=== cl_pairhmm_compute_arbiter_flat ===
==> cl_pairhmm_compute_arbiter_flat/final_placement.png <==
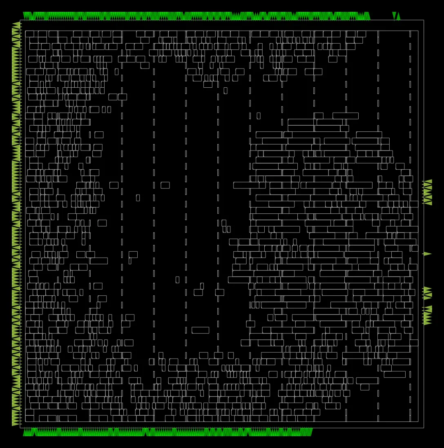

$ cat src/rtl/cl_pairhmm_compute_arbiter_pkg.sv
// Engine request/result types shared with the PairHMM datapath, plus the
// arbiter-local tag type and round-robin wrap helper.
package PairHMMPackage;

  localparam int ARB_MAX_WORKERS     = 16;
  localparam int ARB_WORKER_ID_WIDTH = 4;

  typedef struct packed {
    logic [15:0] read_id;
    logic [15:0] read_len;
    logic [15:0] hap_len;
    logic [15:0] flags;
  } request_t;

  typedef struct packed {
    logic [15:0] read_id;
    logic [31:0] score;
  } result_t;

endpackage

package cl_pairhmm_compute_arbiter_pkg;

  import PairHMMPackage::*;

  typedef logic [ARB_WORKER_ID_WIDTH-1:0] tag_t;

  // (base + step) mod n, valid for base < n and step < n
  function automatic tag_t wrap_add(tag_t base, int unsigned step, int unsigned n);
    int unsigned s;
    s = 32'(base) + step;
    if (s >= n) s = s - n;
    return tag_t'(s);
  endfunction

endpackage

$ cat src/rtl/cl_pairhmm_compute_arbiter_if.sv
// Worker, engine and status signals of the compute arbiter.
// master: workers/engine side; slave: the arbiter.
interface cl_pairhmm_compute_arbiter_if
  import PairHMMPackage::*;
#(
  parameter int NUM_WORKERS     = 4,
  parameter int MAX_OUTSTANDING = 32
) ();

  localparam int OUT_W = $clog2(MAX_OUTSTANDING) + 1;

  logic [NUM_WORKERS-1:0]     req_valid_i;
  request_t [NUM_WORKERS-1:0] req_data_i;
  logic [NUM_WORKERS-1:0]     req_ready_o;

  logic     eng_req_write_o;
  request_t eng_req_data_o;
  logic     eng_req_full_i;

  logic    eng_res_read_o;
  result_t eng_res_data_i;
  logic    eng_res_empty_i;

  logic [NUM_WORKERS-1:0] res_write_o;
  result_t                res_data_o;
  logic [NUM_WORKERS-1:0] res_full_i;

  logic [OUT_W-1:0] outstanding_o;
  logic             idle_o;
  logic             protocol_error_o;

  modport master (
    output req_valid_i, req_data_i, eng_req_full_i, eng_res_data_i,
           eng_res_empty_i, res_full_i,
    input  req_ready_o, eng_req_write_o, eng_req_data_o, eng_res_read_o,
           res_write_o, res_data_o, outstanding_o, idle_o, protocol_error_o
  );

  modport slave (
    input  req_valid_i, req_data_i, eng_req_full_i, eng_res_data_i,
           eng_res_empty_i, res_full_i,
    output req_ready_o, eng_req_write_o, eng_req_data_o, eng_res_read_o,
           res_write_o, res_data_o, outstanding_o, idle_o, protocol_error_o
  );

endinterface

$ cat src/rtl/cl_pairhmm_tag_fifo.sv
// First-word-fall-through FIFO holding the owner tag of each in-flight request.
// DEPTH must be a power of two so the pointers wrap on their own.
module cl_pairhmm_tag_fifo #(
  parameter int DEPTH = 32,
  parameter int WIDTH = 4
) (
  input  logic                   clock_i,
  input  logic                   reset_i,
  input  logic                   push,
  input  logic                   pop,
  input  logic [WIDTH-1:0]       push_data,
  output logic [WIDTH-1:0]       pop_data,
  output logic [$clog2(DEPTH):0] count,
  output logic                   empty,
  output logic                   full
);

  localparam int AW = $clog2(DEPTH);

  logic [WIDTH-1:0] mem [DEPTH];
  logic [AW-1:0]    wr_ptr;
  logic [AW-1:0]    rd_ptr;
  logic             do_push;
  logic             do_pop;

  assign empty   = (count == '0);
  assign full    = (count == (AW+1)'(DEPTH));
  assign do_pop  = pop && !empty;
  assign do_push = push && !full;

  always_ff @(posedge clock_i or negedge reset_i) begin
    if (!reset_i) begin
      wr_ptr <= '0;
      rd_ptr <= '0;
      count  <= '0;
    end else begin
      if (do_push) wr_ptr <= wr_ptr + 1'b1;
      if (do_pop)  rd_ptr <= rd_ptr + 1'b1;
      case ({do_push, do_pop})
        2'b10:   count <= count + 1'b1;
        2'b01:   count <= count - 1'b1;
        default: ;
      endcase
    end
  end

  // storage needs no reset: empty/count gate every use of it
  always_ff @(posedge clock_i) begin
    if (do_push) mem[wr_ptr] <= push_data;
  end

  assign pop_data = mem[rd_ptr];

endmodule

$ cat src/rtl/cl_pairhmm_compute_arbiter.sv
// Round-robin arbiter sharing one in-order PairHMM engine among NUM_WORKERS
// cores; a tag FIFO routes each engine result back to the worker that issued it.
module cl_pairhmm_compute_arbiter
  import PairHMMPackage::*;
  import cl_pairhmm_compute_arbiter_pkg::*;
#(
  parameter int NUM_WORKERS     = 4,
  parameter int MAX_OUTSTANDING = 32,
  parameter int DEBUG_VERBOSITY = 0
) (
  input logic                         clock_i,
  input logic                         reset_i,
  cl_pairhmm_compute_arbiter_if.slave bus
);

  localparam int OUT_W = $clog2(MAX_OUTSTANDING) + 1;

  tag_t             rr_ptr;
  tag_t             grant_idx;
  logic             grant_found;
  logic             issue;
  tag_t             head_tag;
  logic             head_full;
  logic             ret;
  logic             tag_empty;
  logic             tag_full;
  logic [OUT_W-1:0] tag_count;
  logic             proto_err;

  // first valid worker at or after rr_ptr
  always_comb begin
    grant_found = 1'b0;
    grant_idx   = '0;
    for (int i = 0; i < NUM_WORKERS; i++) begin
      for (int k = 0; k < NUM_WORKERS; k++) begin
        if (!grant_found && bus.req_valid_i[k] &&
            wrap_add(rr_ptr, i, NUM_WORKERS) == tag_t'(k)) begin
          grant_found = 1'b1;
          grant_idx   = tag_t'(k);
        end
      end
    end
  end

  // tag_full is registered, so a pop this cycle only frees a slot next cycle
  assign issue = reset_i && grant_found && !bus.eng_req_full_i && !tag_full;

  always_comb begin
    bus.req_ready_o    = '0;
    bus.eng_req_data_o = '0;
    for (int k = 0; k < NUM_WORKERS; k++) begin
      if (grant_idx == tag_t'(k)) begin
        bus.req_ready_o[k] = issue;
        bus.eng_req_data_o = bus.req_data_i[k];
      end
    end
  end

  assign bus.eng_req_write_o = issue;

  always_comb begin
    head_full = 1'b0;
    for (int k = 0; k < NUM_WORKERS; k++) begin
      if (head_tag == tag_t'(k)) head_full = bus.res_full_i[k];
    end
  end

  // a full head worker stalls every return behind it
  assign ret = reset_i && !bus.eng_res_empty_i && !tag_empty && !head_full;

  always_comb begin
    bus.res_write_o = '0;
    for (int k = 0; k < NUM_WORKERS; k++) begin
      if (head_tag == tag_t'(k)) bus.res_write_o[k] = ret;
    end
  end

  assign bus.eng_res_read_o   = ret;
  assign bus.res_data_o       = bus.eng_res_data_i;
  assign bus.outstanding_o    = tag_count;
  assign bus.idle_o           = (tag_count == '0) && !(|bus.req_valid_i);
  assign bus.protocol_error_o = proto_err;

  always_ff @(posedge clock_i or negedge reset_i) begin
    if (!reset_i) begin
      rr_ptr    <= '0;
      proto_err <= 1'b0;
    end else begin
      if (issue) rr_ptr <= wrap_add(grant_idx, 1, NUM_WORKERS);
      if (!bus.eng_res_empty_i && tag_empty) proto_err <= 1'b1;
    end
  end

  cl_pairhmm_tag_fifo #(
    .DEPTH (MAX_OUTSTANDING),
    .WIDTH (ARB_WORKER_ID_WIDTH)
  ) u_tag_fifo (
    .clock_i   (clock_i),
    .reset_i   (reset_i),
    .push      (issue),
    .pop       (ret),
    .push_data (grant_idx),
    .pop_data  (head_tag),
    .count     (tag_count),
    .empty     (tag_empty),
    .full      (tag_full)
  );

  // with verbosity enabled, strobes are checked to be one-hot in simulation
  if (DEBUG_VERBOSITY >= 1) begin : g_debug
    always @(posedge clock_i) begin
      if (reset_i) begin
        assert ($onehot0(bus.req_ready_o));
        assert ($onehot0(bus.res_write_o));
      end
    end
  end

endmodule

$ cat src/flat_wrapper.sv
// flat-port wrapper written by rule: the top's interface ports become plain ports
module cl_pairhmm_compute_arbiter_flat import PairHMMPackage::*; import cl_pairhmm_compute_arbiter_pkg::*;
#(
  parameter int NUM_WORKERS     = 4,
  parameter int MAX_OUTSTANDING = 32,
  parameter int DEBUG_VERBOSITY = 0
)
  (clock_i, reset_i, bus_req_valid_i, bus_req_data_i, bus_eng_req_full_i, bus_eng_res_data_i, bus_eng_res_empty_i, bus_res_full_i, bus_req_ready_o, bus_eng_req_write_o, bus_eng_req_data_o, bus_eng_res_read_o, bus_res_write_o, bus_res_data_o, bus_outstanding_o, bus_idle_o, bus_protocol_error_o);
  cl_pairhmm_compute_arbiter_if #(.NUM_WORKERS(NUM_WORKERS), .MAX_OUTSTANDING(MAX_OUTSTANDING)) bus_i ();
  input logic clock_i;
  input logic reset_i;
  input wire logic [$bits(bus_i.req_valid_i)-1:0] bus_req_valid_i;
  input wire logic [$bits(bus_i.req_data_i)-1:0] bus_req_data_i;
  input wire logic [$bits(bus_i.eng_req_full_i)-1:0] bus_eng_req_full_i;
  input wire logic [$bits(bus_i.eng_res_data_i)-1:0] bus_eng_res_data_i;
  input wire logic [$bits(bus_i.eng_res_empty_i)-1:0] bus_eng_res_empty_i;
  input wire logic [$bits(bus_i.res_full_i)-1:0] bus_res_full_i;
  output wire logic [$bits(bus_i.req_ready_o)-1:0] bus_req_ready_o;
  output wire logic [$bits(bus_i.eng_req_write_o)-1:0] bus_eng_req_write_o;
  output wire logic [$bits(bus_i.eng_req_data_o)-1:0] bus_eng_req_data_o;
  output wire logic [$bits(bus_i.eng_res_read_o)-1:0] bus_eng_res_read_o;
  output wire logic [$bits(bus_i.res_write_o)-1:0] bus_res_write_o;
  output wire logic [$bits(bus_i.res_data_o)-1:0] bus_res_data_o;
  output wire logic [$bits(bus_i.outstanding_o)-1:0] bus_outstanding_o;
  output wire logic [$bits(bus_i.idle_o)-1:0] bus_idle_o;
  output wire logic [$bits(bus_i.protocol_error_o)-1:0] bus_protocol_error_o;
  assign bus_i.req_valid_i = bus_req_valid_i;
  assign bus_i.req_data_i = bus_req_data_i;
  assign bus_i.eng_req_full_i = bus_eng_req_full_i;
  assign bus_i.eng_res_data_i = bus_eng_res_data_i;
  assign bus_i.eng_res_empty_i = bus_eng_res_empty_i;
  assign bus_i.res_full_i = bus_res_full_i;
  assign bus_req_ready_o = bus_i.req_ready_o;
  assign bus_eng_req_write_o = bus_i.eng_req_write_o;
  assign bus_eng_req_data_o = bus_i.eng_req_data_o;
  assign bus_eng_res_read_o = bus_i.eng_res_read_o;
  assign bus_res_write_o = bus_i.res_write_o;
  assign bus_res_data_o = bus_i.res_data_o;
  assign bus_outstanding_o = bus_i.outstanding_o;
  assign bus_idle_o = bus_i.idle_o;
  assign bus_protocol_error_o = bus_i.protocol_error_o;
  cl_pairhmm_compute_arbiter #(.NUM_WORKERS(NUM_WORKERS), .MAX_OUTSTANDING(MAX_OUTSTANDING), .DEBUG_VERBOSITY(DEBUG_VERBOSITY)) u_core (.clock_i(clock_i), .reset_i(reset_i), .bus(bus_i));
endmodule
$ cat config.mk
export PLATFORM = sky130hd
export DESIGN_NAME = cl_pairhmm_compute_arbiter_flat
export DESIGN_NICKNAME = d
export VERILOG_FILES = /design/src/rtl/cl_pairhmm_compute_arbiter_pkg.sv /design/src/rtl/cl_pairhmm_compute_arbiter_if.sv /design/src/rtl/cl_pairhmm_tag_fifo.sv /design/src/rtl/cl_pairhmm_compute_arbiter.sv /design/src/flat_wrapper.sv
export SDC_FILE = /design/constraint.sdc
export NUM_CORES = 1
export LEC_CHECK = 0
export ABC_CLOCK_PERIOD_IN_PS = 9800
export CORE_AREA = 2 2 172 174
export CTS_BUF_LIST = sky130_fd_sc_hd__clkbuf_4 sky130_fd_sc_hd__clkbuf_8
export DETAILED_ROUTE_END_ITERATION = 7
export DIE_AREA = 0 0 174 176
export SYNTH_ARGS = -nofsm -noshare
export SYNTH_HDL_FRONTEND = slang
export SYNTH_SLANG_ARGS = --single-unit
$ cat constraint.sdc
create_clock -name clock_i -period 9.8 [get_ports clock_i]
set_input_delay 1.96 -clock clock_i [delete_from_list [all_inputs] [get_ports clock_i]]
set_output_delay 1.96 -clock clock_i [all_outputs]
set_load 0.02 [all_outputs]
=== nco_wave_gen ===
### config.mk
export PLATFORM = sky130hd
export DESIGN_NAME = nco_wave_gen
export DESIGN_NICKNAME = d
export VERILOG_FILES = /design/src/rtl/nco_wave_gen.sv
export SDC_FILE = /design/constraint.sdc
export NUM_CORES = 1
export LEC_CHECK = 0
export ABC_AREA = 0
export CAP_MARGIN = 0
export CORE_MARGIN = 2
export CORE_UTILIZATION = 27
export CTS_CLUSTER_SIZE = 12
export DETAILED_ROUTE_END_ITERATION = 6
export PLACE_DENSITY = 0.5
export SLEW_MARGIN = 20
export SYNTH_ARGS = -nofsm -noshare
export SYNTH_HDL_FRONTEND = slang
export SYNTH_SLANG_ARGS = --single-unit
### constraint.sdc
create_clock -name clk -period 3.15 [get_ports clk]
set_clock_uncertainty 0.15 [all_clocks]
set_input_delay 0.63 -clock clk [delete_from_list [all_inputs] [get_ports clk]]
set_output_delay 0.63 -clock clk [all_outputs]
set_load 0.02 [all_outputs]
### src/rtl/nco_wave_gen.sv
// NCO core: 5-bit phase accumulator driving an eight-shape waveform table,
// with a minimum hold window between waveform select changes.
module nco_wave_gen #(
    parameter int SELECT_WIDTH = 3,
    parameter int WAVE_WIDTH   = 8,
    parameter int HOLD_CYCLES  = 32
) (
    input  logic                    clk,
    input  logic                    resetn,
    input  logic                    enable,
    input  logic [SELECT_WIDTH-1:0] signal_in,
    input  logic [4:0]              phase_inc,
    output logic [SELECT_WIDTH-1:0] signal_out,
    output logic [WAVE_WIDTH-1:0]   wave_out,
    output logic                    busy
);

    localparam int CW = (HOLD_CYCLES > 1) ? $clog2(HOLD_CYCLES) : 1;
    localparam logic [CW-1:0] HOLD_MAX = CW'(HOLD_CYCLES - 1);
    localparam int SHIFT = WAVE_WIDTH - 5;
    localparam logic [WAVE_WIDTH-1:0] HALF = WAVE_WIDTH'(1) << (WAVE_WIDTH - 1);

    // Quarter-wave sine in Q16, mirrored/negated to cover all 32 phases,
    // so the table is built with integer arithmetic at elaboration.
    function automatic logic [WAVE_WIDTH-1:0] sine_at(input int p);
        int     k;
        longint q;
        longint h;
        longint mag;
        k = p % 16;
        if (k > 8) k = 16 - k;
        case (k)
            1:       q = 12785;
            2:       q = 25080;
            3:       q = 36410;
            4:       q = 46341;
            5:       q = 54491;
            6:       q = 60547;
            7:       q = 64277;
            8:       q = 65536;
            default: q = 0;
        endcase
        h   = longint'(1) << (WAVE_WIDTH - 1);
        mag = ((h - 1) * q + 32768) >>> 16;
        if (p < 16) return WAVE_WIDTH'(h + mag);
        else        return WAVE_WIDTH'(h - mag);
    endfunction

    logic [WAVE_WIDTH-1:0] sine_lut [32];

    for (genvar i = 0; i < 32; i++) begin : g_sine
        assign sine_lut[i] = sine_at(i);
    end

    logic [4:0]            phase;
    logic [CW-1:0]         hold_cnt;
    logic                  do_switch;
    logic [WAVE_WIDTH-1:0] wave_next;
    logic [WAVE_WIDTH-1:0] ph_up;
    logic [WAVE_WIDTH-1:0] ph_down;

    assign busy      = (hold_cnt != HOLD_MAX);
    assign do_switch = (signal_in != signal_out) && (hold_cnt == HOLD_MAX);

    always_comb begin
        wave_next = '0;
        ph_up     = WAVE_WIDTH'(phase);
        ph_down   = WAVE_WIDTH'(5'd31 - phase);
        case (int'(signal_out))
            1:       wave_next = sine_lut[phase];
            2:       wave_next = sine_lut[5'(phase + 5'd8)];
            3:       wave_next = phase[4] ? '0 : '1;
            4:       wave_next = ph_up << SHIFT;
            5:       wave_next = ph_down << SHIFT;
            6:       wave_next = phase[4] ? (ph_down << (SHIFT + 1)) : (ph_up << (SHIFT + 1));
            7:       wave_next = HALF;
            default: wave_next = '0;
        endcase
    end

    always_ff @(posedge clk) begin
        if (resetn) begin
            signal_out <= '0;
            wave_out   <= '0;
            phase      <= '0;
            hold_cnt   <= HOLD_MAX;
        end else begin
            wave_out <= wave_next;
            if (do_switch) begin
                signal_out <= signal_in;
                phase      <= '0;
                hold_cnt   <= '0;
            end else begin
                if (enable) phase <= phase + phase_inc;
                if (hold_cnt != HOLD_MAX) hold_cnt <= hold_cnt + CW'(1);
            end
        end
    end

endmodule

=== shift_frame_ctrl ===
--- src/rtl/shift_frame_ctrl_pkg.sv ---
// Shared state type, default parameters and counter sizing for the shift frame controller.
package shift_frame_pkg;

   typedef enum logic [1:0] {IDLE, SHIFT, DONE} state_t;

   localparam int   DEF_WIDTH      = 8;
   localparam int   DEF_DIV        = 4;
   localparam logic DEF_IDLE_LEVEL = 1'b1;

   // A divide-by-1 timer still needs a one-bit counter to stay well-formed.
   function automatic int div_cnt_width(input int div);
      return $clog2((div < 2) ? 2 : div);
   endfunction

endpackage

--- src/rtl/shift_frame_ctrl_bit_timer.sv ---
// Bit-period timer: counts DIV clocks while running and strobes on the last one.
module bit_timer
   import shift_frame_pkg::*;
#(
   parameter int DIV = DEF_DIV
) (
   input  logic clk,
   input  logic rst,
   input  logic run,
   input  logic restart,
   output logic strobe
);

   localparam int            CW   = div_cnt_width(DIV);
   localparam logic [CW-1:0] LAST = CW'(DIV - 1);

   logic [CW-1:0] div_cnt_reg;

   always_ff @(posedge clk) begin
      if (rst || restart) begin
         div_cnt_reg <= '0;
      end else if (run) begin
         div_cnt_reg <= (div_cnt_reg == LAST) ? '0 : div_cnt_reg + 1'b1;
      end
   end

   assign strobe = run && (div_cnt_reg == LAST);

endmodule

--- src/rtl/shift_frame_ctrl.sv ---
// Full-duplex serial frame sequencer: shifts a word out MSB-first while capturing ser_in.
// Optional trailing even-parity bit period is enabled by defining SHIFT_FRAME_PARITY_EN.
module shift_frame_ctrl
   import shift_frame_pkg::*;
#(
   parameter int   WIDTH      = DEF_WIDTH,
   parameter int   DIV        = DEF_DIV,
   parameter logic IDLE_LEVEL = DEF_IDLE_LEVEL
) (
   input  logic             clk,
   input  logic             rst,
   input  logic [WIDTH-1:0] tx_data,
   input  logic             tx_valid,
   output logic             tx_ready,
   output logic             ser_out,
   input  logic             ser_in,
   output logic             bit_strobe,
   output logic             busy,
   output logic [WIDTH-1:0] rx_data,
   output logic             rx_valid,
   output logic             rx_perr
);

`ifdef SHIFT_FRAME_PARITY_EN
   localparam int FRAME_BITS = WIDTH + 1;
`else
   localparam int FRAME_BITS = WIDTH;
`endif
   localparam int            BW        = $clog2(FRAME_BITS + 1);
   localparam logic [BW-1:0] LAST_DATA = BW'(WIDTH - 1);

   state_t           state_reg;
   logic [WIDTH-1:0] sr_reg;
   logic [WIDTH-1:0] sr_next;
   logic [WIDTH-1:0] rx_data_reg;
   logic [BW-1:0]    bit_cnt_reg;
   logic             ser_out_reg;
   logic             rx_valid_reg;
   logic             rx_perr_reg;
   logic             handshake;
   logic             shifting;
   logic             strobe;
`ifdef SHIFT_FRAME_PARITY_EN
   localparam logic [BW-1:0] PAR_IDX = BW'(WIDTH);
   logic             tx_par_reg;
`endif

   assign tx_ready  = ((state_reg == IDLE) || (state_reg == DONE)) && !rst;
   assign handshake = tx_valid && tx_ready;
   assign shifting  = (state_reg == SHIFT) && !rst;
   assign sr_next   = {sr_reg[WIDTH-2:0], ser_in};

   bit_timer #(.DIV(DIV)) u_bit_timer (
      .clk    (clk),
      .rst    (rst),
      .run    (shifting),
      .restart(handshake),
      .strobe (strobe)
   );

   always_ff @(posedge clk) begin
      if (rst) begin
         state_reg    <= IDLE;
         sr_reg       <= '0;
         bit_cnt_reg  <= '0;
         ser_out_reg  <= IDLE_LEVEL;
         rx_data_reg  <= '0;
         rx_valid_reg <= 1'b0;
         rx_perr_reg  <= 1'b0;
`ifdef SHIFT_FRAME_PARITY_EN
         tx_par_reg   <= 1'b0;
`endif
      end else begin
         rx_valid_reg <= 1'b0;
         case (state_reg)
            IDLE, DONE: begin
               state_reg <= IDLE;
               if (handshake) begin
                  state_reg   <= SHIFT;
                  sr_reg      <= tx_data;
                  bit_cnt_reg <= '0;
                  ser_out_reg <= tx_data[WIDTH-1];
`ifdef SHIFT_FRAME_PARITY_EN
                  tx_par_reg  <= ^tx_data;
`endif
               end
            end
            SHIFT: begin
               if (strobe) begin
                  bit_cnt_reg <= bit_cnt_reg + 1'b1;
`ifdef SHIFT_FRAME_PARITY_EN
                  // The parity strobe leaves sr holding the received word.
                  if (bit_cnt_reg == PAR_IDX) begin
                     state_reg    <= DONE;
                     ser_out_reg  <= IDLE_LEVEL;
                     rx_valid_reg <= 1'b1;
                     rx_data_reg  <= sr_reg;
                     rx_perr_reg  <= ser_in ^ (^sr_reg);
                  end else begin
                     sr_reg      <= sr_next;
                     ser_out_reg <= (bit_cnt_reg == LAST_DATA) ? tx_par_reg : sr_reg[WIDTH-2];
                  end
`else
                  sr_reg <= sr_next;
                  if (bit_cnt_reg == LAST_DATA) begin
                     state_reg    <= DONE;
                     ser_out_reg  <= IDLE_LEVEL;
                     rx_valid_reg <= 1'b1;
                     rx_data_reg  <= sr_next;
                  end else begin
                     ser_out_reg <= sr_reg[WIDTH-2];
                  end
`endif
               end
            end
            default: state_reg <= IDLE;
         endcase
      end
   end

   assign ser_out    = ser_out_reg;
   assign bit_strobe = strobe;
   assign busy       = shifting;
   assign rx_data    = rx_data_reg;
   assign rx_valid   = rx_valid_reg;
   assign rx_perr    = rx_perr_reg;

endmodule
--- config.mk ---
export PLATFORM = sky130hd
export DESIGN_NAME = shift_frame_ctrl
export DESIGN_NICKNAME = d
export VERILOG_FILES = /design/src/rtl/shift_frame_ctrl_pkg.sv /design/src/rtl/shift_frame_ctrl_bit_timer.sv /design/src/rtl/shift_frame_ctrl.sv
export SDC_FILE = /design/constraint.sdc
export NUM_CORES = 1
export LEC_CHECK = 0
export CORE_MARGIN = 1.5
export CORE_UTILIZATION = 48
export CTS_BUF_LIST = sky130_fd_sc_hd__clkbuf_4 sky130_fd_sc_hd__clkbuf_8 sky130_fd_sc_hd__clkbuf_16
export DETAILED_ROUTE_END_ITERATION = 8
export PLACE_DENSITY = 0.76
export SETUP_SLACK_MARGIN = 0.1
export SYNTH_ARGS = -nofsm -noshare
export SYNTH_HDL_FRONTEND = slang
export SYNTH_SLANG_ARGS = --single-unit
--- constraint.sdc ---
create_clock -name clk -period 1.8 [get_ports clk]
set_clock_uncertainty 0.2 [all_clocks]
set_input_delay 0.36 -clock clk [delete_from_list [all_inputs] [get_ports clk]]
set_output_delay 0.36 -clock clk [all_outputs]
set_load 0.01 [all_outputs]
=== rst_ctrl_sonata ===
<file path="config.mk">
export PLATFORM = sky130hd
export DESIGN_NAME = rst_ctrl_sonata
export DESIGN_NICKNAME = d
export VERILOG_FILES = /design/src/rtl/rst_ctrl_pkg.sv /design/src/rtl/rst_sync.sv /design/src/rtl/rst_ctrl_sonata.sv
export SDC_FILE = /design/constraint.sdc
export NUM_CORES = 1
export LEC_CHECK = 0
export CAP_MARGIN = 20
export CORE_MARGIN = 2
export CORE_UTILIZATION = 41
export DETAILED_ROUTE_END_ITERATION = 8
export HOLD_SLACK_MARGIN = 0.08
export PLACE_DENSITY = 0.74
export SETUP_SLACK_MARGIN = 0.4
export SLEW_MARGIN = 30
export SYNTH_ARGS = -nofsm -noshare
export SYNTH_HDL_FRONTEND = slang
export SYNTH_SLANG_ARGS = --single-unit
export TNS_END_PERCENT = 10
</file>
<file path="constraint.sdc">
create_clock -name clk_sys_i -period 0.8 [get_ports clk_sys_i]
set_input_delay 0.16 -clock clk_sys_i [delete_from_list [all_inputs] [get_ports clk_sys_i]]
set_output_delay 0.16 -clock clk_sys_i [all_outputs]
set_load 0.01 [all_outputs]
</file>
<file path="src/rtl/rst_ctrl_pkg.sv">
`timescale 1ns/1ps
`default_nettype none
// ============================================================================
// Module   : rst_ctrl_pkg
// Brief    : Shared types and helpers for the rst_ctrl_sonata reset sequencer.
// Revision : 1.0 - initial release
// ============================================================================
package rst_ctrl_pkg;

  // Sequencer states, in the order a cold boot walks through them.
  typedef enum logic [1:0] {
    ST_STRETCH = 2'd0,
    ST_PERI    = 2'd1,
    ST_RUN     = 2'd2,
    ST_HOLD    = 2'd3
  } rst_state_e;

  // Cause of the most recent reset, as seen by software.
  typedef enum logic [1:0] {
    RstCauseExt = 2'd0,
    RstCauseNdm = 2'd1,
    RstCauseSw  = 2'd2
  } rst_cause_e;

  // Largest of three cycle counts; sizes the shared phase counter.
  function automatic int unsigned max3(input int unsigned a,
                                       input int unsigned b,
                                       input int unsigned c);
    int unsigned m;
    m = (a > b) ? a : b;
    return (m > c) ? m : c;
  endfunction

endpackage
`default_nettype wire

</file>
<file path="src/rtl/rst_sync.sv">
`timescale 1ns/1ps
`default_nettype none
// ============================================================================
// Module   : rst_sync
// Brief    : Reset synchroniser, asynchronous assertion and synchronous
//            release through a SyncStages-deep flop chain (SyncStages >= 2).
// Revision : 1.0 - initial release
// ============================================================================
module rst_sync #(
  parameter int unsigned SyncStages = 2
) (
  input  logic clk_i,
  input  logic rst_ni,
  output logic rst_no
);

  logic [SyncStages-1:0] sync_q;
  logic [SyncStages-1:0] sync_d;

  // Shift a constant 1 in from the bottom of the chain.
  always_comb begin
    sync_d = {sync_q[SyncStages-2:0], 1'b1};
  end

  // Any low level on rst_ni empties the chain at once; release ripples through.
  always_ff @(posedge clk_i or negedge rst_ni) begin
    if (!rst_ni) begin
      sync_q <= '0;
    end else begin
      sync_q <= sync_d;
    end
  end

  assign rst_no = sync_q[SyncStages-1];

endmodule
`default_nettype wire

</file>
<file path="src/rtl/rst_ctrl_sonata.sv">
`timescale 1ns/1ps
`default_nettype none
// ============================================================================
// Module   : rst_ctrl_sonata
// Brief    : Reset sequencer: synchronises the board reset, releases the
//            peripheral fabric then the Ibex core, handles ndmreset and
//            software soft resets and records the last reset cause.
//            Build option RST_CTRL_SW_RST_EN enables the software request;
//            without it sw_rst_req_i is present but ignored.
// Revision : 1.0 - initial release
// ============================================================================
module rst_ctrl_sonata
  import rst_ctrl_pkg::*;
#(
  parameter int unsigned SyncStages      = 2,
  parameter int unsigned StretchCycles   = 16,
  parameter int unsigned CoreDelayCycles = 4,
  parameter int unsigned HoldCycles      = 8
) (
  input  logic       clk_sys_i,
  input  logic       rst_sys_ni,
  input  logic       ndmreset_req_i,
  input  logic       sw_rst_req_i,
  output logic       rst_peri_no,
  output logic       rst_core_no,
  output logic       rst_done_o,
  output logic [1:0] rst_cause_o
);

  localparam int unsigned c_max_cycles = max3(StretchCycles, CoreDelayCycles, HoldCycles);
  localparam int unsigned c_cnt_w      = (c_max_cycles > 1) ? $clog2(c_max_cycles) : 1;

  localparam logic [c_cnt_w-1:0] c_stretch_last = c_cnt_w'(StretchCycles - 1);
  localparam logic [c_cnt_w-1:0] c_core_last    = c_cnt_w'(CoreDelayCycles - 1);
  localparam logic [c_cnt_w-1:0] c_hold_last    = c_cnt_w'(HoldCycles - 1);

  logic               rst_sync_n;
  logic               sw_hit;
  rst_state_e         state_q, state_d;
  rst_cause_e         cause_q, cause_d;
  logic [c_cnt_w-1:0] cnt_q, cnt_d;
  logic               peri_n_q, peri_n_d;
  logic               core_n_q, core_n_d;
  logic               done_q, done_d;

  rst_sync #(
    .SyncStages (SyncStages)
  ) u_rst_sync (
    .clk_i  (clk_sys_i),
    .rst_ni (rst_sys_ni),
    .rst_no (rst_sync_n)
  );

`ifdef RST_CTRL_SW_RST_EN
  assign sw_hit = sw_rst_req_i;
`else
  logic unused_sw_req;
  assign unused_sw_req = sw_rst_req_i;
  assign sw_hit        = 1'b0;
`endif

  // Next-state, counter and cause logic; outputs are decoded from the next state
  // so that they register alongside it.
  always_comb begin
    state_d = state_q;
    cnt_d   = cnt_q;
    cause_d = cause_q;
    unique case (state_q)
      ST_STRETCH: begin
        if (ndmreset_req_i) begin
          state_d = ST_HOLD;
          cnt_d   = '0;
          cause_d = RstCauseNdm;
        end else if (cnt_q == c_stretch_last) begin
          state_d = ST_PERI;
          cnt_d   = '0;
        end else begin
          cnt_d = cnt_q + 1'b1;
        end
      end
      ST_PERI: begin
        if (ndmreset_req_i) begin
          state_d = ST_HOLD;
          cnt_d   = '0;
          cause_d = RstCauseNdm;
        end else if (cnt_q == c_core_last) begin
          state_d = ST_RUN;
          cnt_d   = '0;
        end else begin
          cnt_d = cnt_q + 1'b1;
        end
      end
      ST_RUN: begin
        // ndmreset has priority when both requests arrive together.
        if (ndmreset_req_i) begin
          state_d = ST_HOLD;
          cnt_d   = '0;
          cause_d = RstCauseNdm;
        end else if (sw_hit) begin
          state_d = ST_HOLD;
          cnt_d   = '0;
          cause_d = RstCauseSw;
        end
      end
      ST_HOLD: begin
        // Counter parks at its last value while ndmreset is still held.
        if (cnt_q == c_hold_last) begin
          if (!ndmreset_req_i) begin
            state_d = ST_STRETCH;
            cnt_d   = '0;
          end
        end else begin
          cnt_d = cnt_q + 1'b1;
        end
      end
      default: begin
        state_d = ST_STRETCH;
        cnt_d   = '0;
      end
    endcase

    peri_n_d = (state_d == ST_PERI) || (state_d == ST_RUN);
    core_n_d = (state_d == ST_RUN);
    done_d   = (state_d == ST_RUN);
  end

  // Sequencer state and registered outputs, all cleared by the synchronised reset.
  always_ff @(posedge clk_sys_i or negedge rst_sync_n) begin
    if (!rst_sync_n) begin
      state_q  <= ST_STRETCH;
      cnt_q    <= '0;
      cause_q  <= RstCauseExt;
      peri_n_q <= 1'b0;
      core_n_q <= 1'b0;
      done_q   <= 1'b0;
    end else begin
      state_q  <= state_d;
      cnt_q    <= cnt_d;
      cause_q  <= cause_d;
      peri_n_q <= peri_n_d;
      core_n_q <= core_n_d;
      done_q   <= done_d;
    end
  end

  assign rst_peri_no = peri_n_q;
  assign rst_core_no = core_n_q;
  assign rst_done_o  = done_q;
  assign rst_cause_o = cause_q;

endmodule
`default_nettype wire

</file>
==> nco_wave_gen/drive_strength.png <==
Drawn at 4 px/micron.
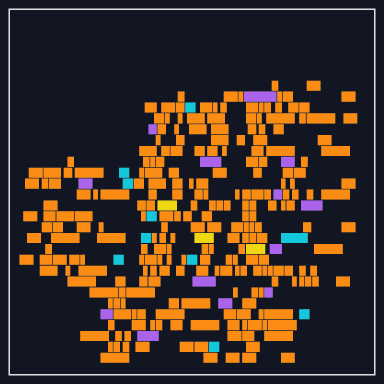
Key: cyan = drive 3 to 4 [cells 10]; yellow = drive 6 and up [cells 3]; purple = drive 2 [cells 13]; orange = drive 1 or less [cells 244]
Final Instance Area: 2347 sq um
worst setup margin: 0.2899 ns
nonclk buf count: 31
Layout Area Growth over Synthesis: 14.81%

==> impl_metrics.py, nco_wave_gen <==
# Physical implementation metrics
metrics = {
    "final_layout": {
        "regArea_sq_um": 420.4,
        "flops": 21,
    },
    "power": {
        "maxPowerGroup": "combinational cells",
        "switching_share_pct": 48.25,
        "combPwrFrac_pct": 64.2,
        "p_sw_w": 0.0008047,
    },
    "floorplanning": {
        "num_rows": 31,
        "fp_util_pct": 28.04,
        "core_sq_um": 7292,
    },
    "cts": {
        "cts-htree-levels": 1,
        "cts_buffers": 3,
    },
    "final_timing": {
        "slew_headroom_pct": 52.38,
        "tightest_slew_ns": 0.7133,
    },
    "placement": {
        "port_buffers": 22,
    },
    "worst_setup_path": {
        "r2r_slack_ns": 0.98,
        "r2r_cells": 8,
        "path_class": "flip-flop to output port",
    },
    "drt": {
        "vias": 1951,
        "met2_length_microns": 2497,
    },
    "synth": {
        "aoi_share_pct": 29.99,
        "area_leaders": "dfxtp_1 21%, ha_1 8.6%, mux2i_1 5.9%",
        "yosys_area_sq_um": 2044,
    },
    "global_routing": {
        "grt_busiest_layer": "met2",
        "grt_pass1_wl_microns": 9328,
    },
    "flow_run": {
        "drv_cap": 0,
    },
    "outcome": {
        "status": "complete, no violations",
    },
}
nco_wave_gen: worst max path at each step:
stage | startpoint | endpoint | cells after the start
after floorplan | phase_inc[0] | phase[4] | 7
after global placement | phase_inc[0] | phase[4] | 8
after detailed placement | phase_inc[0] | phase[4] | 8
after CTS | hold_cnt[0] | busy | 5
after global routing | hold_cnt[0] | busy | 5
final | hold_cnt[0] | busy | 5
nco_wave_gen: cells by family (layout without fill, tap and decap cells):
family / count (synthesis) / after routing
buf+inv: 33 / 44
compound gates: 92 / 92
simple gates: 74 / 74
mux: 13 / 13
xor+xnor: 11 / 11
fa+ha+maj: 15 / 15
flops: 21 / 21
nco_wave_gen: placed cells by master, fill, tap and decap left out, drive strengths merged, types with 7 or more instances in the layout:
master	instances
inv	7
dfxtp	21
nand2	21
a21oi	21
a31oi	8
buf	9
ha	14
mux2i	12
nor2	21
clkdlybuf4s50	22
o21ai	21
a211oi	7
nco_wave_gen: registers in the layout, summed over array words and instances (netlist names):
signal and flops:
signal_out 3, hold_cnt 5, wave_out 8, phase 5
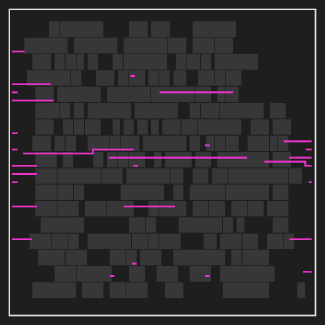
(shift_frame_ctrl/met3.png)
Drawn at 6 px/micron.
The layer carries 117 microns of wire. The longest straight run is 22.7 microns. The wires run mostly horizontal. The layer holds 3.9% of the routed length. 23 nets have wire on it.
DR vias: 1057
final WL: 2999 microns
M3 GR Usage: 3.571%

==> impl_metrics.py, shift_frame_ctrl <==
# Physical implementation metrics
metrics = {
    "outcome": {
        "status": "complete, no violations",
    },
    "synth": {
        "common_cells": "25 x dfxtp_1, 11 x nand3_1, 10 x nor3_1",
        "ys_types": 31,
        "ys_seq_share_pct": 45.66,
        "synthCells": 120,
    },
    "global_routing": {
        "grt_busiest_layer": "met2",
    },
    "power": {
        "p_seq_w": 0.000591,
        "total_power_w": 0.001029,
        "p_sw_w": 0.0002820,
    },
    "final_layout": {
        "stdcell_area_sq_um": 1562,
        "logic_gates": 85,
        "synthToLayoutAreaGrowth_pct": 42.47,
        "num_antenna_cells": 0,
        "n_fill_cell": 185,
        "clockBufferCount": 3,
        "signal_buffers": 39,
    },
    "drt": {
        "met2_length_microns": 1561,
    },
    "floorplanning": {
        "core_sq_um": 2191,
        "dieArea_sq_um": 2579,
        "fp_util_pct": 50.03,
        "die_w_microns": 50.79,
    },
    "final_timing": {
        "period_minus_slack_ns": 1.765,
        "layout_setup_ws_ns": 0.03528,
    },
    "cts": {
        "cts_tree": "built",
    },
    "worst_setup_path": {
        "path_class": "flip-flop to output port",
    },
}
## shift_frame_ctrl: placed cells by master (no fill, tap or decap), types with 2 or more instances in the layout
cell type and count:
clkdlybuf4s50_1 10, clkbuf_4 3, a211oi_1 4, dfxtp_1 22, nand3_1 11, a211oi_2 3, mux2i_1 9, dlygate4sd2_1 11
o21ai_0 3, a21oi_1 9, nor2_1 6, o21ai_1 7, nor3_4 2, buf_12 2, dfxtp_4 2, buf_4 13
nor3_1 7, or3_1 2, nand2b_1 2, nand3b_1 2, buf_2 2
## shift_frame_ctrl: path summary, 6_finish.rpt
path	from	end	cells after the start	slack (ns)
min reg2reg	rx_data[0]	rx_data[0]	2	0.30
min	rst	u_bit_timer.div_cnt_reg[0]	3	0.26
max	u_bit_timer.div_cnt_reg[1]	bit_strobe	4	0.04
max reg2reg	bit_cnt_reg[0]	ser_out	4	0.15
## shift_frame_ctrl: worst register-to-register path, delay by kind of cell (launching register included)
family	cells	cell delay, ns
adders and majority gates	1	0.22
and+or+nand+nor	2	0.52
DFF	1	0.42
AOI/OAI and AO/OA	1	0.22
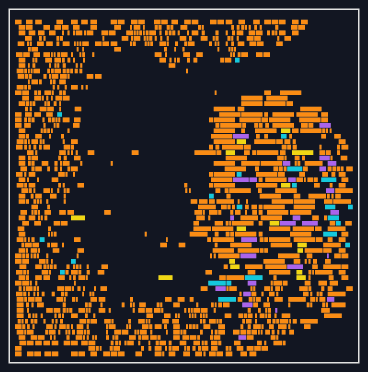
(cl_pairhmm_compute_arbiter_flat/drive_strength.png)
Drawn at 2 px/micron.
Key: yellow = drive 6 and up [cells 15]; cyan = drive 3 to 4 [cells 22]; orange = drive 1 or less [cells 1113]; purple = drive 2 [cells 26]
Final Instance Area: 10810 sq um
Layout Area Growth over Synthesis: 52.15%
nonclk buf count: 362
worst setup margin: 1.383 ns

==> cl_pairhmm_compute_arbiter_flat/registers.png <==
Drawn at 2 px/micron. Other sequential cells in the stronger gray, the rest of the logic in the fainter gray.
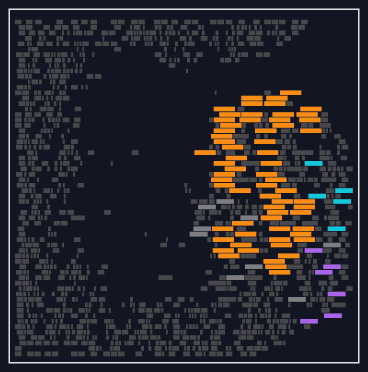
Key: orange = u_core.u_tag_fifo.mem [sequential cells 64, where right middle]; purple = u_core.u_tag_fifo.count [sequential cells 6, where bottom right]; cyan = u_core.u_tag_fifo.rd_ptr [sequential cells 5, where right middle]
Another 9 sequential cells are not colored.
sequential share of cell area: 22.40%
P_seq: 0.000378 W
Core Util, Final: 37.88%
Flop area: 2422 sq um

## Picture notes: cl_pairhmm_compute_arbiter_flat/final_placement.png
Layout fillers: 3006
number of tapcells: 384
final cell count without fillers: 1565

==> impl_metrics.py, cl_pairhmm_compute_arbiter_flat <==
# Physical implementation metrics
metrics = {
    "final_timing": {
        "finalSetupViolCount": 0,
        "rsz0062_at_grt": "false",
        "period_used_pct": 85.89,
    },
    "cts": {
        "cts_buffers": 9,
        "cts_tree": "built",
        "cts-hold-fix-buffers": 0,
        "cts.repair.resized": 0,
    },
    "placement": {
        "dp_slack_ns": 1.402,
        "placed_area_sq_um": 10600,
    },
    "drt": {
        "drt_iter0_markers": 341,
        "vias_per_cell": 4.722,
    },
    "synth": {
        "area_leaders": "edfxtp_1 27%, a21oi_1 9.7%, nand2_1 7.8%",
        "aoi_share_pct": 18.80,
        "top_logic_kind": "simple AND/OR/NAND/NOR gates",
    },
    "final_layout": {
        "final_cell_mix": "349 x clkdlybuf4s50_1, 147 x nand2_1, 144 x nor2_1",
        "nNetsFinal": 1508,
    },
    "floorplanning": {
        "die_w_microns": 174,
    },
    "outcome": {
        "status": "complete, no violations",
    },
    "power": {
        "comb-power_w": 0.000204,
    },
}
==> cl_pairhmm_compute_arbiter_flat: critical path: stages <==
cell,delay (ns)
clkdlybuf4s50_1,0.60
mux2i_1,0.12
nor3_1,0.23
and3b_1,0.21
o211ai_1,0.15
a21oi_1,0.09
a211oi_1,0.59
ha_2,0.60
buf_12,0.27
nand2_1,0.08
nor2_1,0.08
a21oi_1,0.06
nor2_1,0.14
a21oi_1,0.05
o21ai_0,0.45
clkdlybuf4s50_1,0.70
==> cl_pairhmm_compute_arbiter_flat: worst paths after layout <==
| check | from | end | slack (ns) | depth (start not counted) |
|---|---|---|---|---|
| worst max register to register | u_core.rr_ptr[0] | u_core.u_tag_fifo.count[5] | 4.79 | 18 |
| worst min-delay path | u_core.bus.protocol_error_o | u_core.bus.protocol_error_o | 0.48 | 1 |
| worst min register to register | u_core.bus.protocol_error_o | u_core.bus.protocol_error_o | 0.48 | 1 |
| worst max-delay path | bus_req_valid_i[3] | bus_eng_req_data_o[48] | 1.38 | 16 |
| min in group asynchronous | reset_i | u_core.u_tag_fifo.rd_ptr[1] | 1.97 | 2 |
| max in group asynchronous | reset_i | u_core.rr_ptr[1] | 7.56 | 2 |
==> rst_ctrl_sonata/final_placement.png <==
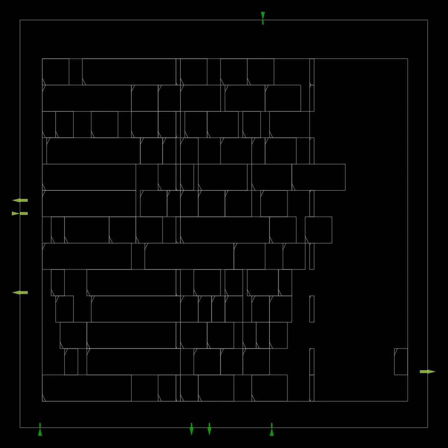
seq_cells: 11
Core Util, Final: 62.10%
Core Footprint: 1334 sq um
number of tapcells: 15
final cell count without fillers: 98

==> rst_ctrl_sonata/drive_strength.png <==
Drawn at 10 px/micron.
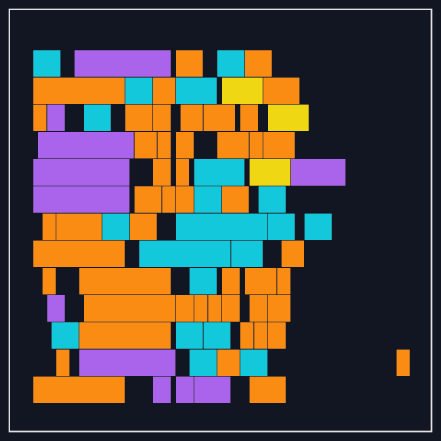
Key: purple = drive 2 [cells 11]; orange = drive 1 or less [cells 49]; yellow = drive 6 and up [cells 3]; cyan = drive 3 to 4 [cells 20]
worst setup margin: -0.6853 ns
Layout Area Growth over Synthesis: 39.37%
nonclk buf count: 21
Final Instance Area: 828.3 sq um

==> impl_metrics.py, rst_ctrl_sonata <==
# Physical implementation metrics
metrics = {
    "power": {
        "ir_drop_v": 0.002124,
    },
    "synth": {
        "synth_area_leader_cell": "dfrtp_1",
        "synth_top_cell_by_count": "dfrtp_1",
    },
    "outcome": {
        "status": "finished with violations",
        "violations": "setup timing",
    },
    "cts": {
        "cts_root_buf": "clkbuf_4",
        "clkLatencyLatePin_ns": 0.26,
        "clkSinkCount": 11,
    },
    "final_layout": {
        "drive_gt1_share_pct": 40.96,
    },
    "placement": {
        "port_buffers": 6,
        "gp_congestion": 0.7704,
    },
    "final_timing": {
        "layout_setup_ws_ns": -0.6853,
        "finalSetupViolCount": 13,
    },
    "drt": {
        "dr.max_layer_used": "met4",
    },
    "worst_setup_path": {
        "worstPathArrival_ns": 1.64,
    },
    "floorplanning": {
        "num_rows": 13,
    },
}
rst_ctrl_sonata: cell families (layout without fill, tap and decap cells):
group / count (synthesis) / after routing / share of synthesized area, %
AOI/OAI and AO/OA: 16 / 16 / 17.48
adders and majority gates: 2 / 2 / 4.210
DFF: 11 / 11 / 46.32
and+or+nand+nor: 24 / 24 / 22.53
buffers and inverters: 9 / 28 / 8.209
other: 2 / 2 / 1.264
rst_ctrl_sonata: worst max-delay path: cells and delay by family, from the launching register on:
| kind | cells | cell delay [ns] |
|---|---|---|
| adder cells (fa/ha/maj) | 2 | 0.47 |
| flip-flops | 1 | 0.41 |
| AND/OR/NAND/NOR | 2 | 0.23 |
| AND-OR/OR-AND | 1 | 0.23 |
| buffers and inverters | 1 | 0.03 |
rst_ctrl_sonata: final timing paths:
kind                                      start  cells past startpoint                   end
max                                    cnt_q[1]                      6           rst_peri_no
min                                  rst_sys_ni                      1  u_rst_sync.sync_q[0]
max reg2reg                            cnt_q[1]                      6           rst_peri_no
min reg2reg                u_rst_sync.sync_q[1]                      0           rst_peri_no
max in group asynchronous  u_rst_sync.sync_q[1]                      0              cnt_q[2]
min in group clk_sys_i     u_rst_sync.sync_q[0]                      0  u_rst_sync.sync_q[1]

=== hazard_unit ===
<file path="src/rtl/hazard_pkg.sv">
// Shared definitions for the pipeline hazard unit: FSM states, parameter
// defaults, counter widths and the hard-wired zero register specifier.
package hazard_pkg;

  localparam int unsigned MUL_LAT_DEF   = 4;   // EX multiply latency (2..16)
  localparam int unsigned DRAIN_CYC_DEF = 3;   // EX/MEM/WB drain cycles (1..15)
  localparam int unsigned REG_W_DEF     = 4;   // register specifier width
  localparam int unsigned CNT_W         = 4;   // shared MUL_WAIT/DRAIN down-counter
  localparam int unsigned STALL_W       = 16;  // stall statistics counter
  localparam int unsigned ZERO_REG      = 0;   // register that never hazards

  typedef enum logic [1:0] {
    ST_RUN      = 2'd0,
    ST_MUL_WAIT = 2'd1,
    ST_DRAIN    = 2'd2,
    ST_HALTED   = 2'd3
  } state_e;

endpackage

</file>
<file path="src/rtl/hazard_cmp.sv">
// Load-use detector: a load in EX writes a register the ID instruction reads.
// Ports: EX valid/load/destination, ID valid/sources/source-use flags in;
//        load_use_c out (combinational).
module hazard_cmp
  import hazard_pkg::*;
#(
  parameter int unsigned REG_W = REG_W_DEF
) (
  input  logic             ex_valid_i,
  input  logic             ex_mem_read_i,
  input  logic [REG_W-1:0] ex_rd_i,
  input  logic             id_valid_i,
  input  logic [REG_W-1:0] id_rs_i,
  input  logic [REG_W-1:0] id_rt_i,
  input  logic             id_uses_rs_i,
  input  logic             id_uses_rt_i,
  output logic             load_use_c
);

  logic rd_nonzero;
  logic rs_hit;
  logic rt_hit;

  // Register 0 is constant, so a load targeting it can never hazard.
  assign rd_nonzero = (ex_rd_i != REG_W'(ZERO_REG));
  assign rs_hit     = id_uses_rs_i & (id_rs_i == ex_rd_i);
  assign rt_hit     = id_uses_rt_i & (id_rt_i == ex_rd_i);
  assign load_use_c = ex_valid_i & ex_mem_read_i & rd_nonzero & id_valid_i
                    & (rs_hit | rt_hit);

endmodule

</file>
<file path="src/rtl/hazard_unit.sv">
// Pipeline hazard unit: branch flush, multiply stall, load-use stall and
// HALT drain sequencing, plus a saturating count of stalled fetch cycles.
// Ports: clk, rst (async active-low); ID/EX hazard inputs; control outputs
//        stop_pc, halt, ifid_hold/flush, idex_bubble/hold, pipe_done
//        (combinational from state, counter and inputs); stall_cnt (registered).
module hazard_unit
  import hazard_pkg::*;
#(
  parameter int unsigned MUL_LAT   = MUL_LAT_DEF,
  parameter int unsigned DRAIN_CYC = DRAIN_CYC_DEF,
  parameter int unsigned REG_W     = REG_W_DEF
) (
  input  logic               clk,
  input  logic               rst,
  input  logic               id_valid,
  input  logic [REG_W-1:0]   id_rs,
  input  logic [REG_W-1:0]   id_rt,
  input  logic               id_uses_rs,
  input  logic               id_uses_rt,
  input  logic               id_is_halt,
  input  logic               ex_valid,
  input  logic               ex_mem_read,
  input  logic               ex_mul_start,
  input  logic [REG_W-1:0]   ex_rd,
  input  logic               ex_branch_taken,
  output logic               stop_pc,
  output logic               halt,
  output logic               ifid_hold,
  output logic               ifid_flush,
  output logic               idex_bubble,
  output logic               idex_hold,
  output logic               pipe_done,
  output logic [STALL_W-1:0] stall_cnt
);

  state_e             state_q, state_d;
  logic [CNT_W-1:0]   cnt_q, cnt_d;
  logic [STALL_W-1:0] stall_cnt_q, stall_cnt_d;
  logic               load_use;
  logic               id_halt;

  assign id_halt = id_valid & id_is_halt;

  hazard_cmp #(
    .REG_W (REG_W)
  ) u_cmp (
    .ex_valid_i    (ex_valid),
    .ex_mem_read_i (ex_mem_read),
    .ex_rd_i       (ex_rd),
    .id_valid_i    (id_valid),
    .id_rs_i       (id_rs),
    .id_rt_i       (id_rt),
    .id_uses_rs_i  (id_uses_rs),
    .id_uses_rt_i  (id_uses_rt),
    .load_use_c    (load_use)
  );

  // State, shared down-counter and stall statistics.
  always_ff @(posedge clk or negedge rst) begin
    if (!rst) begin
      state_q     <= ST_RUN;
      cnt_q       <= '0;
      stall_cnt_q <= '0;
    end else begin
      state_q     <= state_d;
      cnt_q       <= cnt_d;
      stall_cnt_q <= stall_cnt_d;
    end
  end

  // Next state and counter load/decrement.
  always_comb begin
    state_d = state_q;
    cnt_d   = cnt_q;
    case (state_q)
      ST_RUN: begin
        // A taken branch squashes whatever sits in ID, including HALT.
        if (ex_branch_taken) begin
          state_d = ST_RUN;
        end else if (ex_mul_start) begin
          // The first stall cycle is spent here in RUN.
          cnt_d   = CNT_W'(MUL_LAT - 2);
          state_d = ST_MUL_WAIT;
        end else if (id_halt) begin
          cnt_d   = CNT_W'(DRAIN_CYC - 1);
          state_d = ST_DRAIN;
        end
      end
      ST_MUL_WAIT: begin
        if (cnt_q != '0) cnt_d = cnt_q - CNT_W'(1);
        else             state_d = ST_RUN;
      end
      ST_DRAIN: begin
        if (cnt_q != '0) cnt_d = cnt_q - CNT_W'(1);
        else             state_d = ST_HALTED;
      end
      ST_HALTED: state_d = ST_HALTED;
      default:   state_d = ST_RUN;
    endcase
  end

  // Saturating count of cycles with the fetch address held.
  always_comb begin
    stall_cnt_d = stall_cnt_q;
    if (stop_pc && (stall_cnt_q != '1)) stall_cnt_d = stall_cnt_q + STALL_W'(1);
  end

  // Output decode; gated by rst because RUN outputs follow the inputs directly.
  always_comb begin
    stop_pc     = 1'b0;
    halt        = 1'b0;
    ifid_hold   = 1'b0;
    ifid_flush  = 1'b0;
    idex_bubble = 1'b0;
    idex_hold   = 1'b0;
    pipe_done   = 1'b0;
    if (rst) begin
      case (state_q)
        ST_RUN: begin
          if (ex_branch_taken) begin
            ifid_flush  = 1'b1;
            idex_bubble = 1'b1;
          end else if (ex_mul_start) begin
            stop_pc   = 1'b1;
            ifid_hold = 1'b1;
            idex_hold = 1'b1;
          end else if (id_halt) begin
            halt       = 1'b1;
            ifid_flush = 1'b1;
          end else if (load_use) begin
            stop_pc     = 1'b1;
            ifid_hold   = 1'b1;
            idex_bubble = 1'b1;
          end
        end
        ST_MUL_WAIT: begin
          if (cnt_q != '0) begin
            stop_pc   = 1'b1;
            ifid_hold = 1'b1;
            idex_hold = 1'b1;
          end
        end
        ST_DRAIN: begin
          halt       = 1'b1;
          ifid_flush = 1'b1;
        end
        ST_HALTED: begin
          halt      = 1'b1;
          pipe_done = 1'b1;
        end
        default: ;
      endcase
    end
  end

  assign stall_cnt = stall_cnt_q;

endmodule

</file>
<file path="config.mk">
export PLATFORM = sky130hd
export DESIGN_NAME = hazard_unit
export DESIGN_NICKNAME = d
export VERILOG_FILES = /design/src/rtl/hazard_pkg.sv /design/src/rtl/hazard_cmp.sv /design/src/rtl/hazard_unit.sv
export SDC_FILE = /design/constraint.sdc
export NUM_CORES = 1
export LEC_CHECK = 0
export CAP_MARGIN = 5
export CORE_MARGIN = 5
export CORE_UTILIZATION = 25
export DETAILED_ROUTE_END_ITERATION = 8
export GPL_TIMING_DRIVEN = 0
export PLACE_DENSITY_LB_ADDON = 0.25
export SETUP_SLACK_MARGIN = 0.5
export SYNTH_ARGS = -nofsm -noshare
export SYNTH_HDL_FRONTEND = slang
export SYNTH_SLANG_ARGS = --single-unit
</file>
<file path="constraint.sdc">
create_clock -name clk -period 2.9 [get_ports clk]
set_clock_uncertainty 0.15 [all_clocks]
set_input_delay 0.435 -clock clk [delete_from_list [all_inputs] [get_ports clk]]
set_output_delay 0.435 -clock clk [all_outputs]
set_load 0.02 [all_outputs]
</file>
=== shadow_param_memory ===
===== src/rtl/shadow_param_memory_pkg.sv =====
// Shared types and helpers for the shadow parameter memory.
// Holds the control FSM encoding and byte/word sizing.
package shadow_param_memory_pkg;

    typedef enum logic [1:0] {
        IDLE,
        LOAD,
        FULL,
        COMMIT
    } state_t;

    localparam int BYTE_W = 8;

    function automatic int bytes_per_word(input int n);
        return (n + BYTE_W - 1) / BYTE_W;
    endfunction

endpackage


===== src/rtl/byte_word_packer.sv =====
// Little-endian byte-to-word assembler.
// Emits the finished word combinationally on the last byte.
module byte_word_packer
    import shadow_param_memory_pkg::*;
#(
    parameter int N = 8,
    parameter int B = 1
) (
    input  logic              clk,
    input  logic              reset,
    input  logic              clear,
    input  logic              byte_valid,
    input  logic [BYTE_W-1:0] byte_in,
    output logic [N-1:0]      word,
    output logic              word_valid
);

    localparam int W  = B * BYTE_W;
    localparam int CW = (B > 1) ? $clog2(B) : 1;

    logic [W-1:0]  sr_q;
    logic [W-1:0]  sr_d;
    logic [CW-1:0] cnt_q;

    // New bytes enter at the top, so after B bytes the first sits in [7:0].
    assign sr_d = (sr_q >> BYTE_W) | (W'(byte_in) << (W - BYTE_W));

    assign word_valid = byte_valid && (cnt_q == CW'(B - 1));
    assign word       = sr_d[N-1:0];

    always_ff @(posedge clk or posedge reset) begin
        if (reset) begin
            sr_q  <= '0;
            cnt_q <= '0;
        end else if (clear) begin
            sr_q  <= '0;
            cnt_q <= '0;
        end else if (byte_valid) begin
            if (word_valid) begin
                sr_q  <= '0;
                cnt_q <= '0;
            end else begin
                sr_q  <= sr_d;
                cnt_q <= cnt_q + 1'b1;
            end
        end
    end

endmodule


===== src/rtl/shadow_param_memory.sv =====
// Double-buffered parameter store: bytes load a shadow bank,
// and a commit copies it into the active bank in one edge.
module shadow_param_memory
    import shadow_param_memory_pkg::*;
#(
    parameter int M = 10,
    parameter int N = 8
) (
    input  logic                         clk,
    input  logic                         reset,
    input  logic                         start,
    input  logic [7:0]                   in_data,
    input  logic                         in_valid,
    output logic                         in_ready,
    input  logic                         commit,
    input  logic [$clog2(M)-1:0]         rd_addr,
    output logic [N-1:0]                 rd_data,
    output logic [M*N-1:0]               all_data_out,
    output logic [$clog2(M+1)-1:0]       load_count,
    output logic                         load_done,
    output logic                         commit_done
);

    localparam int B  = bytes_per_word(N);
    localparam int AW = $clog2(M);
    localparam int CW = $clog2(M + 1);

    state_t        state_q;
    state_t        state_d;
    logic [CW-1:0] ptr_q;
    logic [CW-1:0] ptr_d;
    logic          clear;
    logic          accept;
    logic          do_commit;
    logic          commit_done_q;
    logic [N-1:0]  word;
    logic          word_valid;

    logic [N-1:0]  shadow_q [M];
    logic [N-1:0]  active_q [M];

    // A start request takes priority over a byte on the same cycle.
    assign accept = (state_q == LOAD) && in_valid && !start;

    byte_word_packer #(
        .N (N),
        .B (B)
    ) u_packer (
        .clk        (clk),
        .reset      (reset),
        .clear      (clear),
        .byte_valid (accept),
        .byte_in    (in_data),
        .word       (word),
        .word_valid (word_valid)
    );

    always_comb begin
        state_d   = state_q;
        ptr_d     = ptr_q;
        clear     = 1'b0;
        do_commit = 1'b0;
        unique case (state_q)
            IDLE: begin
                if (start) begin
                    state_d = LOAD;
                    ptr_d   = '0;
                    clear   = 1'b1;
                end
            end
            LOAD: begin
                if (start) begin
                    ptr_d = '0;
                    clear = 1'b1;
                end else if (word_valid) begin
                    ptr_d = ptr_q + 1'b1;
                    if (ptr_q == CW'(M - 1)) begin
                        state_d = FULL;
                    end
                end
            end
            FULL: begin
                if (start) begin
                    state_d = LOAD;
                    ptr_d   = '0;
                    clear   = 1'b1;
                end else if (commit) begin
                    state_d = COMMIT;
                end
            end
            COMMIT: begin
                do_commit = 1'b1;
                state_d   = IDLE;
            end
            default: state_d = IDLE;
        endcase
    end

    always_ff @(posedge clk or posedge reset) begin
        if (reset) begin
            state_q       <= IDLE;
            ptr_q         <= '0;
            commit_done_q <= 1'b0;
        end else begin
            state_q       <= state_d;
            ptr_q         <= ptr_d;
            commit_done_q <= do_commit;
        end
    end

    always_ff @(posedge clk or posedge reset) begin
        if (reset) begin
            for (int j = 0; j < M; j++) begin
                shadow_q[j] <= '0;
            end
        end else if (word_valid) begin
            shadow_q[ptr_q[AW-1:0]] <= word;
        end
    end

    always_ff @(posedge clk or posedge reset) begin
        if (reset) begin
            for (int j = 0; j < M; j++) begin
                active_q[j] <= '0;
            end
        end else if (do_commit) begin
            for (int j = 0; j < M; j++) begin
                active_q[j] <= shadow_q[j];
            end
        end
    end

    always_comb begin
        all_data_out = '0;
        for (int j = 0; j < M; j++) begin
            all_data_out[j*N +: N] = active_q[j];
        end
    end

    assign rd_data = ({1'b0, rd_addr} < (AW + 1)'(M)) ? active_q[rd_addr] : '0;

    assign in_ready    = (state_q == LOAD);
    assign load_done   = (state_q == FULL);
    assign load_count  = ptr_q;
    assign commit_done = commit_done_q;

endmodule


===== config.mk =====
export PLATFORM = sky130hd
export DESIGN_NAME = shadow_param_memory
export DESIGN_NICKNAME = d
export VERILOG_FILES = /design/src/rtl/shadow_param_memory_pkg.sv /design/src/rtl/byte_word_packer.sv /design/src/rtl/shadow_param_memory.sv
export SDC_FILE = /design/constraint.sdc
export NUM_CORES = 1
export LEC_CHECK = 0
export ABC_AREA = 1
export CAP_MARGIN = 20
export CORE_ASPECT_RATIO = 1.1
export CORE_MARGIN = 2
export CORE_UTILIZATION = 57
export CTS_CLUSTER_SIZE = 28
export DETAILED_ROUTE_END_ITERATION = 12
export DONT_BUFFER_PORTS = 1
export PLACE_DENSITY_LB_ADDON = 0.3
export SYNTH_ARGS = -nofsm -noshare
export SYNTH_HDL_FRONTEND = slang
export SYNTH_HIERARCHICAL = 1
export SYNTH_SLANG_ARGS = --single-unit

===== constraint.sdc =====
create_clock -name clk -period 6 [get_ports clk]
set_clock_uncertainty 0.15 [all_clocks]
set_input_delay 1.5 -clock clk [delete_from_list [all_inputs] [get_ports clk]]
set_output_delay 1.5 -clock clk [all_outputs]
set_load 0.01 [all_outputs]

==> shadow_param_memory/cell_classes.png <==
Drawn at 4 px/micron.
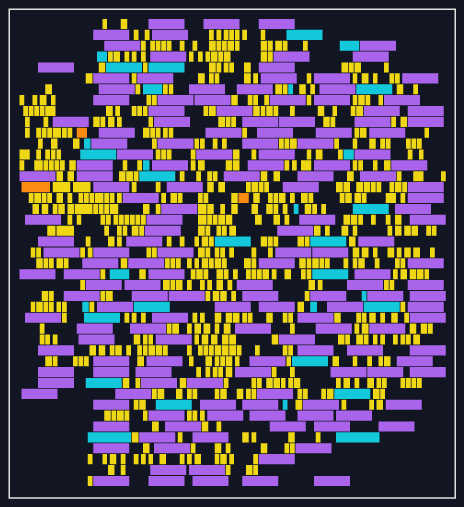
Key: yellow = all other logic [cells 637]; orange = other buffers and delay cells [cells 3]; cyan = clock drivers and dummy loads [cells 32]; purple = flip-flops [cells 168]
sequential share of cell area: 54.37%
FP Rows: 43
Core Footprint: 12480 sq um

==> impl_metrics.py, shadow_param_memory <==
# Physical implementation metrics
metrics = {
    "outcome": {
        "status": "complete, no violations",
    },
    "final_timing": {
        "fin_hold_ws_ns": 0.3241,
        "rsz0062_at_grt": "false",
        "slew_headroom_pct": 40.67,
    },
    "synth": {
        "async_flop_share_pct": 100.0,
        "edf_count": 0,
        "synth_stat.cells": 853,
        "common_cells": "326 x nand2_1, 168 x dfrtp_1, 125 x o21ai_0",
        "top_logic_kind": "simple AND/OR/NAND/NOR gates",
    },
    "drt": {
        "ant_nets": 0,
        "wl_met1_microns": 7480,
        "met2_length_microns": 8687,
        "wl_per_cell_microns": 18.30,
    },
    "worst_setup_path": {
        "r2r_cells": 5,
        "cp-end-kind": "output port",
        "path_class": "input port to output port",
        "crit_top_cell": "nand3_1",
    },
    "global_routing": {
        "grt_busiest_layer": "met2",
        "antenna_found_initial": 0,
        "track_usage_pct": 28.26,
        "grt_pass1_vias": 5302,
        "grtUsageMet1_pct": 36.34,
    },
    "min_path": {
        "holdPathEnd": "all_data_out[37]",
    },
    "final_layout": {
        "drive_gt1_share_pct": 4.643,
        "nNetsFinal": 848,
        "synthToLayoutAreaGrowth_pct": 7.516,
    },
    "cts": {
        "clockBufferDepth": 2,
        "postCtsSetupBuffers": 0,
    },
    "power": {
        "p_int_w": 0.002019,
        "p_seq_w": 0.00142,
        "switching_share_pct": 30.74,
        "p_clk_share_pct": 36.6,
    },
    "placement": {
        "dp_hpwl_microns": 12070,
    },
}
==> shadow_param_memory: area by class of cell <==
type / count / area [sq um] / area share [%]
clock buffer: 24 / 481.7 / 6.230
clock inverter: 8 / 95.09 / 1.230
inverter: 79 / 301.5 / 3.900
multi-input combinational: 558 / 2419 / 31.28
sequential: 168 / 4204 / 54.37
tap: 157 / 196.4 / 2.540
timing repair buffer: 3 / 35.03 / 0.4531
==> shadow_param_memory: worst reg2reg max path: cells and delay by family, from the launching register on <==
family          cells  cell delay, ns
buf+inv             2            1.20
compound gates      1            0.09
simple gates        2            0.28
flops               1            0.42
==> shadow_param_memory: registers in the layout, indices dropped and copies added (netlist names) <==
| register | flops |
|---|---|
| shadow_q | 80 |
| all_data_out | 80 |
| state_q | 2 |
| load_count | 4 |
| u_packer/cnt_q | 1 |
| commit_done | 1 |
==> shadow_param_memory: through the flow <==
step	util [%]	total power [W]	setup slack [ns]	area [sq um]	cells
4_1_cts	61.95	0.002923	1.909	7732	997
5_1_grt	61.95	0.003054	1.777	7732	997
2_1_floorplan	-	0.001747	2.063	7196	853
3_5_place_dp	57.33	0.001863	1.918	7156	965
3_3_place_gp	57.33	0.001839	1.962	7156	965
6_report	61.95	0.002916	1.848	7732	997
==> hazard_unit/final_placement.png <==
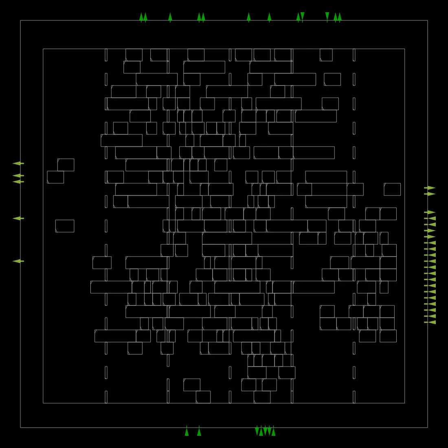
seq_cells: 22
FP Rows: 29
final cell count without fillers: 305

==> hazard_unit/met3.png <==
Drawn at 3 px/micron.
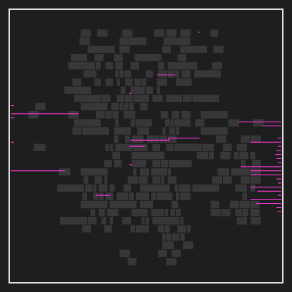
30 nets have wire on it. The layer holds 4.3% of the routed length. The layer carries 192 microns of wire. The longest straight run is 22.3 microns.
final WL: 4484 microns
M3 GR Usage: 2.417%
DR vias: 1493

==> impl_metrics.py, hazard_unit <==
# Physical implementation metrics
metrics = {
    "min_path": {
        "holdPathEnd": "stall_cnt[15]",
        "hold_depth": 1,
    },
    "final_layout": {
        "mi_logic_area_sq_um": 1044,
        "layout_top_cell": "clkdlybuf4s50_1",
        "signal_buffers": 68,
        "buffer_area_share_pct": 25.53,
        "dominant_cells": "multi-input combinational cells",
        "synthToLayoutAreaGrowth_pct": 48.85,
        "regArea_sq_um": 550.5,
        "final_cell_mix": "27 x clkdlybuf4s50_1, 22 x dfrtp_1, 18 x buf_4",
    },
    "worst_setup_path": {
        "path_delay_family": "buffers and inverters",
        "r2r_cells": 9,
    },
    "power": {
        "p_seq_w": 0.000420,
        "comb-power_w": 0.000903,
        "switching_share_pct": 39.04,
    },
    "final_timing": {
        "hold_viol": 0,
        "tightest_slew_ns": 1.014,
        "slew_violations": 0,
    },
    "cts": {
        "cts.repair.resized": 62,
        "clkSinkCount": 22,
        "cts_root_buf": "clkbuf_8",
    },
    "synth": {
        "async_flop_share_pct": 100.0,
        "synth_area_leader_cell": "dfrtp_1",
        "synth_area_sq_um": 1627,
    },
    "drt": {
        "dr.pass1.iters": 4,
        "dr.max_layer_used": "met4",
        "ant_nets": 0,
        "dr_wl_met3_microns": 192,
    },
    "outcome": {
        "status": "complete, no violations",
    },
    "global_routing": {
        "use_met2_pct": 16.28,
        "grt_max_degree": 23,
    },
    "flow_run": {
        "warnings": 33,
    },
    "floorplanning": {
        "dieArea_sq_um": 8219,
        "num_io_pins": 45,
    },
}
==> hazard_unit: kinds of logic (layout without fill, tap and decap cells) <==
group	count (synthesis)	in the layout	synth area share, %
compound gates	42	42	24.31
fa+ha+maj	7	7	5.384
flops	22	22	33.85
buf+inv	17	83	6.000
xor+xnor	22	22	11.85
mux	2	2	1.308
simple gates	50	50	17.31
==> hazard_unit: state kept, by name (all words and copies together), names as in the netlist <==
signal	cells
state_q	2
cnt_q	4
stall_cnt	16
==> hazard_unit: worst reg2reg max path: cells and delay by family (launching register included) <==
kind,cells,cell delay [ns]
adders and majority gates,1,0.13
AOI/OAI and AO/OA,2,0.43
buffers and inverters,3,0.36
and+or+nand+nor,2,0.47
muxes,1,0.31
DFF,1,0.40
==> hazard_unit: per-stage QoR <==
step                      cell area, sq um  power [W]  worst slack, ns  setup TNS, ns
after CTS                             2351   0.001564           0.3029              0
after floorplan                       1657  0.0009577           0.4493              0
final                                 2421   0.001619           0.2984              0
after detailed placement              2193   0.001199           -1.186         -11.65
after global routing                  2421   0.001745           0.2404              0
after global placement                2193   0.001195           -1.191         -11.92

=== sram_access_sequencer ===
==> sram_access_sequencer/final_placement.png <==
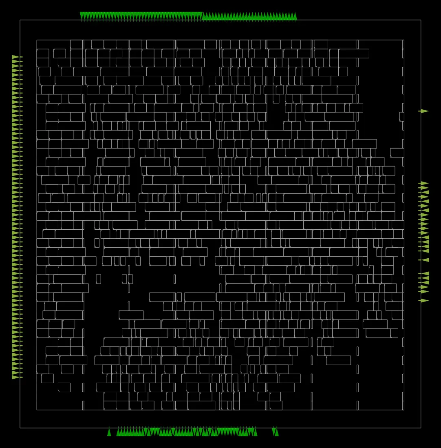

`src/rtl/sram_ctrl_pkg.sv`:
```
// rtl/sram_ctrl_pkg.sv - shared widths, timing defaults and state encodings for the SRAM access sequencer
package sram_ctrl_pkg;
   localparam int BYTE_W         = 8;
   localparam int WORD_W         = 32;
   localparam int DEF_PRE_CYCLES = 2;
   localparam int DEF_ACC_CYCLES = 2;
   localparam int CNT_W          = 8;

   typedef enum logic [2:0] {
      ST_IDLE  = 3'd0,
      ST_PRE_R = 3'd1,
      ST_RD    = 3'd2,
      ST_PRE_W = 3'd3,
      ST_WR    = 3'd4,
      ST_VPRE  = 3'd5,
      ST_VRD   = 3'd6,
      ST_RESP  = 3'd7
   } state_t;
endpackage

```
`src/rtl/sram_byte_merge.sv`:
```
// rtl/sram_byte_merge.sv - replaces one byte lane of a word and returns the byte it held
module sram_byte_merge
   import sram_ctrl_pkg::*;
(
   input  logic [WORD_W-1:0] i_word,
   input  logic [1:0]        i_lane,
   input  logic [BYTE_W-1:0] i_byte,
   output logic [WORD_W-1:0] o_merged,
   output logic [BYTE_W-1:0] o_old_byte
);
   always_comb begin
      o_merged                            = i_word;
      o_merged[i_lane*BYTE_W +: BYTE_W]   = i_byte;
      o_old_byte                          = i_word[i_lane*BYTE_W +: BYTE_W];
   end
endmodule

```
`src/rtl/sram_access_sequencer.sv`:
```
// rtl/sram_access_sequencer.sv - byte read / read-modify-write sequencer onto 32-bit SRAM banks
// Optional write read-back check enabled by defining SRAM_VERIFY_EN.
module sram_access_sequencer
   import sram_ctrl_pkg::*;
#(
   parameter int ADDR_W     = 10,
   parameter int NUM_BANKS  = 4,
   parameter int PRE_CYCLES = DEF_PRE_CYCLES,
   parameter int ACC_CYCLES = DEF_ACC_CYCLES
)
(
   input  logic                        clk,
   input  logic                        rst,
   input  logic                        req_valid,
   output logic                        req_ready,
   input  logic                        req_write,
   input  logic [1:0]                  req_bank,
   input  logic [ADDR_W-1:0]           req_addr,
   input  logic [1:0]                  req_byte,
   input  logic [BYTE_W-1:0]           req_wdata,
   output logic                        rsp_valid,
   output logic [BYTE_W-1:0]           rsp_rdata,
   output logic                        rsp_err,
   output logic                        sram_pre,
   output logic [NUM_BANKS-1:0]        bank_read_en,
   output logic [NUM_BANKS-1:0]        bank_write_en,
   output logic [ADDR_W-1:0]           sram_addr,
   output logic [WORD_W-1:0]           sram_wdata,
   input  logic [NUM_BANKS*WORD_W-1:0] bank_rdata
);
   state_t              r_state;
   state_t              w_state_next;
   logic [CNT_W-1:0]    r_cnt;
   logic [CNT_W-1:0]    w_cnt_load;
   logic                r_write;
   logic [1:0]          r_bank;
   logic [ADDR_W-1:0]   r_addr;
   logic [1:0]          r_byte;
   logic [BYTE_W-1:0]   r_wdata;
   logic [WORD_W-1:0]   r_word_q;
   logic [WORD_W-1:0]   w_slice;
   logic [WORD_W-1:0]   w_merged;
   logic [BYTE_W-1:0]   w_old_byte;
   logic [NUM_BANKS-1:0] w_bank_oh;
   logic                w_last;
`ifdef SRAM_VERIFY_EN
   logic [WORD_W-1:0]   r_verify_q;
`endif

   assign w_slice   = bank_rdata[int'(r_bank)*WORD_W +: WORD_W];
   assign w_bank_oh = NUM_BANKS'(1) << r_bank;
   assign w_last    = (r_cnt == '0);

   // One merge unit serves both the response lane select and the write word.
   sram_byte_merge u_merge (
      .i_word     (r_word_q),
      .i_lane     (r_byte),
      .i_byte     (r_wdata),
      .o_merged   (w_merged),
      .o_old_byte (w_old_byte)
   );

   always_comb begin
      w_state_next  = r_state;
      req_ready     = 1'b0;
      rsp_valid     = 1'b0;
      rsp_rdata     = '0;
      rsp_err       = 1'b0;
      sram_pre      = 1'b0;
      bank_read_en  = '0;
      bank_write_en = '0;
      sram_addr     = r_addr;
      sram_wdata    = '0;
      case (r_state)
         ST_IDLE: begin
            req_ready = rst;
            sram_addr = '0;
            if (req_valid) w_state_next = ST_PRE_R;
         end
         ST_PRE_R: begin
            sram_pre = 1'b1;
            if (w_last) w_state_next = ST_RD;
         end
         ST_RD: begin
            bank_read_en = w_bank_oh;
            if (w_last) w_state_next = r_write ? ST_PRE_W : ST_RESP;
         end
         ST_PRE_W: begin
            sram_pre = 1'b1;
            if (w_last) w_state_next = ST_WR;
         end
         ST_WR: begin
            bank_write_en = w_bank_oh;
            sram_wdata    = w_merged;
`ifdef SRAM_VERIFY_EN
            if (w_last) w_state_next = ST_VPRE;
`else
            if (w_last) w_state_next = ST_RESP;
`endif
         end
`ifdef SRAM_VERIFY_EN
         ST_VPRE: begin
            sram_pre = 1'b1;
            if (w_last) w_state_next = ST_VRD;
         end
         ST_VRD: begin
            bank_read_en = w_bank_oh;
            if (w_last) w_state_next = ST_RESP;
         end
`endif
         ST_RESP: begin
            rsp_valid    = 1'b1;
            rsp_rdata    = w_old_byte;
`ifdef SRAM_VERIFY_EN
            rsp_err      = (r_verify_q != w_merged);
`endif
            w_state_next = ST_IDLE;
         end
         default: w_state_next = ST_IDLE;
      endcase
   end

   always_comb begin
      w_cnt_load = '0;
      case (w_state_next)
         ST_PRE_R, ST_PRE_W, ST_VPRE: w_cnt_load = CNT_W'(PRE_CYCLES - 1);
         ST_RD, ST_WR, ST_VRD:        w_cnt_load = CNT_W'(ACC_CYCLES - 1);
         default:                     w_cnt_load = '0;
      endcase
   end

   always_ff @(posedge clk) begin
      if (!rst) begin
         r_state  <= ST_IDLE;
         r_cnt    <= '0;
         r_write  <= 1'b0;
         r_bank   <= '0;
         r_addr   <= '0;
         r_byte   <= '0;
         r_wdata  <= '0;
         r_word_q <= '0;
`ifdef SRAM_VERIFY_EN
         r_verify_q <= '0;
`endif
      end else begin
         r_state <= w_state_next;
         // Each phase counts down from its own length, reloaded on entry.
         if (w_state_next != r_state) r_cnt <= w_cnt_load;
         else if (!w_last)            r_cnt <= r_cnt - 1'b1;
         if (r_state == ST_IDLE && req_valid) begin
            r_write <= req_write;
            r_bank  <= req_bank;
            r_addr  <= req_addr;
            r_byte  <= req_byte;
            r_wdata <= req_wdata;
         end
         if (r_state == ST_RD && w_last) r_word_q <= w_slice;
`ifdef SRAM_VERIFY_EN
         if (r_state == ST_VRD && w_last) r_verify_q <= w_slice;
`endif
      end
   end
endmodule

```
`config.mk`:
```
export PLATFORM = sky130hd
export DESIGN_NAME = sram_access_sequencer
export DESIGN_NICKNAME = d
export VERILOG_FILES = /design/src/rtl/sram_ctrl_pkg.sv /design/src/rtl/sram_byte_merge.sv /design/src/rtl/sram_access_sequencer.sv
export SDC_FILE = /design/constraint.sdc
export NUM_CORES = 1
export LEC_CHECK = 0
export CAP_MARGIN = 20
export CORE_AREA = 5 5 116 118
export CTS_CLUSTER_DIAMETER = 40
export CTS_CLUSTER_SIZE = 16
export DETAILED_ROUTE_END_ITERATION = 10
export DIE_AREA = 0 0 121 123
export PLACE_DENSITY = 0.76
export SETUP_SLACK_MARGIN = 0.3
export SLEW_MARGIN = 0
export SYNTH_ARGS = -nofsm -noshare
export SYNTH_HDL_FRONTEND = slang
export SYNTH_SLANG_ARGS = --single-unit
```
`constraint.sdc`:
```
create_clock -name clk -period 2.3 [get_ports clk]
set_input_delay 0.46 -clock clk [delete_from_list [all_inputs] [get_ports clk]]
set_output_delay 0.46 -clock clk [all_outputs]
set_load 0.02 [all_outputs]
```
=== instr_fetch_unit ===
<file path="config.mk">
export PLATFORM = sky130hd
export DESIGN_NAME = instr_fetch_unit
export DESIGN_NICKNAME = d
export VERILOG_FILES = /design/src/rtl/riscv_pkg.sv /design/src/rtl/fetch_queue.sv /design/src/rtl/instr_fetch_unit.sv
export SDC_FILE = /design/constraint.sdc
export NUM_CORES = 1
export LEC_CHECK = 0
export ABC_AREA = 0
export ABC_CLOCK_PERIOD_IN_PS = 7000
export CORE_ASPECT_RATIO = 0.5
export CORE_MARGIN = 4
export CORE_UTILIZATION = 35
export CTS_CLUSTER_DIAMETER = 100
export DETAILED_ROUTE_END_ITERATION = 16
export GPL_ROUTABILITY_DRIVEN = 1
export GPL_TIMING_DRIVEN = 0
export HOLD_SLACK_MARGIN = 0.03
export PLACE_DENSITY = 0.63
export SYNTH_ARGS = -nofsm -noshare
export SYNTH_HDL_FRONTEND = slang
export SYNTH_HIERARCHICAL = 1
export SYNTH_SLANG_ARGS = --single-unit
</file>
<file path="constraint.sdc">
create_clock -name i_clk -period 7 [get_ports i_clk]
set_clock_uncertainty 0.05 [all_clocks]
set_input_delay 1.4 -clock i_clk [delete_from_list [all_inputs] [get_ports i_clk]]
set_output_delay 1.4 -clock i_clk [all_outputs]
set_load 0.03 [all_outputs]
</file>
<file path="src/rtl/riscv_pkg.sv">
// -----------------------------------------------------------------------------
// riscv_pkg
// Shared definitions for the instruction fetch front end.
//   XLEN       : architectural data/address width
//   NOP_INSTR  : addi x0,x0,0, presented to decode whenever no instruction is valid
//   fetch_state_e : fetch FSM state encoding
// -----------------------------------------------------------------------------
package riscv_pkg;

    localparam int          XLEN      = 32;
    localparam logic [31:0] NOP_INSTR = 32'h0000_0013;

    typedef enum logic [1:0] {
        FS_IDLE = 2'd0,  // first cycle out of reset
        FS_REQ  = 2'd1,  // presenting a request to instruction memory
        FS_WAIT = 2'd2,  // one live request outstanding
        FS_DROP = 2'd3   // one stale request outstanding, its data will be thrown away
    } fetch_state_e;

endpackage

</file>
<file path="src/rtl/fetch_queue.sv">
// -----------------------------------------------------------------------------
// fetch_queue
// Two-entry FIFO with synchronous flush that holds {pc, instruction} pairs
// between instruction memory and decode.
// Ports:
//   i_clk        clock
//   i_reset_n    synchronous reset, active-low
//   i_flush      empties the queue (wins over push and pop)
//   i_push       write i_push_data at the tail
//   i_push_data  entry to write
//   i_pop        drop the head entry (ignored when empty)
//   o_head_data  head entry, meaningful only when o_count != 0
//   o_count      number of valid entries, 0..2
// -----------------------------------------------------------------------------
module fetch_queue #(
    parameter int WIDTH = 64
) (
    input  logic             i_clk,
    input  logic             i_reset_n,
    input  logic             i_flush,
    input  logic             i_push,
    input  logic [WIDTH-1:0] i_push_data,
    input  logic             i_pop,
    output logic [WIDTH-1:0] o_head_data,
    output logic [1:0]       o_count
);

    logic [WIDTH-1:0] storage [2];
    logic             rd_ptr;
    logic             wr_ptr;
    logic [1:0]       count;
    logic             do_push;
    logic             do_pop;

    assign do_pop  = i_pop && (count != 2'd0);
    // A full queue may still accept a write when the head leaves in the same cycle.
    assign do_push = i_push && ((count != 2'd2) || do_pop);

    // NOTE: sequential state uses non-blocking assignments so every register
    // samples pre-edge values regardless of block ordering.
    always_ff @(posedge i_clk) begin
        if (!i_reset_n || i_flush) begin
            rd_ptr <= 1'b0;
            wr_ptr <= 1'b0;
            count  <= 2'd0;
        end else begin
            if (do_push) wr_ptr <= ~wr_ptr;
            if (do_pop)  rd_ptr <= ~rd_ptr;
            count <= count + {1'b0, do_push} - {1'b0, do_pop};
        end
    end

    // NOTE: the storage array is deliberately not reset; count qualifies every
    // read, so clearing it would only add reset fan-out.
    always_ff @(posedge i_clk) begin
        if (do_push) storage[wr_ptr] <= i_push_data;
    end

    assign o_head_data = storage[rd_ptr];
    assign o_count     = count;

endmodule

</file>
<file path="src/rtl/instr_fetch_unit.sv">
// -----------------------------------------------------------------------------
// instr_fetch_unit
// Instruction fetch front end. Owns the PC, issues one word request at a time
// to instruction memory, buffers returned words in a 2-entry queue and presents
// them to decode with a valid/ready handshake. EX redirects flush the queue and
// restart fetch at the new target.
// Ports:
//   i_clk, i_reset_n        clock, synchronous active-low reset
//   o_imem_req/o_imem_addr  fetch request and word-aligned address
//   i_imem_ready            memory accepts the request this cycle
//   i_imem_rsp_valid/_data  in-order read response
//   i_redirect_valid/_pc    taken branch/jump target from EX
//   i_id_ready              decode can accept (0 = stall)
//   o_valid/o_pc_out/o_instruction_out  instruction presented to decode
// -----------------------------------------------------------------------------
module instr_fetch_unit #(
    parameter int              XLEN     = riscv_pkg::XLEN,
    parameter logic [XLEN-1:0] RESET_PC = '0
) (
    input  logic            i_clk,
    input  logic            i_reset_n,
    output logic            o_imem_req,
    output logic [XLEN-1:0] o_imem_addr,
    input  logic            i_imem_ready,
    input  logic            i_imem_rsp_valid,
    input  logic [XLEN-1:0] i_imem_rsp_data,
    input  logic            i_redirect_valid,
    input  logic [XLEN-1:0] i_redirect_pc,
    input  logic            i_id_ready,
    output logic            o_valid,
    output logic [XLEN-1:0] o_pc_out,
    output logic [XLEN-1:0] o_instruction_out
);

    import riscv_pkg::*;

    fetch_state_e      state;
    fetch_state_e      state_next;
    logic [XLEN-1:0]   pc;
    logic [XLEN-1:0]   pc_next;
    logic [XLEN-1:0]   req_addr;      // address of the request currently outstanding
    logic              outstanding;
    logic              handshake;
    logic              q_push;
    logic [1:0]        q_count;
    logic [2*XLEN-1:0] q_head;
    logic [XLEN-1:0]   redirect_target;
    logic              redirect_lsbs_unused;

    assign redirect_target      = {i_redirect_pc[XLEN-1:2], 2'b00};
    assign redirect_lsbs_unused = ^i_redirect_pc[1:0];

    assign outstanding = (state == FS_WAIT) || (state == FS_DROP);
    // Only request when the word is guaranteed a free queue slot on return.
    assign o_imem_req  = (state == FS_REQ) && ((3'(q_count) + 3'(outstanding)) < 3'd2);
    assign o_imem_addr = pc;
    assign handshake   = o_imem_req && i_imem_ready;

    // NOTE: every signal assigned here gets a default first, so no path through
    // the block can leave one unassigned and infer a latch.
    always_comb begin
        state_next = state;
        pc_next    = pc;
        q_push     = 1'b0;

        case (state)
            FS_IDLE: state_next = FS_REQ;
            FS_REQ: begin
                if (handshake) begin
                    pc_next    = pc + XLEN'(4);
                    state_next = FS_WAIT;
                end
            end
            FS_WAIT: begin
                if (i_imem_rsp_valid) begin
                    q_push     = 1'b1;
                    state_next = FS_REQ;
                end
            end
            FS_DROP: begin
                if (i_imem_rsp_valid) state_next = FS_REQ;
            end
            default: state_next = FS_IDLE;
        endcase

        if (i_redirect_valid) begin
            pc_next = redirect_target;
            q_push  = 1'b0;
            // A request that memory has taken still owes one response. If that
            // response lands in this very cycle it is consumed (and discarded)
            // now; otherwise it must be absorbed later in DROP.
            case (state)
                FS_REQ:           state_next = handshake ? FS_DROP : FS_REQ;
                FS_WAIT, FS_DROP: state_next = i_imem_rsp_valid ? FS_REQ : FS_DROP;
                default:          state_next = FS_REQ;
            endcase
        end
    end

    always_ff @(posedge i_clk) begin
        if (!i_reset_n) begin
            state    <= FS_IDLE;
            pc       <= RESET_PC;
            req_addr <= RESET_PC;
        end else begin
            state <= state_next;
            pc    <= pc_next;
            if (handshake) req_addr <= pc;
        end
    end

    fetch_queue #(
        .WIDTH (2 * XLEN)
    ) u_queue (
        .i_clk       (i_clk),
        .i_reset_n   (i_reset_n),
        .i_flush     (i_redirect_valid),
        .i_push      (q_push),
        .i_push_data ({req_addr, i_imem_rsp_data}),
        .i_pop       (o_valid && i_id_ready),
        .o_head_data (q_head),
        .o_count     (q_count)
    );

    // Outputs come straight from queue registers; the mux only substitutes
    // the idle values when the queue is empty.
    assign o_valid           = (q_count != 2'd0);
    assign o_pc_out          = o_valid ? q_head[2*XLEN-1:XLEN] : '0;
    assign o_instruction_out = o_valid ? q_head[XLEN-1:0] : XLEN'(NOP_INSTR);

endmodule
</file>
==> instr_fetch_unit/final_placement.png <==
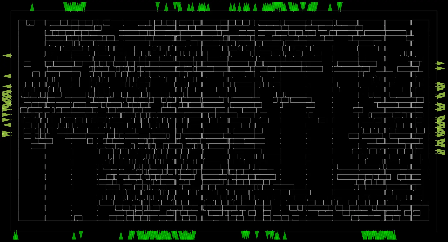
final cell count without fillers: 1160
Core Util, Final: 47.71%
number of tapcells: 307
Core Footprint: 22980 sq um
Layout fillers: 2099

==> instr_fetch_unit/drive_strength.png <==
Drawn at 2 px/micron.
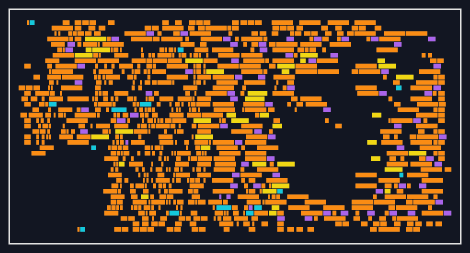
Key: cyan = drive 3 to 4 [cells 14]; purple = drive 2 [cells 71]; yellow = drive 6 and up [cells 38]; orange = drive 1 or less [cells 730]
worst setup margin: 2.535 ns
Layout Area Growth over Synthesis: 33.09%
Final Instance Area: 10970 sq um
nonclk buf count: 205

==> impl_metrics.py, instr_fetch_unit <==
# Physical implementation metrics
metrics = {
    "outcome": {
        "status": "complete, no violations",
    },
    "synth": {
        "synth_area_sq_um": 8239,
        "yosysWarnings": 6,
        "edf_count": 128,
        "top_logic_kind": "simple AND/OR/NAND/NOR gates",
        "synthFlopType": "edfxtp_1",
        "xor_area_share_pct": 3.189,
        "async_flop_share_pct": 0,
        "ys_sh_adder_pct": 0.4556,
        "ys_types": 50,
    },
    "global_routing": {
        "grtUsageMet1_pct": 19.17,
        "grt_pass1_vias": 5603,
        "overflow": 0,
        "grt_pass1_wl_microns": 31060,
    },
    "power": {
        "p_clk_share_pct": 40.2,
        "switching_share_pct": 23.49,
        "p_sw_w": 0.0005638,
        "combPwrFrac_pct": 7.0,
    },
    "final_timing": {
        "hold_viol": 0,
        "rsz0062_at_grt": "false",
        "period_minus_slack_ns": 4.465,
        "fmax_mhz": 224.0,
        "fin_hold_ws_ns": 0.4062,
    },
    "cts": {
        "postCtsSetupBuffers": 0,
        "clockBufferDepth": 2,
        "cts_root_buf": "clkbuf_16",
    },
    "worst_setup_path": {
        "critical_path.endpoint": "o_pc_out[10]",
        "crit_required_ns": 5.55,
        "rr_endpoint": "u_queue/storage[1][44]",
    },
    "final_layout": {
        "logic_gates": 413,
        "buffer_area_share_pct": 17.81,
        "drive_gt1_share_pct": 14.42,
        "dominant_cells": "flip-flops and latches",
        "seq_area_share_pct": 47.28,
        "num_antenna_cells": 0,
        "inverters": 8,
        "comb_area_share_pct": 25.82,
    },
    "min_path": {
        "holdPathEnd": "u_queue/storage[0][39]",
        "hold_path.class": "flip-flop to flip-flop",
    },
    "drt": {
        "wl_met1_microns": 9053,
        "vias": 5484,
        "dr.max_layer_used": "met4",
    },
    "floorplanning": {
        "dieArea_sq_um": 26210,
        "die_height_microns": 116.5,
        "num_io_pins": 168,
    },
    "placement": {
        "dp_hpwl_microns": 14770,
    },
    "flow_run": {
        "warnings": 28,
    },
}
[instr_fetch_unit: per-stage QoR]
| step | instance area (sq um) | cells | power (W) | util (%) |
|---|---|---|---|---|
| 2_1_floorplan | 8258 | 654 | 0.001364 | - |
| 3_3_place_gp | 10270 | 1124 | 0.001457 | 44.70 |
| 3_5_place_dp | 10380 | 1128 | 0.001461 | 45.18 |
| 4_1_cts | 10970 | 1160 | 0.002427 | 47.71 |
| 5_1_grt | 10970 | 1160 | 0.002489 | 47.71 |
| 6_report | 10970 | 1160 | 0.002400 | 47.71 |
[instr_fetch_unit: critical path, delay by kind of cell (launching register included)]
kind / cells / cell delay [ns]
buffers and inverters: 3 / 1.66
and+or+nand+nor: 2 / 0.44
DFF: 1 / 0.47
[instr_fetch_unit: power by group through the flow]
stage	sequential, W	combinational (W)	clock, W
final	0.00127	0.000167	0.000965
after global routing	0.00127	0.000179	0.00104
after CTS	0.00127	0.000168	0.000991
after detailed placement	0.00129	0.000167	0
after global placement	0.00129	0.000164	0
after floorplan	0.00131	0.0000570	0
==> sram_access_sequencer/met3.png <==
Drawn at 2 px/micron.
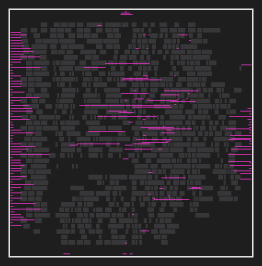
The layer carries 1030 microns of wire. The wires run mostly horizontal.
M3 GR Usage: 4.758%
final WL: 16700 microns
DR vias: 4747

==> sram_access_sequencer/drive_strength.png <==
Drawn at 3 px/micron.
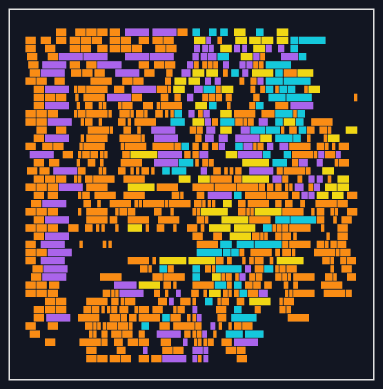
Key: purple = drive 2 [cells 106]; orange = drive 1 or less [cells 523]; cyan = drive 3 to 4 [cells 67]; yellow = drive 6 and up [cells 55]
Layout Area Growth over Synthesis: 71.69%
worst setup margin: -0.1255 ns
Final Instance Area: 7617 sq um
nonclk buf count: 255

Notes on sram_access_sequencer/final_placement.png above:
number of tapcells: 172
sequential share of cell area: 17.58%
final cell count without fillers: 923

==> impl_metrics.py, sram_access_sequencer <==
# Physical implementation metrics
metrics = {
    "outcome": {
        "status": "finished with violations",
        "violations": "setup timing",
    },
    "global_routing": {
        "grtUsageMet1_pct": 25.14,
    },
    "final_layout": {
        "layout_top_cell": "clkdlybuf4s50_1",
        "clkCellAreaFrac_pct": 4.024,
        "regArea_sq_um": 1339,
        "reg_top3": "r_word_q x32, r_addr x10",
    },
    "final_timing": {
        "finalSetupViolCount": 27,
        "layout_setup_ws_ns": -0.1255,
        "period_used_pct": 105.5,
        "period_minus_slack_ns": 2.426,
        "slew_headroom_pct": 63.45,
    },
    "worst_setup_path": {
        "crit_fanout": 7,
        "path_class": "flip-flop to output port",
    },
    "synth": {
        "synth_stat.cells": 522,
        "async_flop_share_pct": 0,
        "edf_count": 0,
    },
    "drt": {
        "drt_iter0_markers": 226,
        "ant_nets": 0,
        "wl_per_cell_microns": 18.10,
    },
    "cts": {
        "cts_buffers": 9,
        "cts_root_buf": "clkbuf_16",
        "postCtsSetupBuffers": 2,
    },
    "placement": {
        "dp_cells": 898,
    },
    "min_path": {
        "hold_depth": 2,
    },
}
sram_access_sequencer: synth_stat cells, types with 2 or more instances:
library cell / instances / area (sq um)
mux2i_1: 3 / 30.03
nor4b_2: 2 / 30.03
clkbuf_1: 20 / 75.07
buf_2: 12 / 60.06
nor2_1: 49 / 183.9
buf_6: 3 / 33.78
o211ai_1: 2 / 15.01
nor3_1: 11 / 55.05
buf_4: 2 / 15.01
xnor2_1: 2 / 17.52
ha_1: 6 / 75.07
a21oi_1: 35 / 175.2
nor4_1: 2 / 12.51
and2_1: 2 / 12.51
nand2_1: 117 / 439.2
mux4_2: 40 / 900.9
a211oi_1: 2 / 15.01
or3_1: 4 / 25.02
nand2b_1: 4 / 25.02
dfxtp_1: 66 / 1321
nand3_1: 3 / 15.01
inv_1: 7 / 26.28
buf_1: 5 / 18.77
a21boi_1: 31 / 232.7
nand3b_1: 2 / 15.01
nor2b_1: 53 / 331.6
a21boi_0: 25 / 187.7
sram_access_sequencer: power breakdown:
group	switching (W)	internal, W	total (W)
Clock	0.000524	0.000836	0.00136
Combinational	0.00135	0.00140	0.00274
Sequential	0.000302	0.00138	0.00168
Total	0.00218	0.00361	0.00579

## Gallery

Cells colored by class.
picture 1
Drawn at 3 px/micron.
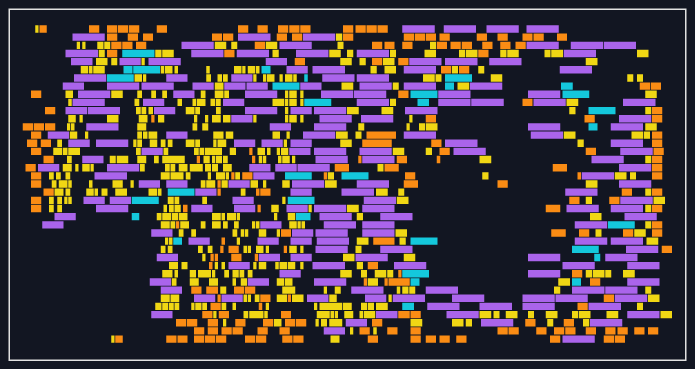
picture 2
Drawn at 4 px/micron.
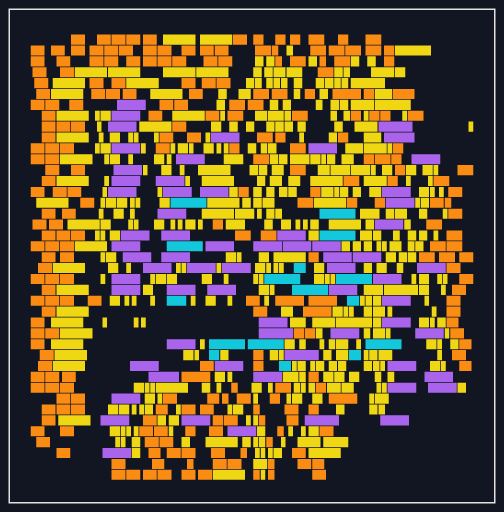
- largest die: picture 1
- highest utilization: picture 2
| picture | from |
|---|---|
| picture 2 | sram_access_sequencer |
| picture 1 | instr_fetch_unit |


=== binary_to_bcd_seq ===
==> binary_to_bcd_seq/met3.png <==
Drawn at 3 px/micron.
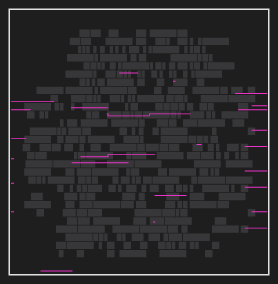

===== src/rtl/binary_to_bcd_seq.sv =====
// rtl/binary_to_bcd_seq.sv - sequential double-dabble binary to BCD converter
module binary_to_bcd_seq #(
    parameter int DW   = 14,
    parameter int NDIG = 5
) (
    input  logic              clk,
    input  logic              rst_n,
    input  logic              i_start,
    input  logic [DW-1:0]     i_bin,
    output logic              o_busy,
    output logic              o_done,
    output logic              o_ovf,
    output logic [4*NDIG-1:0] o_bcd
);

    localparam int SW = 4 * NDIG;
    localparam int CW = $clog2(DW + 1);

    typedef enum logic [1:0] {
        IDLE,
        CONV,
        DONE
    } state_t;

    state_t          state;
    logic [DW-1:0]   bin_sr;
    logic [SW-1:0]   scratch;
    logic [SW-1:0]   adj;
    logic [CW-1:0]   cnt;
    logic            ovf_acc;

    // Add-3 correction so each digit carries cleanly into its neighbour on the shift.
    always_comb begin
        adj = scratch;
        for (int k = 0; k < NDIG; k++) begin
            if (scratch[4*k +: 4] >= 4'd5) begin
                adj[4*k +: 4] = scratch[4*k +: 4] + 4'd3;
            end
        end
    end

    always_ff @(posedge clk or negedge rst_n) begin
        if (!rst_n) begin
            state   <= IDLE;
            bin_sr  <= '0;
            scratch <= '0;
            cnt     <= '0;
            ovf_acc <= 1'b0;
            o_busy  <= 1'b0;
            o_done  <= 1'b0;
            o_ovf   <= 1'b0;
            o_bcd   <= '0;
        end else begin
            case (state)
                IDLE, DONE: begin
                    o_done <= 1'b0;
                    if (i_start) begin
                        state   <= CONV;
                        bin_sr  <= i_bin;
                        scratch <= '0;
                        cnt     <= CW'(DW);
                        ovf_acc <= 1'b0;
                        o_busy  <= 1'b1;
                    end else begin
                        state <= IDLE;
                    end
                end
                CONV: begin
                    if (cnt != '0) begin
                        // A set top bit leaving the scratch means the value needs more than NDIG digits.
                        scratch <= {adj[SW-2:0], bin_sr[DW-1]};
                        bin_sr  <= {bin_sr[DW-2:0], 1'b0};
                        ovf_acc <= ovf_acc | adj[SW-1];
                        cnt     <= cnt - CW'(1);
                    end else begin
                        state  <= DONE;
                        o_bcd  <= scratch;
                        o_ovf  <= ovf_acc;
                        o_done <= 1'b1;
                        o_busy <= 1'b0;
                    end
                end
                default: begin
                    state <= IDLE;
                end
            endcase
        end
    end

endmodule

===== config.mk =====
export PLATFORM = sky130hd
export DESIGN_NAME = binary_to_bcd_seq
export DESIGN_NICKNAME = d
export VERILOG_FILES = /design/src/rtl/binary_to_bcd_seq.sv
export SDC_FILE = /design/constraint.sdc
export NUM_CORES = 1
export LEC_CHECK = 0
export CAP_MARGIN = 20
export CORE_AREA = 4 4 82 84
export DETAILED_ROUTE_END_ITERATION = 16
export DIE_AREA = 0 0 86 88
export PLACE_DENSITY = 0.72
export REMOVE_ABC_BUFFERS = 1
export SLEW_MARGIN = 20
export SYNTH_ARGS = -nofsm -noshare
export SYNTH_HDL_FRONTEND = slang
export SYNTH_SLANG_ARGS = --single-unit

===== constraint.sdc =====
create_clock -name clk -period 1.9 [get_ports clk]
set_input_delay 0.285 -clock clk [delete_from_list [all_inputs] [get_ports clk]]
set_output_delay 0.285 -clock clk [all_outputs]
set_load 0.1 [all_outputs]

=== uart_baud_gen ===
--- config.mk ---
export PLATFORM = sky130hd
export DESIGN_NAME = uart_baud_gen
export DESIGN_NICKNAME = d
export VERILOG_FILES = /design/src/rtl/uart_pkg.sv /design/src/rtl/uart_phase_cnt.sv /design/src/rtl/uart_baud_gen.sv
export SDC_FILE = /design/constraint.sdc
export NUM_CORES = 1
export LEC_CHECK = 0
export CORE_MARGIN = 3
export CORE_UTILIZATION = 60
export DETAILED_ROUTE_END_ITERATION = 10
export PLACE_DENSITY = 0.83
export SYNTH_ARGS = -nofsm -noshare
export SYNTH_HDL_FRONTEND = slang
export SYNTH_SLANG_ARGS = --single-unit
export TNS_END_PERCENT = 10
--- constraint.sdc ---
create_clock -name clk -period 8.5 [get_ports clk]
set_clock_uncertainty 0.1 [all_clocks]
set_input_delay 1.7 -clock clk [delete_from_list [all_inputs] [get_ports clk]]
set_output_delay 1.7 -clock clk [all_outputs]
set_load 0.02 [all_outputs]
--- src/rtl/uart_pkg.sv ---
// rtl/uart_pkg.sv - shared constants and helpers for the UART baud generator
package uart_pkg;

    localparam int UART_DIV_W       = 16;
    localparam int UART_OVS         = 16;
    localparam int UART_DEFAULT_DIV = 326;
    localparam int UART_PHASE_W     = $clog2(UART_OVS);

    // Phase index whose advance lands on the bit centre (OVS/2-1 -> OVS/2)
    function automatic int uart_mid_phase(input int ovs);
        return ovs / 2 - 1;
    endfunction

endpackage

--- src/rtl/uart_phase_cnt.sv ---
// rtl/uart_phase_cnt.sv - modulo-OVS bit phase counter with wrap and mid-bit flags
module uart_phase_cnt
    import uart_pkg::*;
#(
    parameter int OVS = UART_OVS
) (
    input  logic                   clk,
    input  logic                   rst_n,
    input  logic                   adv,
    input  logic                   clr,
    output logic [$clog2(OVS)-1:0] phase,
    output logic                   wrap,
    output logic                   mid
);

    localparam int PW = $clog2(OVS);
    localparam logic [PW-1:0] LAST_PHASE = PW'(OVS - 1);
    localparam logic [PW-1:0] MID_PHASE  = PW'(uart_mid_phase(OVS));
    localparam logic [PW-1:0] PH_ONE     = PW'(1);

    // Advance one step per oversample wrap; clear overrides a coincident advance
    always_ff @(posedge clk or negedge rst_n) begin
        if (!rst_n) begin
            phase <= '0;
        end else if (clr) begin
            phase <= '0;
        end else if (adv) begin
            phase <= (phase == LAST_PHASE) ? '0 : phase + PH_ONE;
        end
    end

    // Flags describe the transition this cycle's advance would make
    assign wrap = adv && !clr && (phase == LAST_PHASE);
    assign mid  = adv && !clr && (phase == MID_PHASE);

endmodule

--- src/rtl/uart_baud_gen.sv ---
// rtl/uart_baud_gen.sv - runtime-divisor baud tick generator with TX, RX-mid and legacy clock outputs
module uart_baud_gen
    import uart_pkg::*;
#(
    parameter int DIV_W       = UART_DIV_W,
    parameter int OVS         = UART_OVS,
    parameter int DEFAULT_DIV = UART_DEFAULT_DIV
) (
    input  logic             clk,
    input  logic             rst_n,
    input  logic             en,
    input  logic [DIV_W-1:0] div_in,
    input  logic             div_load,
    input  logic             rx_sync,
    output logic             tick_ovs,
    output logic             tick_tx,
    output logic             tick_rx_mid,
    output logic             clk_out,
    output logic             div_err
);

    localparam int PW = $clog2(OVS);
    localparam logic [DIV_W-1:0] DIV_ONE  = DIV_W'(1);
    localparam logic [DIV_W-1:0] DIV_MIN  = DIV_W'(2);
    localparam logic [DIV_W-1:0] DIV_RST  = DIV_W'(DEFAULT_DIV);

    logic [DIV_W-1:0] prescaler;
    logic [DIV_W-1:0] active_div;
    logic [DIV_W-1:0] pending_div;
    logic             pending_valid;
    logic             ovs_wrap;
    logic             load_ok;
    logic             load_bad;
    logic [PW-1:0]    tx_phase;
    logic [PW-1:0]    rx_phase;
    logic             tx_wrap;
    logic             tx_mid;
    logic             rx_wrap;
    logic             rx_mid;
    logic             unused_ok;

    // active_div is never below 2, so the minus-one compare cannot underflow
    assign ovs_wrap = en && (prescaler == active_div - DIV_ONE);
    assign load_ok  = div_load && (div_in >= DIV_MIN);
    assign load_bad = div_load && (div_in < DIV_MIN);

    // Oversample prescaler: counts only while enabled, wraps at active_div-1
    always_ff @(posedge clk or negedge rst_n) begin
        if (!rst_n) begin
            prescaler <= '0;
        end else if (en) begin
            prescaler <= ovs_wrap ? '0 : prescaler + DIV_ONE;
        end
    end

    // Divisor staging: new values wait for a wrap so no period is ever truncated
    always_ff @(posedge clk or negedge rst_n) begin
        if (!rst_n) begin
            active_div    <= DIV_RST;
            pending_div   <= '0;
            pending_valid <= 1'b0;
        end else if (ovs_wrap) begin
            if (load_ok) begin
                active_div <= div_in;
            end else if (pending_valid) begin
                active_div <= pending_div;
            end
            pending_valid <= 1'b0;
        end else if (load_ok) begin
            pending_div   <= div_in;
            pending_valid <= 1'b1;
        end
    end

    uart_phase_cnt #(.OVS(OVS)) u_tx_phase (
        .clk   (clk),
        .rst_n (rst_n),
        .adv   (ovs_wrap),
        .clr   (1'b0),
        .phase (tx_phase),
        .wrap  (tx_wrap),
        .mid   (tx_mid)
    );

    uart_phase_cnt #(.OVS(OVS)) u_rx_phase (
        .clk   (clk),
        .rst_n (rst_n),
        .adv   (ovs_wrap),
        .clr   (rx_sync),
        .phase (rx_phase),
        .wrap  (rx_wrap),
        .mid   (rx_mid)
    );

    // Only the TX wrap and RX centre flags drive outputs
    assign unused_ok = ^{tx_phase, rx_phase, tx_mid, rx_wrap};

    // Registered strobes and legacy square wave, all aligned to the wrap
    always_ff @(posedge clk or negedge rst_n) begin
        if (!rst_n) begin
            tick_ovs    <= 1'b0;
            tick_tx     <= 1'b0;
            tick_rx_mid <= 1'b0;
            clk_out     <= 1'b0;
            div_err     <= 1'b0;
        end else begin
            tick_ovs    <= ovs_wrap;
            tick_tx     <= tx_wrap;
            tick_rx_mid <= rx_mid;
            div_err     <= load_bad;
            if (ovs_wrap) begin
                clk_out <= ~clk_out;
            end
        end
    end

endmodule

=== operand_regfile ===
### config.mk
export PLATFORM = sky130hd
export DESIGN_NAME = operand_regfile
export DESIGN_NICKNAME = d
export VERILOG_FILES = /design/src/rtl/cpu_pkg.sv /design/src/rtl/imm_extend.sv /design/src/rtl/operand_regfile.sv
export SDC_FILE = /design/constraint.sdc
export NUM_CORES = 2
export LEC_CHECK = 0
export ABC_CLOCK_PERIOD_IN_PS = 5250
export CAP_MARGIN = 40
export CORE_MARGIN = 2
export CORE_UTILIZATION = 40
export DETAILED_ROUTE_END_ITERATION = 7
export PLACE_DENSITY_LB_ADDON = 0.15
export RECOVER_POWER = 100
export SETUP_SLACK_MARGIN = 0.3
export SKIP_CTS_REPAIR_TIMING = 1
export SLEW_MARGIN = 30
export SYNTH_ARGS = -nofsm -noshare
export SYNTH_HDL_FRONTEND = slang
export SYNTH_SLANG_ARGS = --single-unit
### constraint.sdc
create_clock -name clk -period 5.25 [get_ports clk]
set_input_delay 1.05 -clock clk [delete_from_list [all_inputs] [get_ports clk]]
set_output_delay 1.05 -clock clk [all_outputs]
set_load 0.1 [all_outputs]
### src/rtl/cpu_pkg.sv
// Shared CPU constants: datapath widths, register-zero index, operand-select
// and extension-mode encodings, and the ALU operation encodings.
package cpu_pkg;

    localparam int DATA_W = 32;
    localparam int ADDR_W = 5;
    localparam int IMM_W  = 16;

    localparam logic [ADDR_W-1:0] REG_ZERO = 5'd0;

    localparam logic ALU_SRC_REG = 1'b0;
    localparam logic ALU_SRC_IMM = 1'b1;

    localparam logic EXT_ZERO = 1'b0;
    localparam logic EXT_SIGN = 1'b1;

    typedef enum logic [3:0] {
        ALU_ADD = 4'd0,
        ALU_SUB = 4'd1,
        ALU_AND = 4'd2,
        ALU_OR  = 4'd3,
        ALU_XOR = 4'd4,
        ALU_NOR = 4'd5,
        ALU_SLT = 4'd6,
        ALU_SLL = 4'd7,
        ALU_SRL = 4'd8,
        ALU_SRA = 4'd9,
        ALU_LUI = 4'd10
    } alu_op_e;

endpackage

### src/rtl/imm_extend.sv
// 16-bit immediate to OUT_W-bit operand, sign- or zero-extended. Also intended
// for branch-offset generation, hence kept as its own block.
module imm_extend
    import cpu_pkg::*;
#(
    parameter int OUT_W = 32
) (
    input  logic [15:0]      imm,
    input  logic             ext_sign,
    output logic [OUT_W-1:0] ext_imm
);

    // Select extension mode; an undefined mode falls back to zero extension
    always_comb begin
        ext_imm = {OUT_W{1'b0}};
        case (ext_sign)
            EXT_SIGN: ext_imm = {{(OUT_W-16){imm[15]}}, imm};
            EXT_ZERO: ext_imm = {{(OUT_W-16){1'b0}}, imm};
            default:  ext_imm = {{(OUT_W-16){1'b0}}, imm};
        endcase
    end

endmodule

### src/rtl/operand_regfile.sv
// Architectural register file with same-cycle write-back bypass, ALU operand
// selection (register or extended immediate) and a committed-write counter.
module operand_regfile #(
    parameter int DATA_W = cpu_pkg::DATA_W,
    parameter int ADDR_W = cpu_pkg::ADDR_W
) (
    input  logic              clk,
    input  logic              rst,
    input  logic [ADDR_W-1:0] rs_addr,
    input  logic [ADDR_W-1:0] rt_addr,
    input  logic [15:0]       imm,
    input  logic              ext_sign,
    input  logic              alu_src,
    input  logic              we,
    input  logic [ADDR_W-1:0] wr_addr,
    input  logic [DATA_W-1:0] wr_data,
    output logic [DATA_W-1:0] A,
    output logic [DATA_W-1:0] B,
    output logic [DATA_W-1:0] rt_data,
    input  logic [ADDR_W-1:0] dbg_addr,
    output logic [DATA_W-1:0] dbg_data,
    output logic [31:0]       wr_count
);

    import cpu_pkg::*;

    localparam int                NUM_REGS = 1 << ADDR_W;
    localparam logic [ADDR_W-1:0] ZERO_IDX = ADDR_W'(REG_ZERO);

    logic [DATA_W-1:0] regs_r [NUM_REGS];
    logic [31:0]       wr_count_r;

    logic              wr_hit_s;
    logic              wr_commit_s;
    logic [DATA_W-1:0] rs_raw_s;
    logic [DATA_W-1:0] rt_raw_s;
    logic [DATA_W-1:0] dbg_raw_s;
    logic [DATA_W-1:0] rs_val_s;
    logic [DATA_W-1:0] rt_val_s;
    logic [DATA_W-1:0] ext_imm_s;
    logic [DATA_W-1:0] b_s;

    imm_extend #(
        .OUT_W (DATA_W)
    ) u_imm_extend (
        .imm      (imm),
        .ext_sign (ext_sign),
        .ext_imm  (ext_imm_s)
    );

    // Write-back qualifiers; bypass ignores rst, the commit does not
    always_comb begin
        wr_hit_s    = we && (wr_addr != ZERO_IDX);
        wr_commit_s = wr_hit_s && !rst;
    end

    // Register array and write counter; reset wins over a pending write
    always_ff @(posedge clk) begin
        if (rst) begin
            for (int i = 0; i < NUM_REGS; i++) begin
                regs_r[i] <= {DATA_W{1'b0}};
            end
            wr_count_r <= 32'd0;
        end else if (wr_commit_s) begin
            regs_r[wr_addr] <= wr_data;
            wr_count_r      <= wr_count_r + 32'd1;
        end else begin
            wr_count_r <= wr_count_r;
        end
    end

    // Committed-state reads; index zero is forced to zero independent of storage
    always_comb begin
        rs_raw_s  = regs_r[rs_addr];
        rt_raw_s  = regs_r[rt_addr];
        dbg_raw_s = regs_r[dbg_addr];
        if (rs_addr == ZERO_IDX) begin
            rs_raw_s = {DATA_W{1'b0}};
        end else begin
            rs_raw_s = regs_r[rs_addr];
        end
        if (rt_addr == ZERO_IDX) begin
            rt_raw_s = {DATA_W{1'b0}};
        end else begin
            rt_raw_s = regs_r[rt_addr];
        end
        if (dbg_addr == ZERO_IDX) begin
            dbg_raw_s = {DATA_W{1'b0}};
        end else begin
            dbg_raw_s = regs_r[dbg_addr];
        end
    end

    // Same-cycle bypass of the write-back value onto the source reads
    always_comb begin
        rs_val_s = rs_raw_s;
        rt_val_s = rt_raw_s;
        if (wr_hit_s && (wr_addr == rs_addr)) begin
            rs_val_s = wr_data;
        end else begin
            rs_val_s = rs_raw_s;
        end
        if (wr_hit_s && (wr_addr == rt_addr)) begin
            rt_val_s = wr_data;
        end else begin
            rt_val_s = rt_raw_s;
        end
    end

    // Operand B source select
    always_comb begin
        b_s = rt_val_s;
        case (alu_src)
            ALU_SRC_IMM: b_s = ext_imm_s;
            ALU_SRC_REG: b_s = rt_val_s;
            default:     b_s = rt_val_s;
        endcase
    end

    // Drive outputs; dbg_data deliberately shows committed state only
    always_comb begin
        A        = rs_val_s;
        B        = b_s;
        rt_data  = rt_val_s;
        dbg_data = dbg_raw_s;
        wr_count = wr_count_r;
    end

endmodule
==> binary_to_bcd_seq/drive_strength.png <==
Drawn at 4 px/micron.
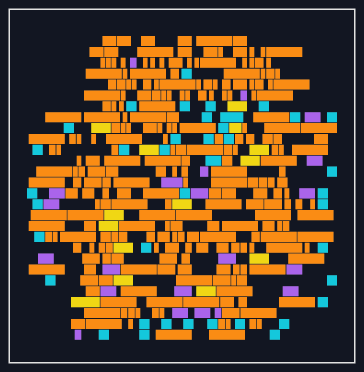
Key: purple = drive 2 [cells 21]; yellow = drive 6 and up [cells 14]; orange = drive 1 or less [cells 253]; cyan = drive 3 to 4 [cells 39]
nonclk buf count: 55
worst setup margin: 0.1189 ns

About binary_to_bcd_seq/met3.png:
The longest straight run is 18.6 microns. 19 nets have wire on it. The layer holds 3.6% of the routed length. The wires run mostly horizontal.
final WL: 5623 microns
M3 GR Usage: 4.516%
DR vias: 2128

==> impl_metrics.py, binary_to_bcd_seq <==
# Physical implementation metrics
metrics = {
    "final_layout": {
        "drive_gt1_share_pct": 22.63,
        "num_antenna_cells": 0,
        "synthToLayoutAreaGrowth_pct": 23.88,
    },
    "cts": {
        "cts_tree": "built",
        "clockBufferDepth": 2,
        "path_clk_slew_ns": 0.06,
    },
    "synth": {
        "top_area_share_pct": 55.27,
        "synth_stat.cells": 269,
        "area_leaders": "dfrtp_1 55%, nand2_1 5.3%, ha_1 4.7%",
    },
    "worst_setup_path": {
        "cp_slowest_cell": "or3b_4",
        "critPathBufInv": 3,
        "rr_endpoint": "bin_sr[3]",
        "path_delay_family": "simple AND/OR/NAND/NOR gates",
    },
    "floorplanning": {
        "die_w_microns": 86,
        "num_rows": 28,
    },
    "global_routing": {
        "overflow": 0,
    },
    "placement": {
        "gp_congestion": 0.7812,
        "dp_slack_ns": -0.1010,
    },
    "outcome": {
        "status": "complete, no violations",
    },
    "min_path": {
        "hp-start": "o_bcd[12]",
    },
    "final_timing": {
        "tightest_slew_ns": 0.6205,
        "fin_skew_ns": 0.007251,
        "rsz0062_at_grt": "true",
    },
}
binary_to_bcd_seq: cell type report:
type	count	area (sq um)	share of cell area, %
clock buffer	13	168.9	4.705
clock inverter	3	15.01	0.4183
inverter	14	57.56	1.603
multi-input combinational	178	1190	33.15
sequential	64	1602	44.61
tap	75	93.84	2.614
timing repair buffer	55	462.9	12.90
binary_to_bcd_seq: Yosys cell counts, drive strengths merged:
cell	instances
nand2b	7
o21ai	18
nor3	1
nor3b	4
o32ai	2
a31oi	15
clkbuf	6
mux2	11
ha	11
nand2	41
nor2b	2
xor2	2
a21oi	9
o31ai	5
a22o	6
dfrtp	64
xnor2	5
buf	7
or3b	1
inv	14
a22oi	1
a32o	5
nor2	17
o21a	1
o22ai	7
mux2i	5
a211oi	2
binary_to_bcd_seq: metrics by stage:
step                cell area, sq um  instances  hold slack [ns]
finish                          3590        402           0.4852
global route                    3590        402           0.4998
CTS                             3577        402           0.4872
detailed placement              3381        385           0.3320
global placement                3381        385           0.3277
floorplan                       2834        256         -0.01059
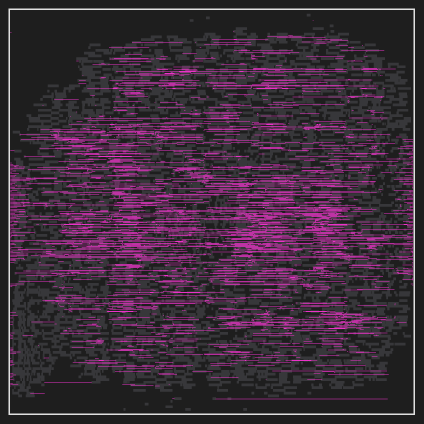
(operand_regfile/met3.png)
Drawn at 1 px/micron.
The layer holds 13% of the routed length. The wires run mostly horizontal.
DR vias: 45408
M3 GR Usage: 10.18%
final WL: 271700 microns

==> impl_metrics.py, operand_regfile <==
# Physical implementation metrics
metrics = {
    "outcome": {
        "status": "finished with violations",
        "violations": "DRC, capacitance limit, slew limit",
    },
    "floorplanning": {
        "dieArea_sq_um": 162800,
        "fp_util_pct": 40.32,
        "num_io_pins": 233,
    },
    "final_layout": {
        "final_cell_mix": "1024 x edfxtp_1, 830 x mux4_2, 703 x and2_1",
        "mi_logic_area_sq_um": 30540,
        "stdcell_count": 6650,
        "regArea_sq_um": 31390,
        "nNetsFinal": 4545,
        "stdcell_area_sq_um": 75210,
        "drive_gt1_share_pct": 34.14,
    },
    "synth": {
        "area_leaders": "edfxtp_1 48%, mux4_2 29%, and2_1 9.8%",
        "yosysWarnings": 0,
        "synthFlopType": "edfxtp_1",
        "ys_ff": 1056,
    },
    "global_routing": {
        "grtUsageMet1_pct": 44.89,
        "antenna_found_initial": 26,
        "grt_busiest_layer": "met2",
    },
    "cts": {
        "cts_buffers": 131,
        "cts-htree-levels": 4,
        "clkSinkCount": 1056,
    },
    "drt": {
        "drcViolationCount": 1,
        "ant_nets": 0,
    },
    "worst_setup_path": {
        "cp_slowest_stage_delay_ns": 2.38,
        "path_depth": 6,
    },
    "placement": {
        "gp_congestion": 0.8928,
        "port_buffers": 232,
        "placed_area_sq_um": 72350,
    },
    "final_timing": {
        "slew_violations": 447,
        "period_minus_slack_ns": 5.248,
        "fmax_mhz": 190.5,
    },
    "flow_run": {
        "warnings": 28,
        "drv_cap": 12,
    },
}
-- operand_regfile: area by class of cell --
cell class                 instances  area share [%]
clock inverter                    61          0.7370
inverter                          39          0.1947
antenna                           14         0.04658
sequential                      1056           41.74
tap                             2072           3.447
timing repair buffer             608           8.553
clock buffer                     165           4.668
multi-input combinational       2635           40.61
-- operand_regfile: final timing paths --
path	to
worst max-delay path	regs_r[24][28]
worst min-delay path	wr_count[5]
worst max register to register	wr_count[30]
worst min register to register	wr_count[5]
-- operand_regfile: state kept, by name, summed over array words and instances (netlist names) --
name	count
wr_count	32
regs_r	1024
-- operand_regfile: kinds of logic (layout without fill, tap and decap cells) --
logic type	Yosys count	in the layout	synth area share [%]
AND-OR/OR-AND	408	408	4.532
XOR/XNOR	35	35	0.4801
adder cells (fa/ha/maj)	1	1	0.01959
buffers and inverters	532	873	3.410
flip-flops	1056	1056	49.16
multiplexers	896	896	30.32
other	1	46	0.005873
AND/OR/NAND/NOR	1263	1263	12.07
-- operand_regfile: metal layers --
metal / part of all wire [%] / vias to the layer above
met5: 0.022 / -
met4: 5.4 / 10
met3: 13 / 725
met2: 44 / 3538
met1: 38 / 23770
li1: - / 17365
==> uart_baud_gen/final_placement.png <==
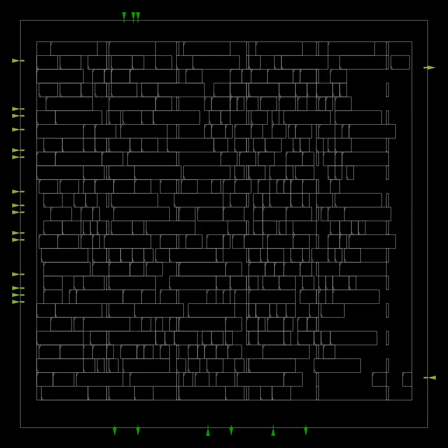
seq_cells: 62
Core Util, Final: 72.10%
Core Footprint: 5238 sq um
FP Rows: 26
number of tapcells: 70

==> impl_metrics.py, uart_baud_gen <==
# Physical implementation metrics
metrics = {
    "worst_setup_path": {
        "path_delay_family": "simple AND/OR/NAND/NOR gates",
        "cp-end-kind": "flip-flop",
    },
    "placement": {
        "dp_slack_ns": 4.101,
    },
    "cts": {
        "cts_buffers": 9,
    },
    "final_layout": {
        "nNetsFinal": 373,
        "final_cell_mix": "58 x dfrtp_1, 29 x nor2_1, 24 x clkdlybuf4s50_1",
        "buffer_area_share_pct": 6.693,
        "seq_area_share_pct": 41.22,
    },
    "synth": {
        "async_flop_share_pct": 100.0,
        "area_leaders": "dfrtp_1 44%, mux2_1 6.1%, xnor2_1 4.7%",
    },
    "drt": {
        "drt_iter0_markers": 158,
    },
    "final_timing": {
        "rsz0062_at_grt": "false",
    },
    "outcome": {
        "status": "complete, no violations",
    },
}
[uart_baud_gen: worst paths after layout]
path	start	endpoint	slack (ns)	depth (start not counted)
min	clk_out	clk_out	0.37	1
max	div_in[14]	pending_div[10]	4.46	6
min reg2reg	clk_out	clk_out	0.37	1
min in group asynchronous	rst_n	u_rx_phase.phase[0]	1.40	2
max in group asynchronous	rst_n	pending_div[1]	6.41	2
max reg2reg	active_div[0]	u_tx_phase.phase[0]	4.47	10
[uart_baud_gen: synth_stat cells (3+ instances only)]
cell type	n
nor2_1	29
xor2_1	14
o22ai_1	16
dfstp_2	4
nor4_1	9
buf_4	3
a2bb2oi_1	14
nor2b_1	4
nand3_1	14
a31oi_1	3
nor3_1	7
o21ai_0	6
mux2_1	18
inv_1	10
xnor2_1	18
o21ai_1	4
a21oi_1	9
or4_1	3
nand2_1	19
ha_1	4
clkbuf_1	7
nand4_1	8
dfrtp_1	58
o2bb2ai_1	3
[uart_baud_gen: cell families after synthesis]
logic type / after synthesis / share of synthesized area, %
flops: 62 / 46.89
compound gates: 71 / 15.19
buf+inv: 25 / 3.694
fa+ha+maj: 4 / 1.508
xor+xnor: 32 / 8.443
simple gates: 113 / 18.17
mux: 18 / 6.106

==> layout pictures side by side <==
Cells colored by class.
image #1
Drawn at 1 px/micron.
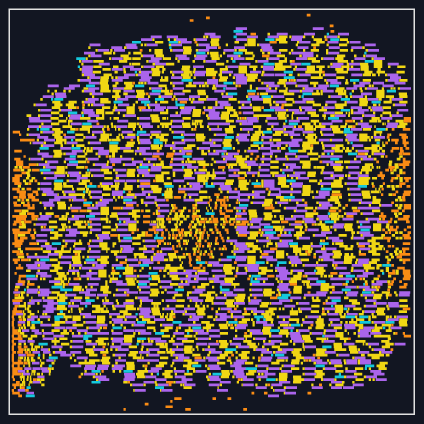
image #2
Drawn at 6 px/micron.
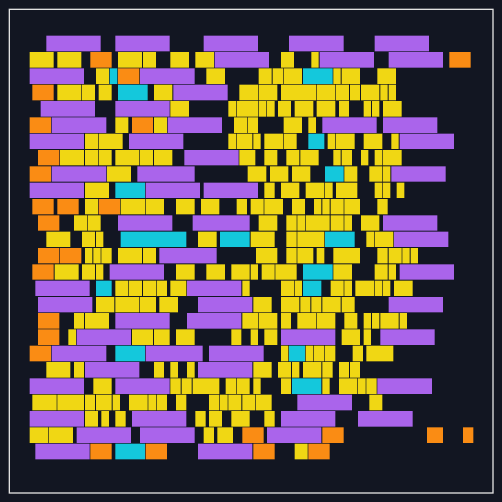
image #3
Drawn at 6 px/micron.
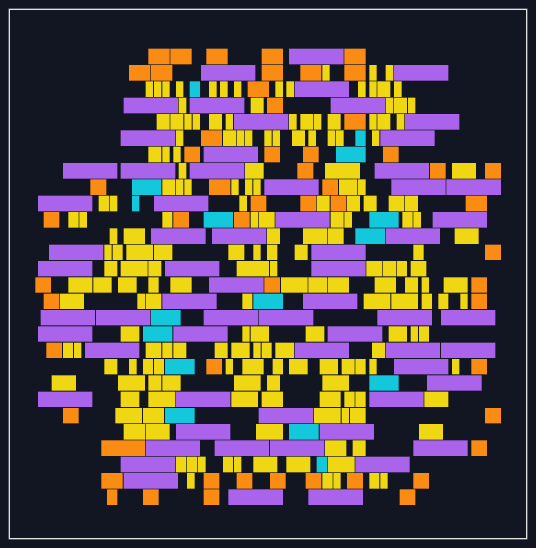
Of these, largest die: image #1
Of these, most cells: image #1
Image #1 is operand_regfile.
Image #3 is binary_to_bcd_seq.
Image #2 is uart_baud_gen.



==> notes/layouts.md <==
Pictures saved along the way, in no particular order.

Register map, names as in the netlist.
(a)
Drawn at 4 px/micron. Other sequential cells in the stronger gray, the rest of the logic in the fainter gray.
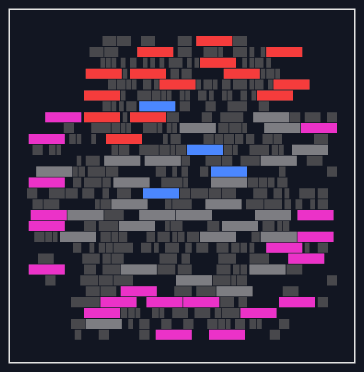
(b)
Drawn at 8 px/micron. Other sequential cells in the stronger gray, the rest of the logic in the fainter gray.
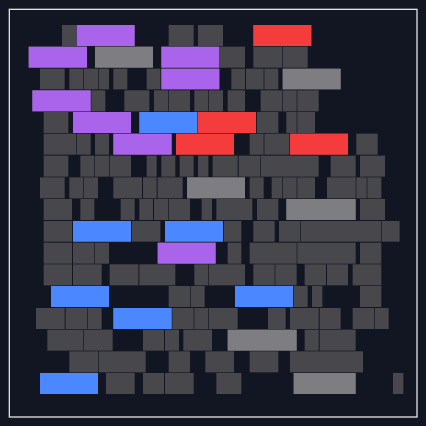
(c)
Drawn at 4 px/micron. Other sequential cells in the stronger gray, the rest of the logic in the fainter gray.
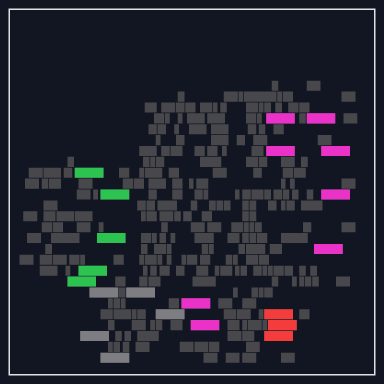
(d)
Drawn at 4 px/micron. Other cells in gray.
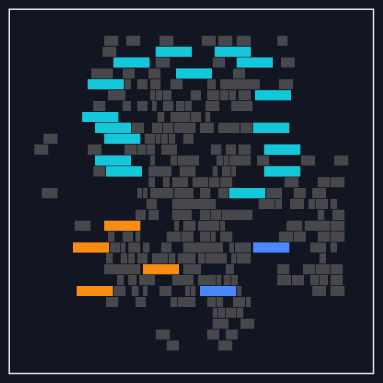
(e)
Drawn at 3 px/micron. Other sequential cells in the stronger gray, the rest of the logic in the fainter gray.
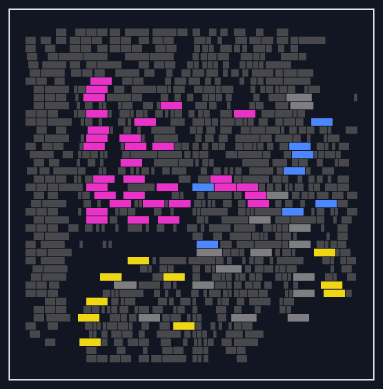
(f)
Drawn at 4 px/micron. Other sequential cells in the stronger gray, the rest of the logic in the fainter gray.
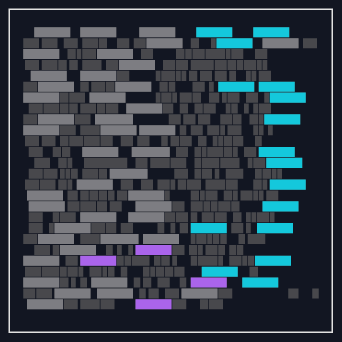
Of these, smallest die: (b)
Of these, largest die: (e)
(d) -> hazard_unit
(b) -> shift_frame_ctrl
(e) -> sram_access_sequencer
(a) -> binary_to_bcd_seq
(f) -> uart_baud_gen
(c) -> nco_wave_gen


## Gallery

Drive-strength map.
panel A
Drawn at 3 px/micron.
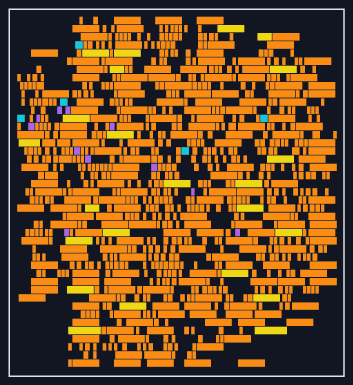
panel B
Drawn at 8 px/micron.
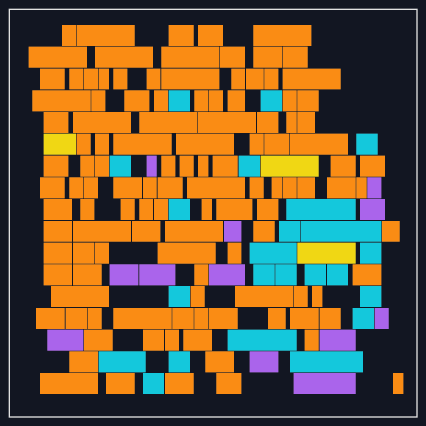
panel C
Drawn at 4 px/micron.
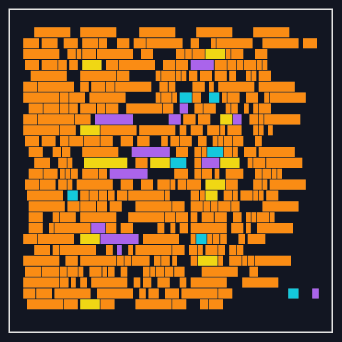
panel D
Drawn at 4 px/micron.
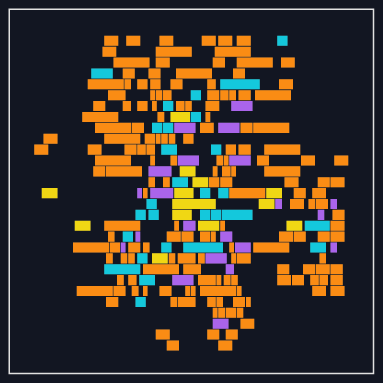
- most cells: panel A
panel A -> shadow_param_memory
panel C -> uart_baud_gen
panel B -> shift_frame_ctrl
panel D -> hazard_unit

Power is estimated from default activity; no workload was simulated.
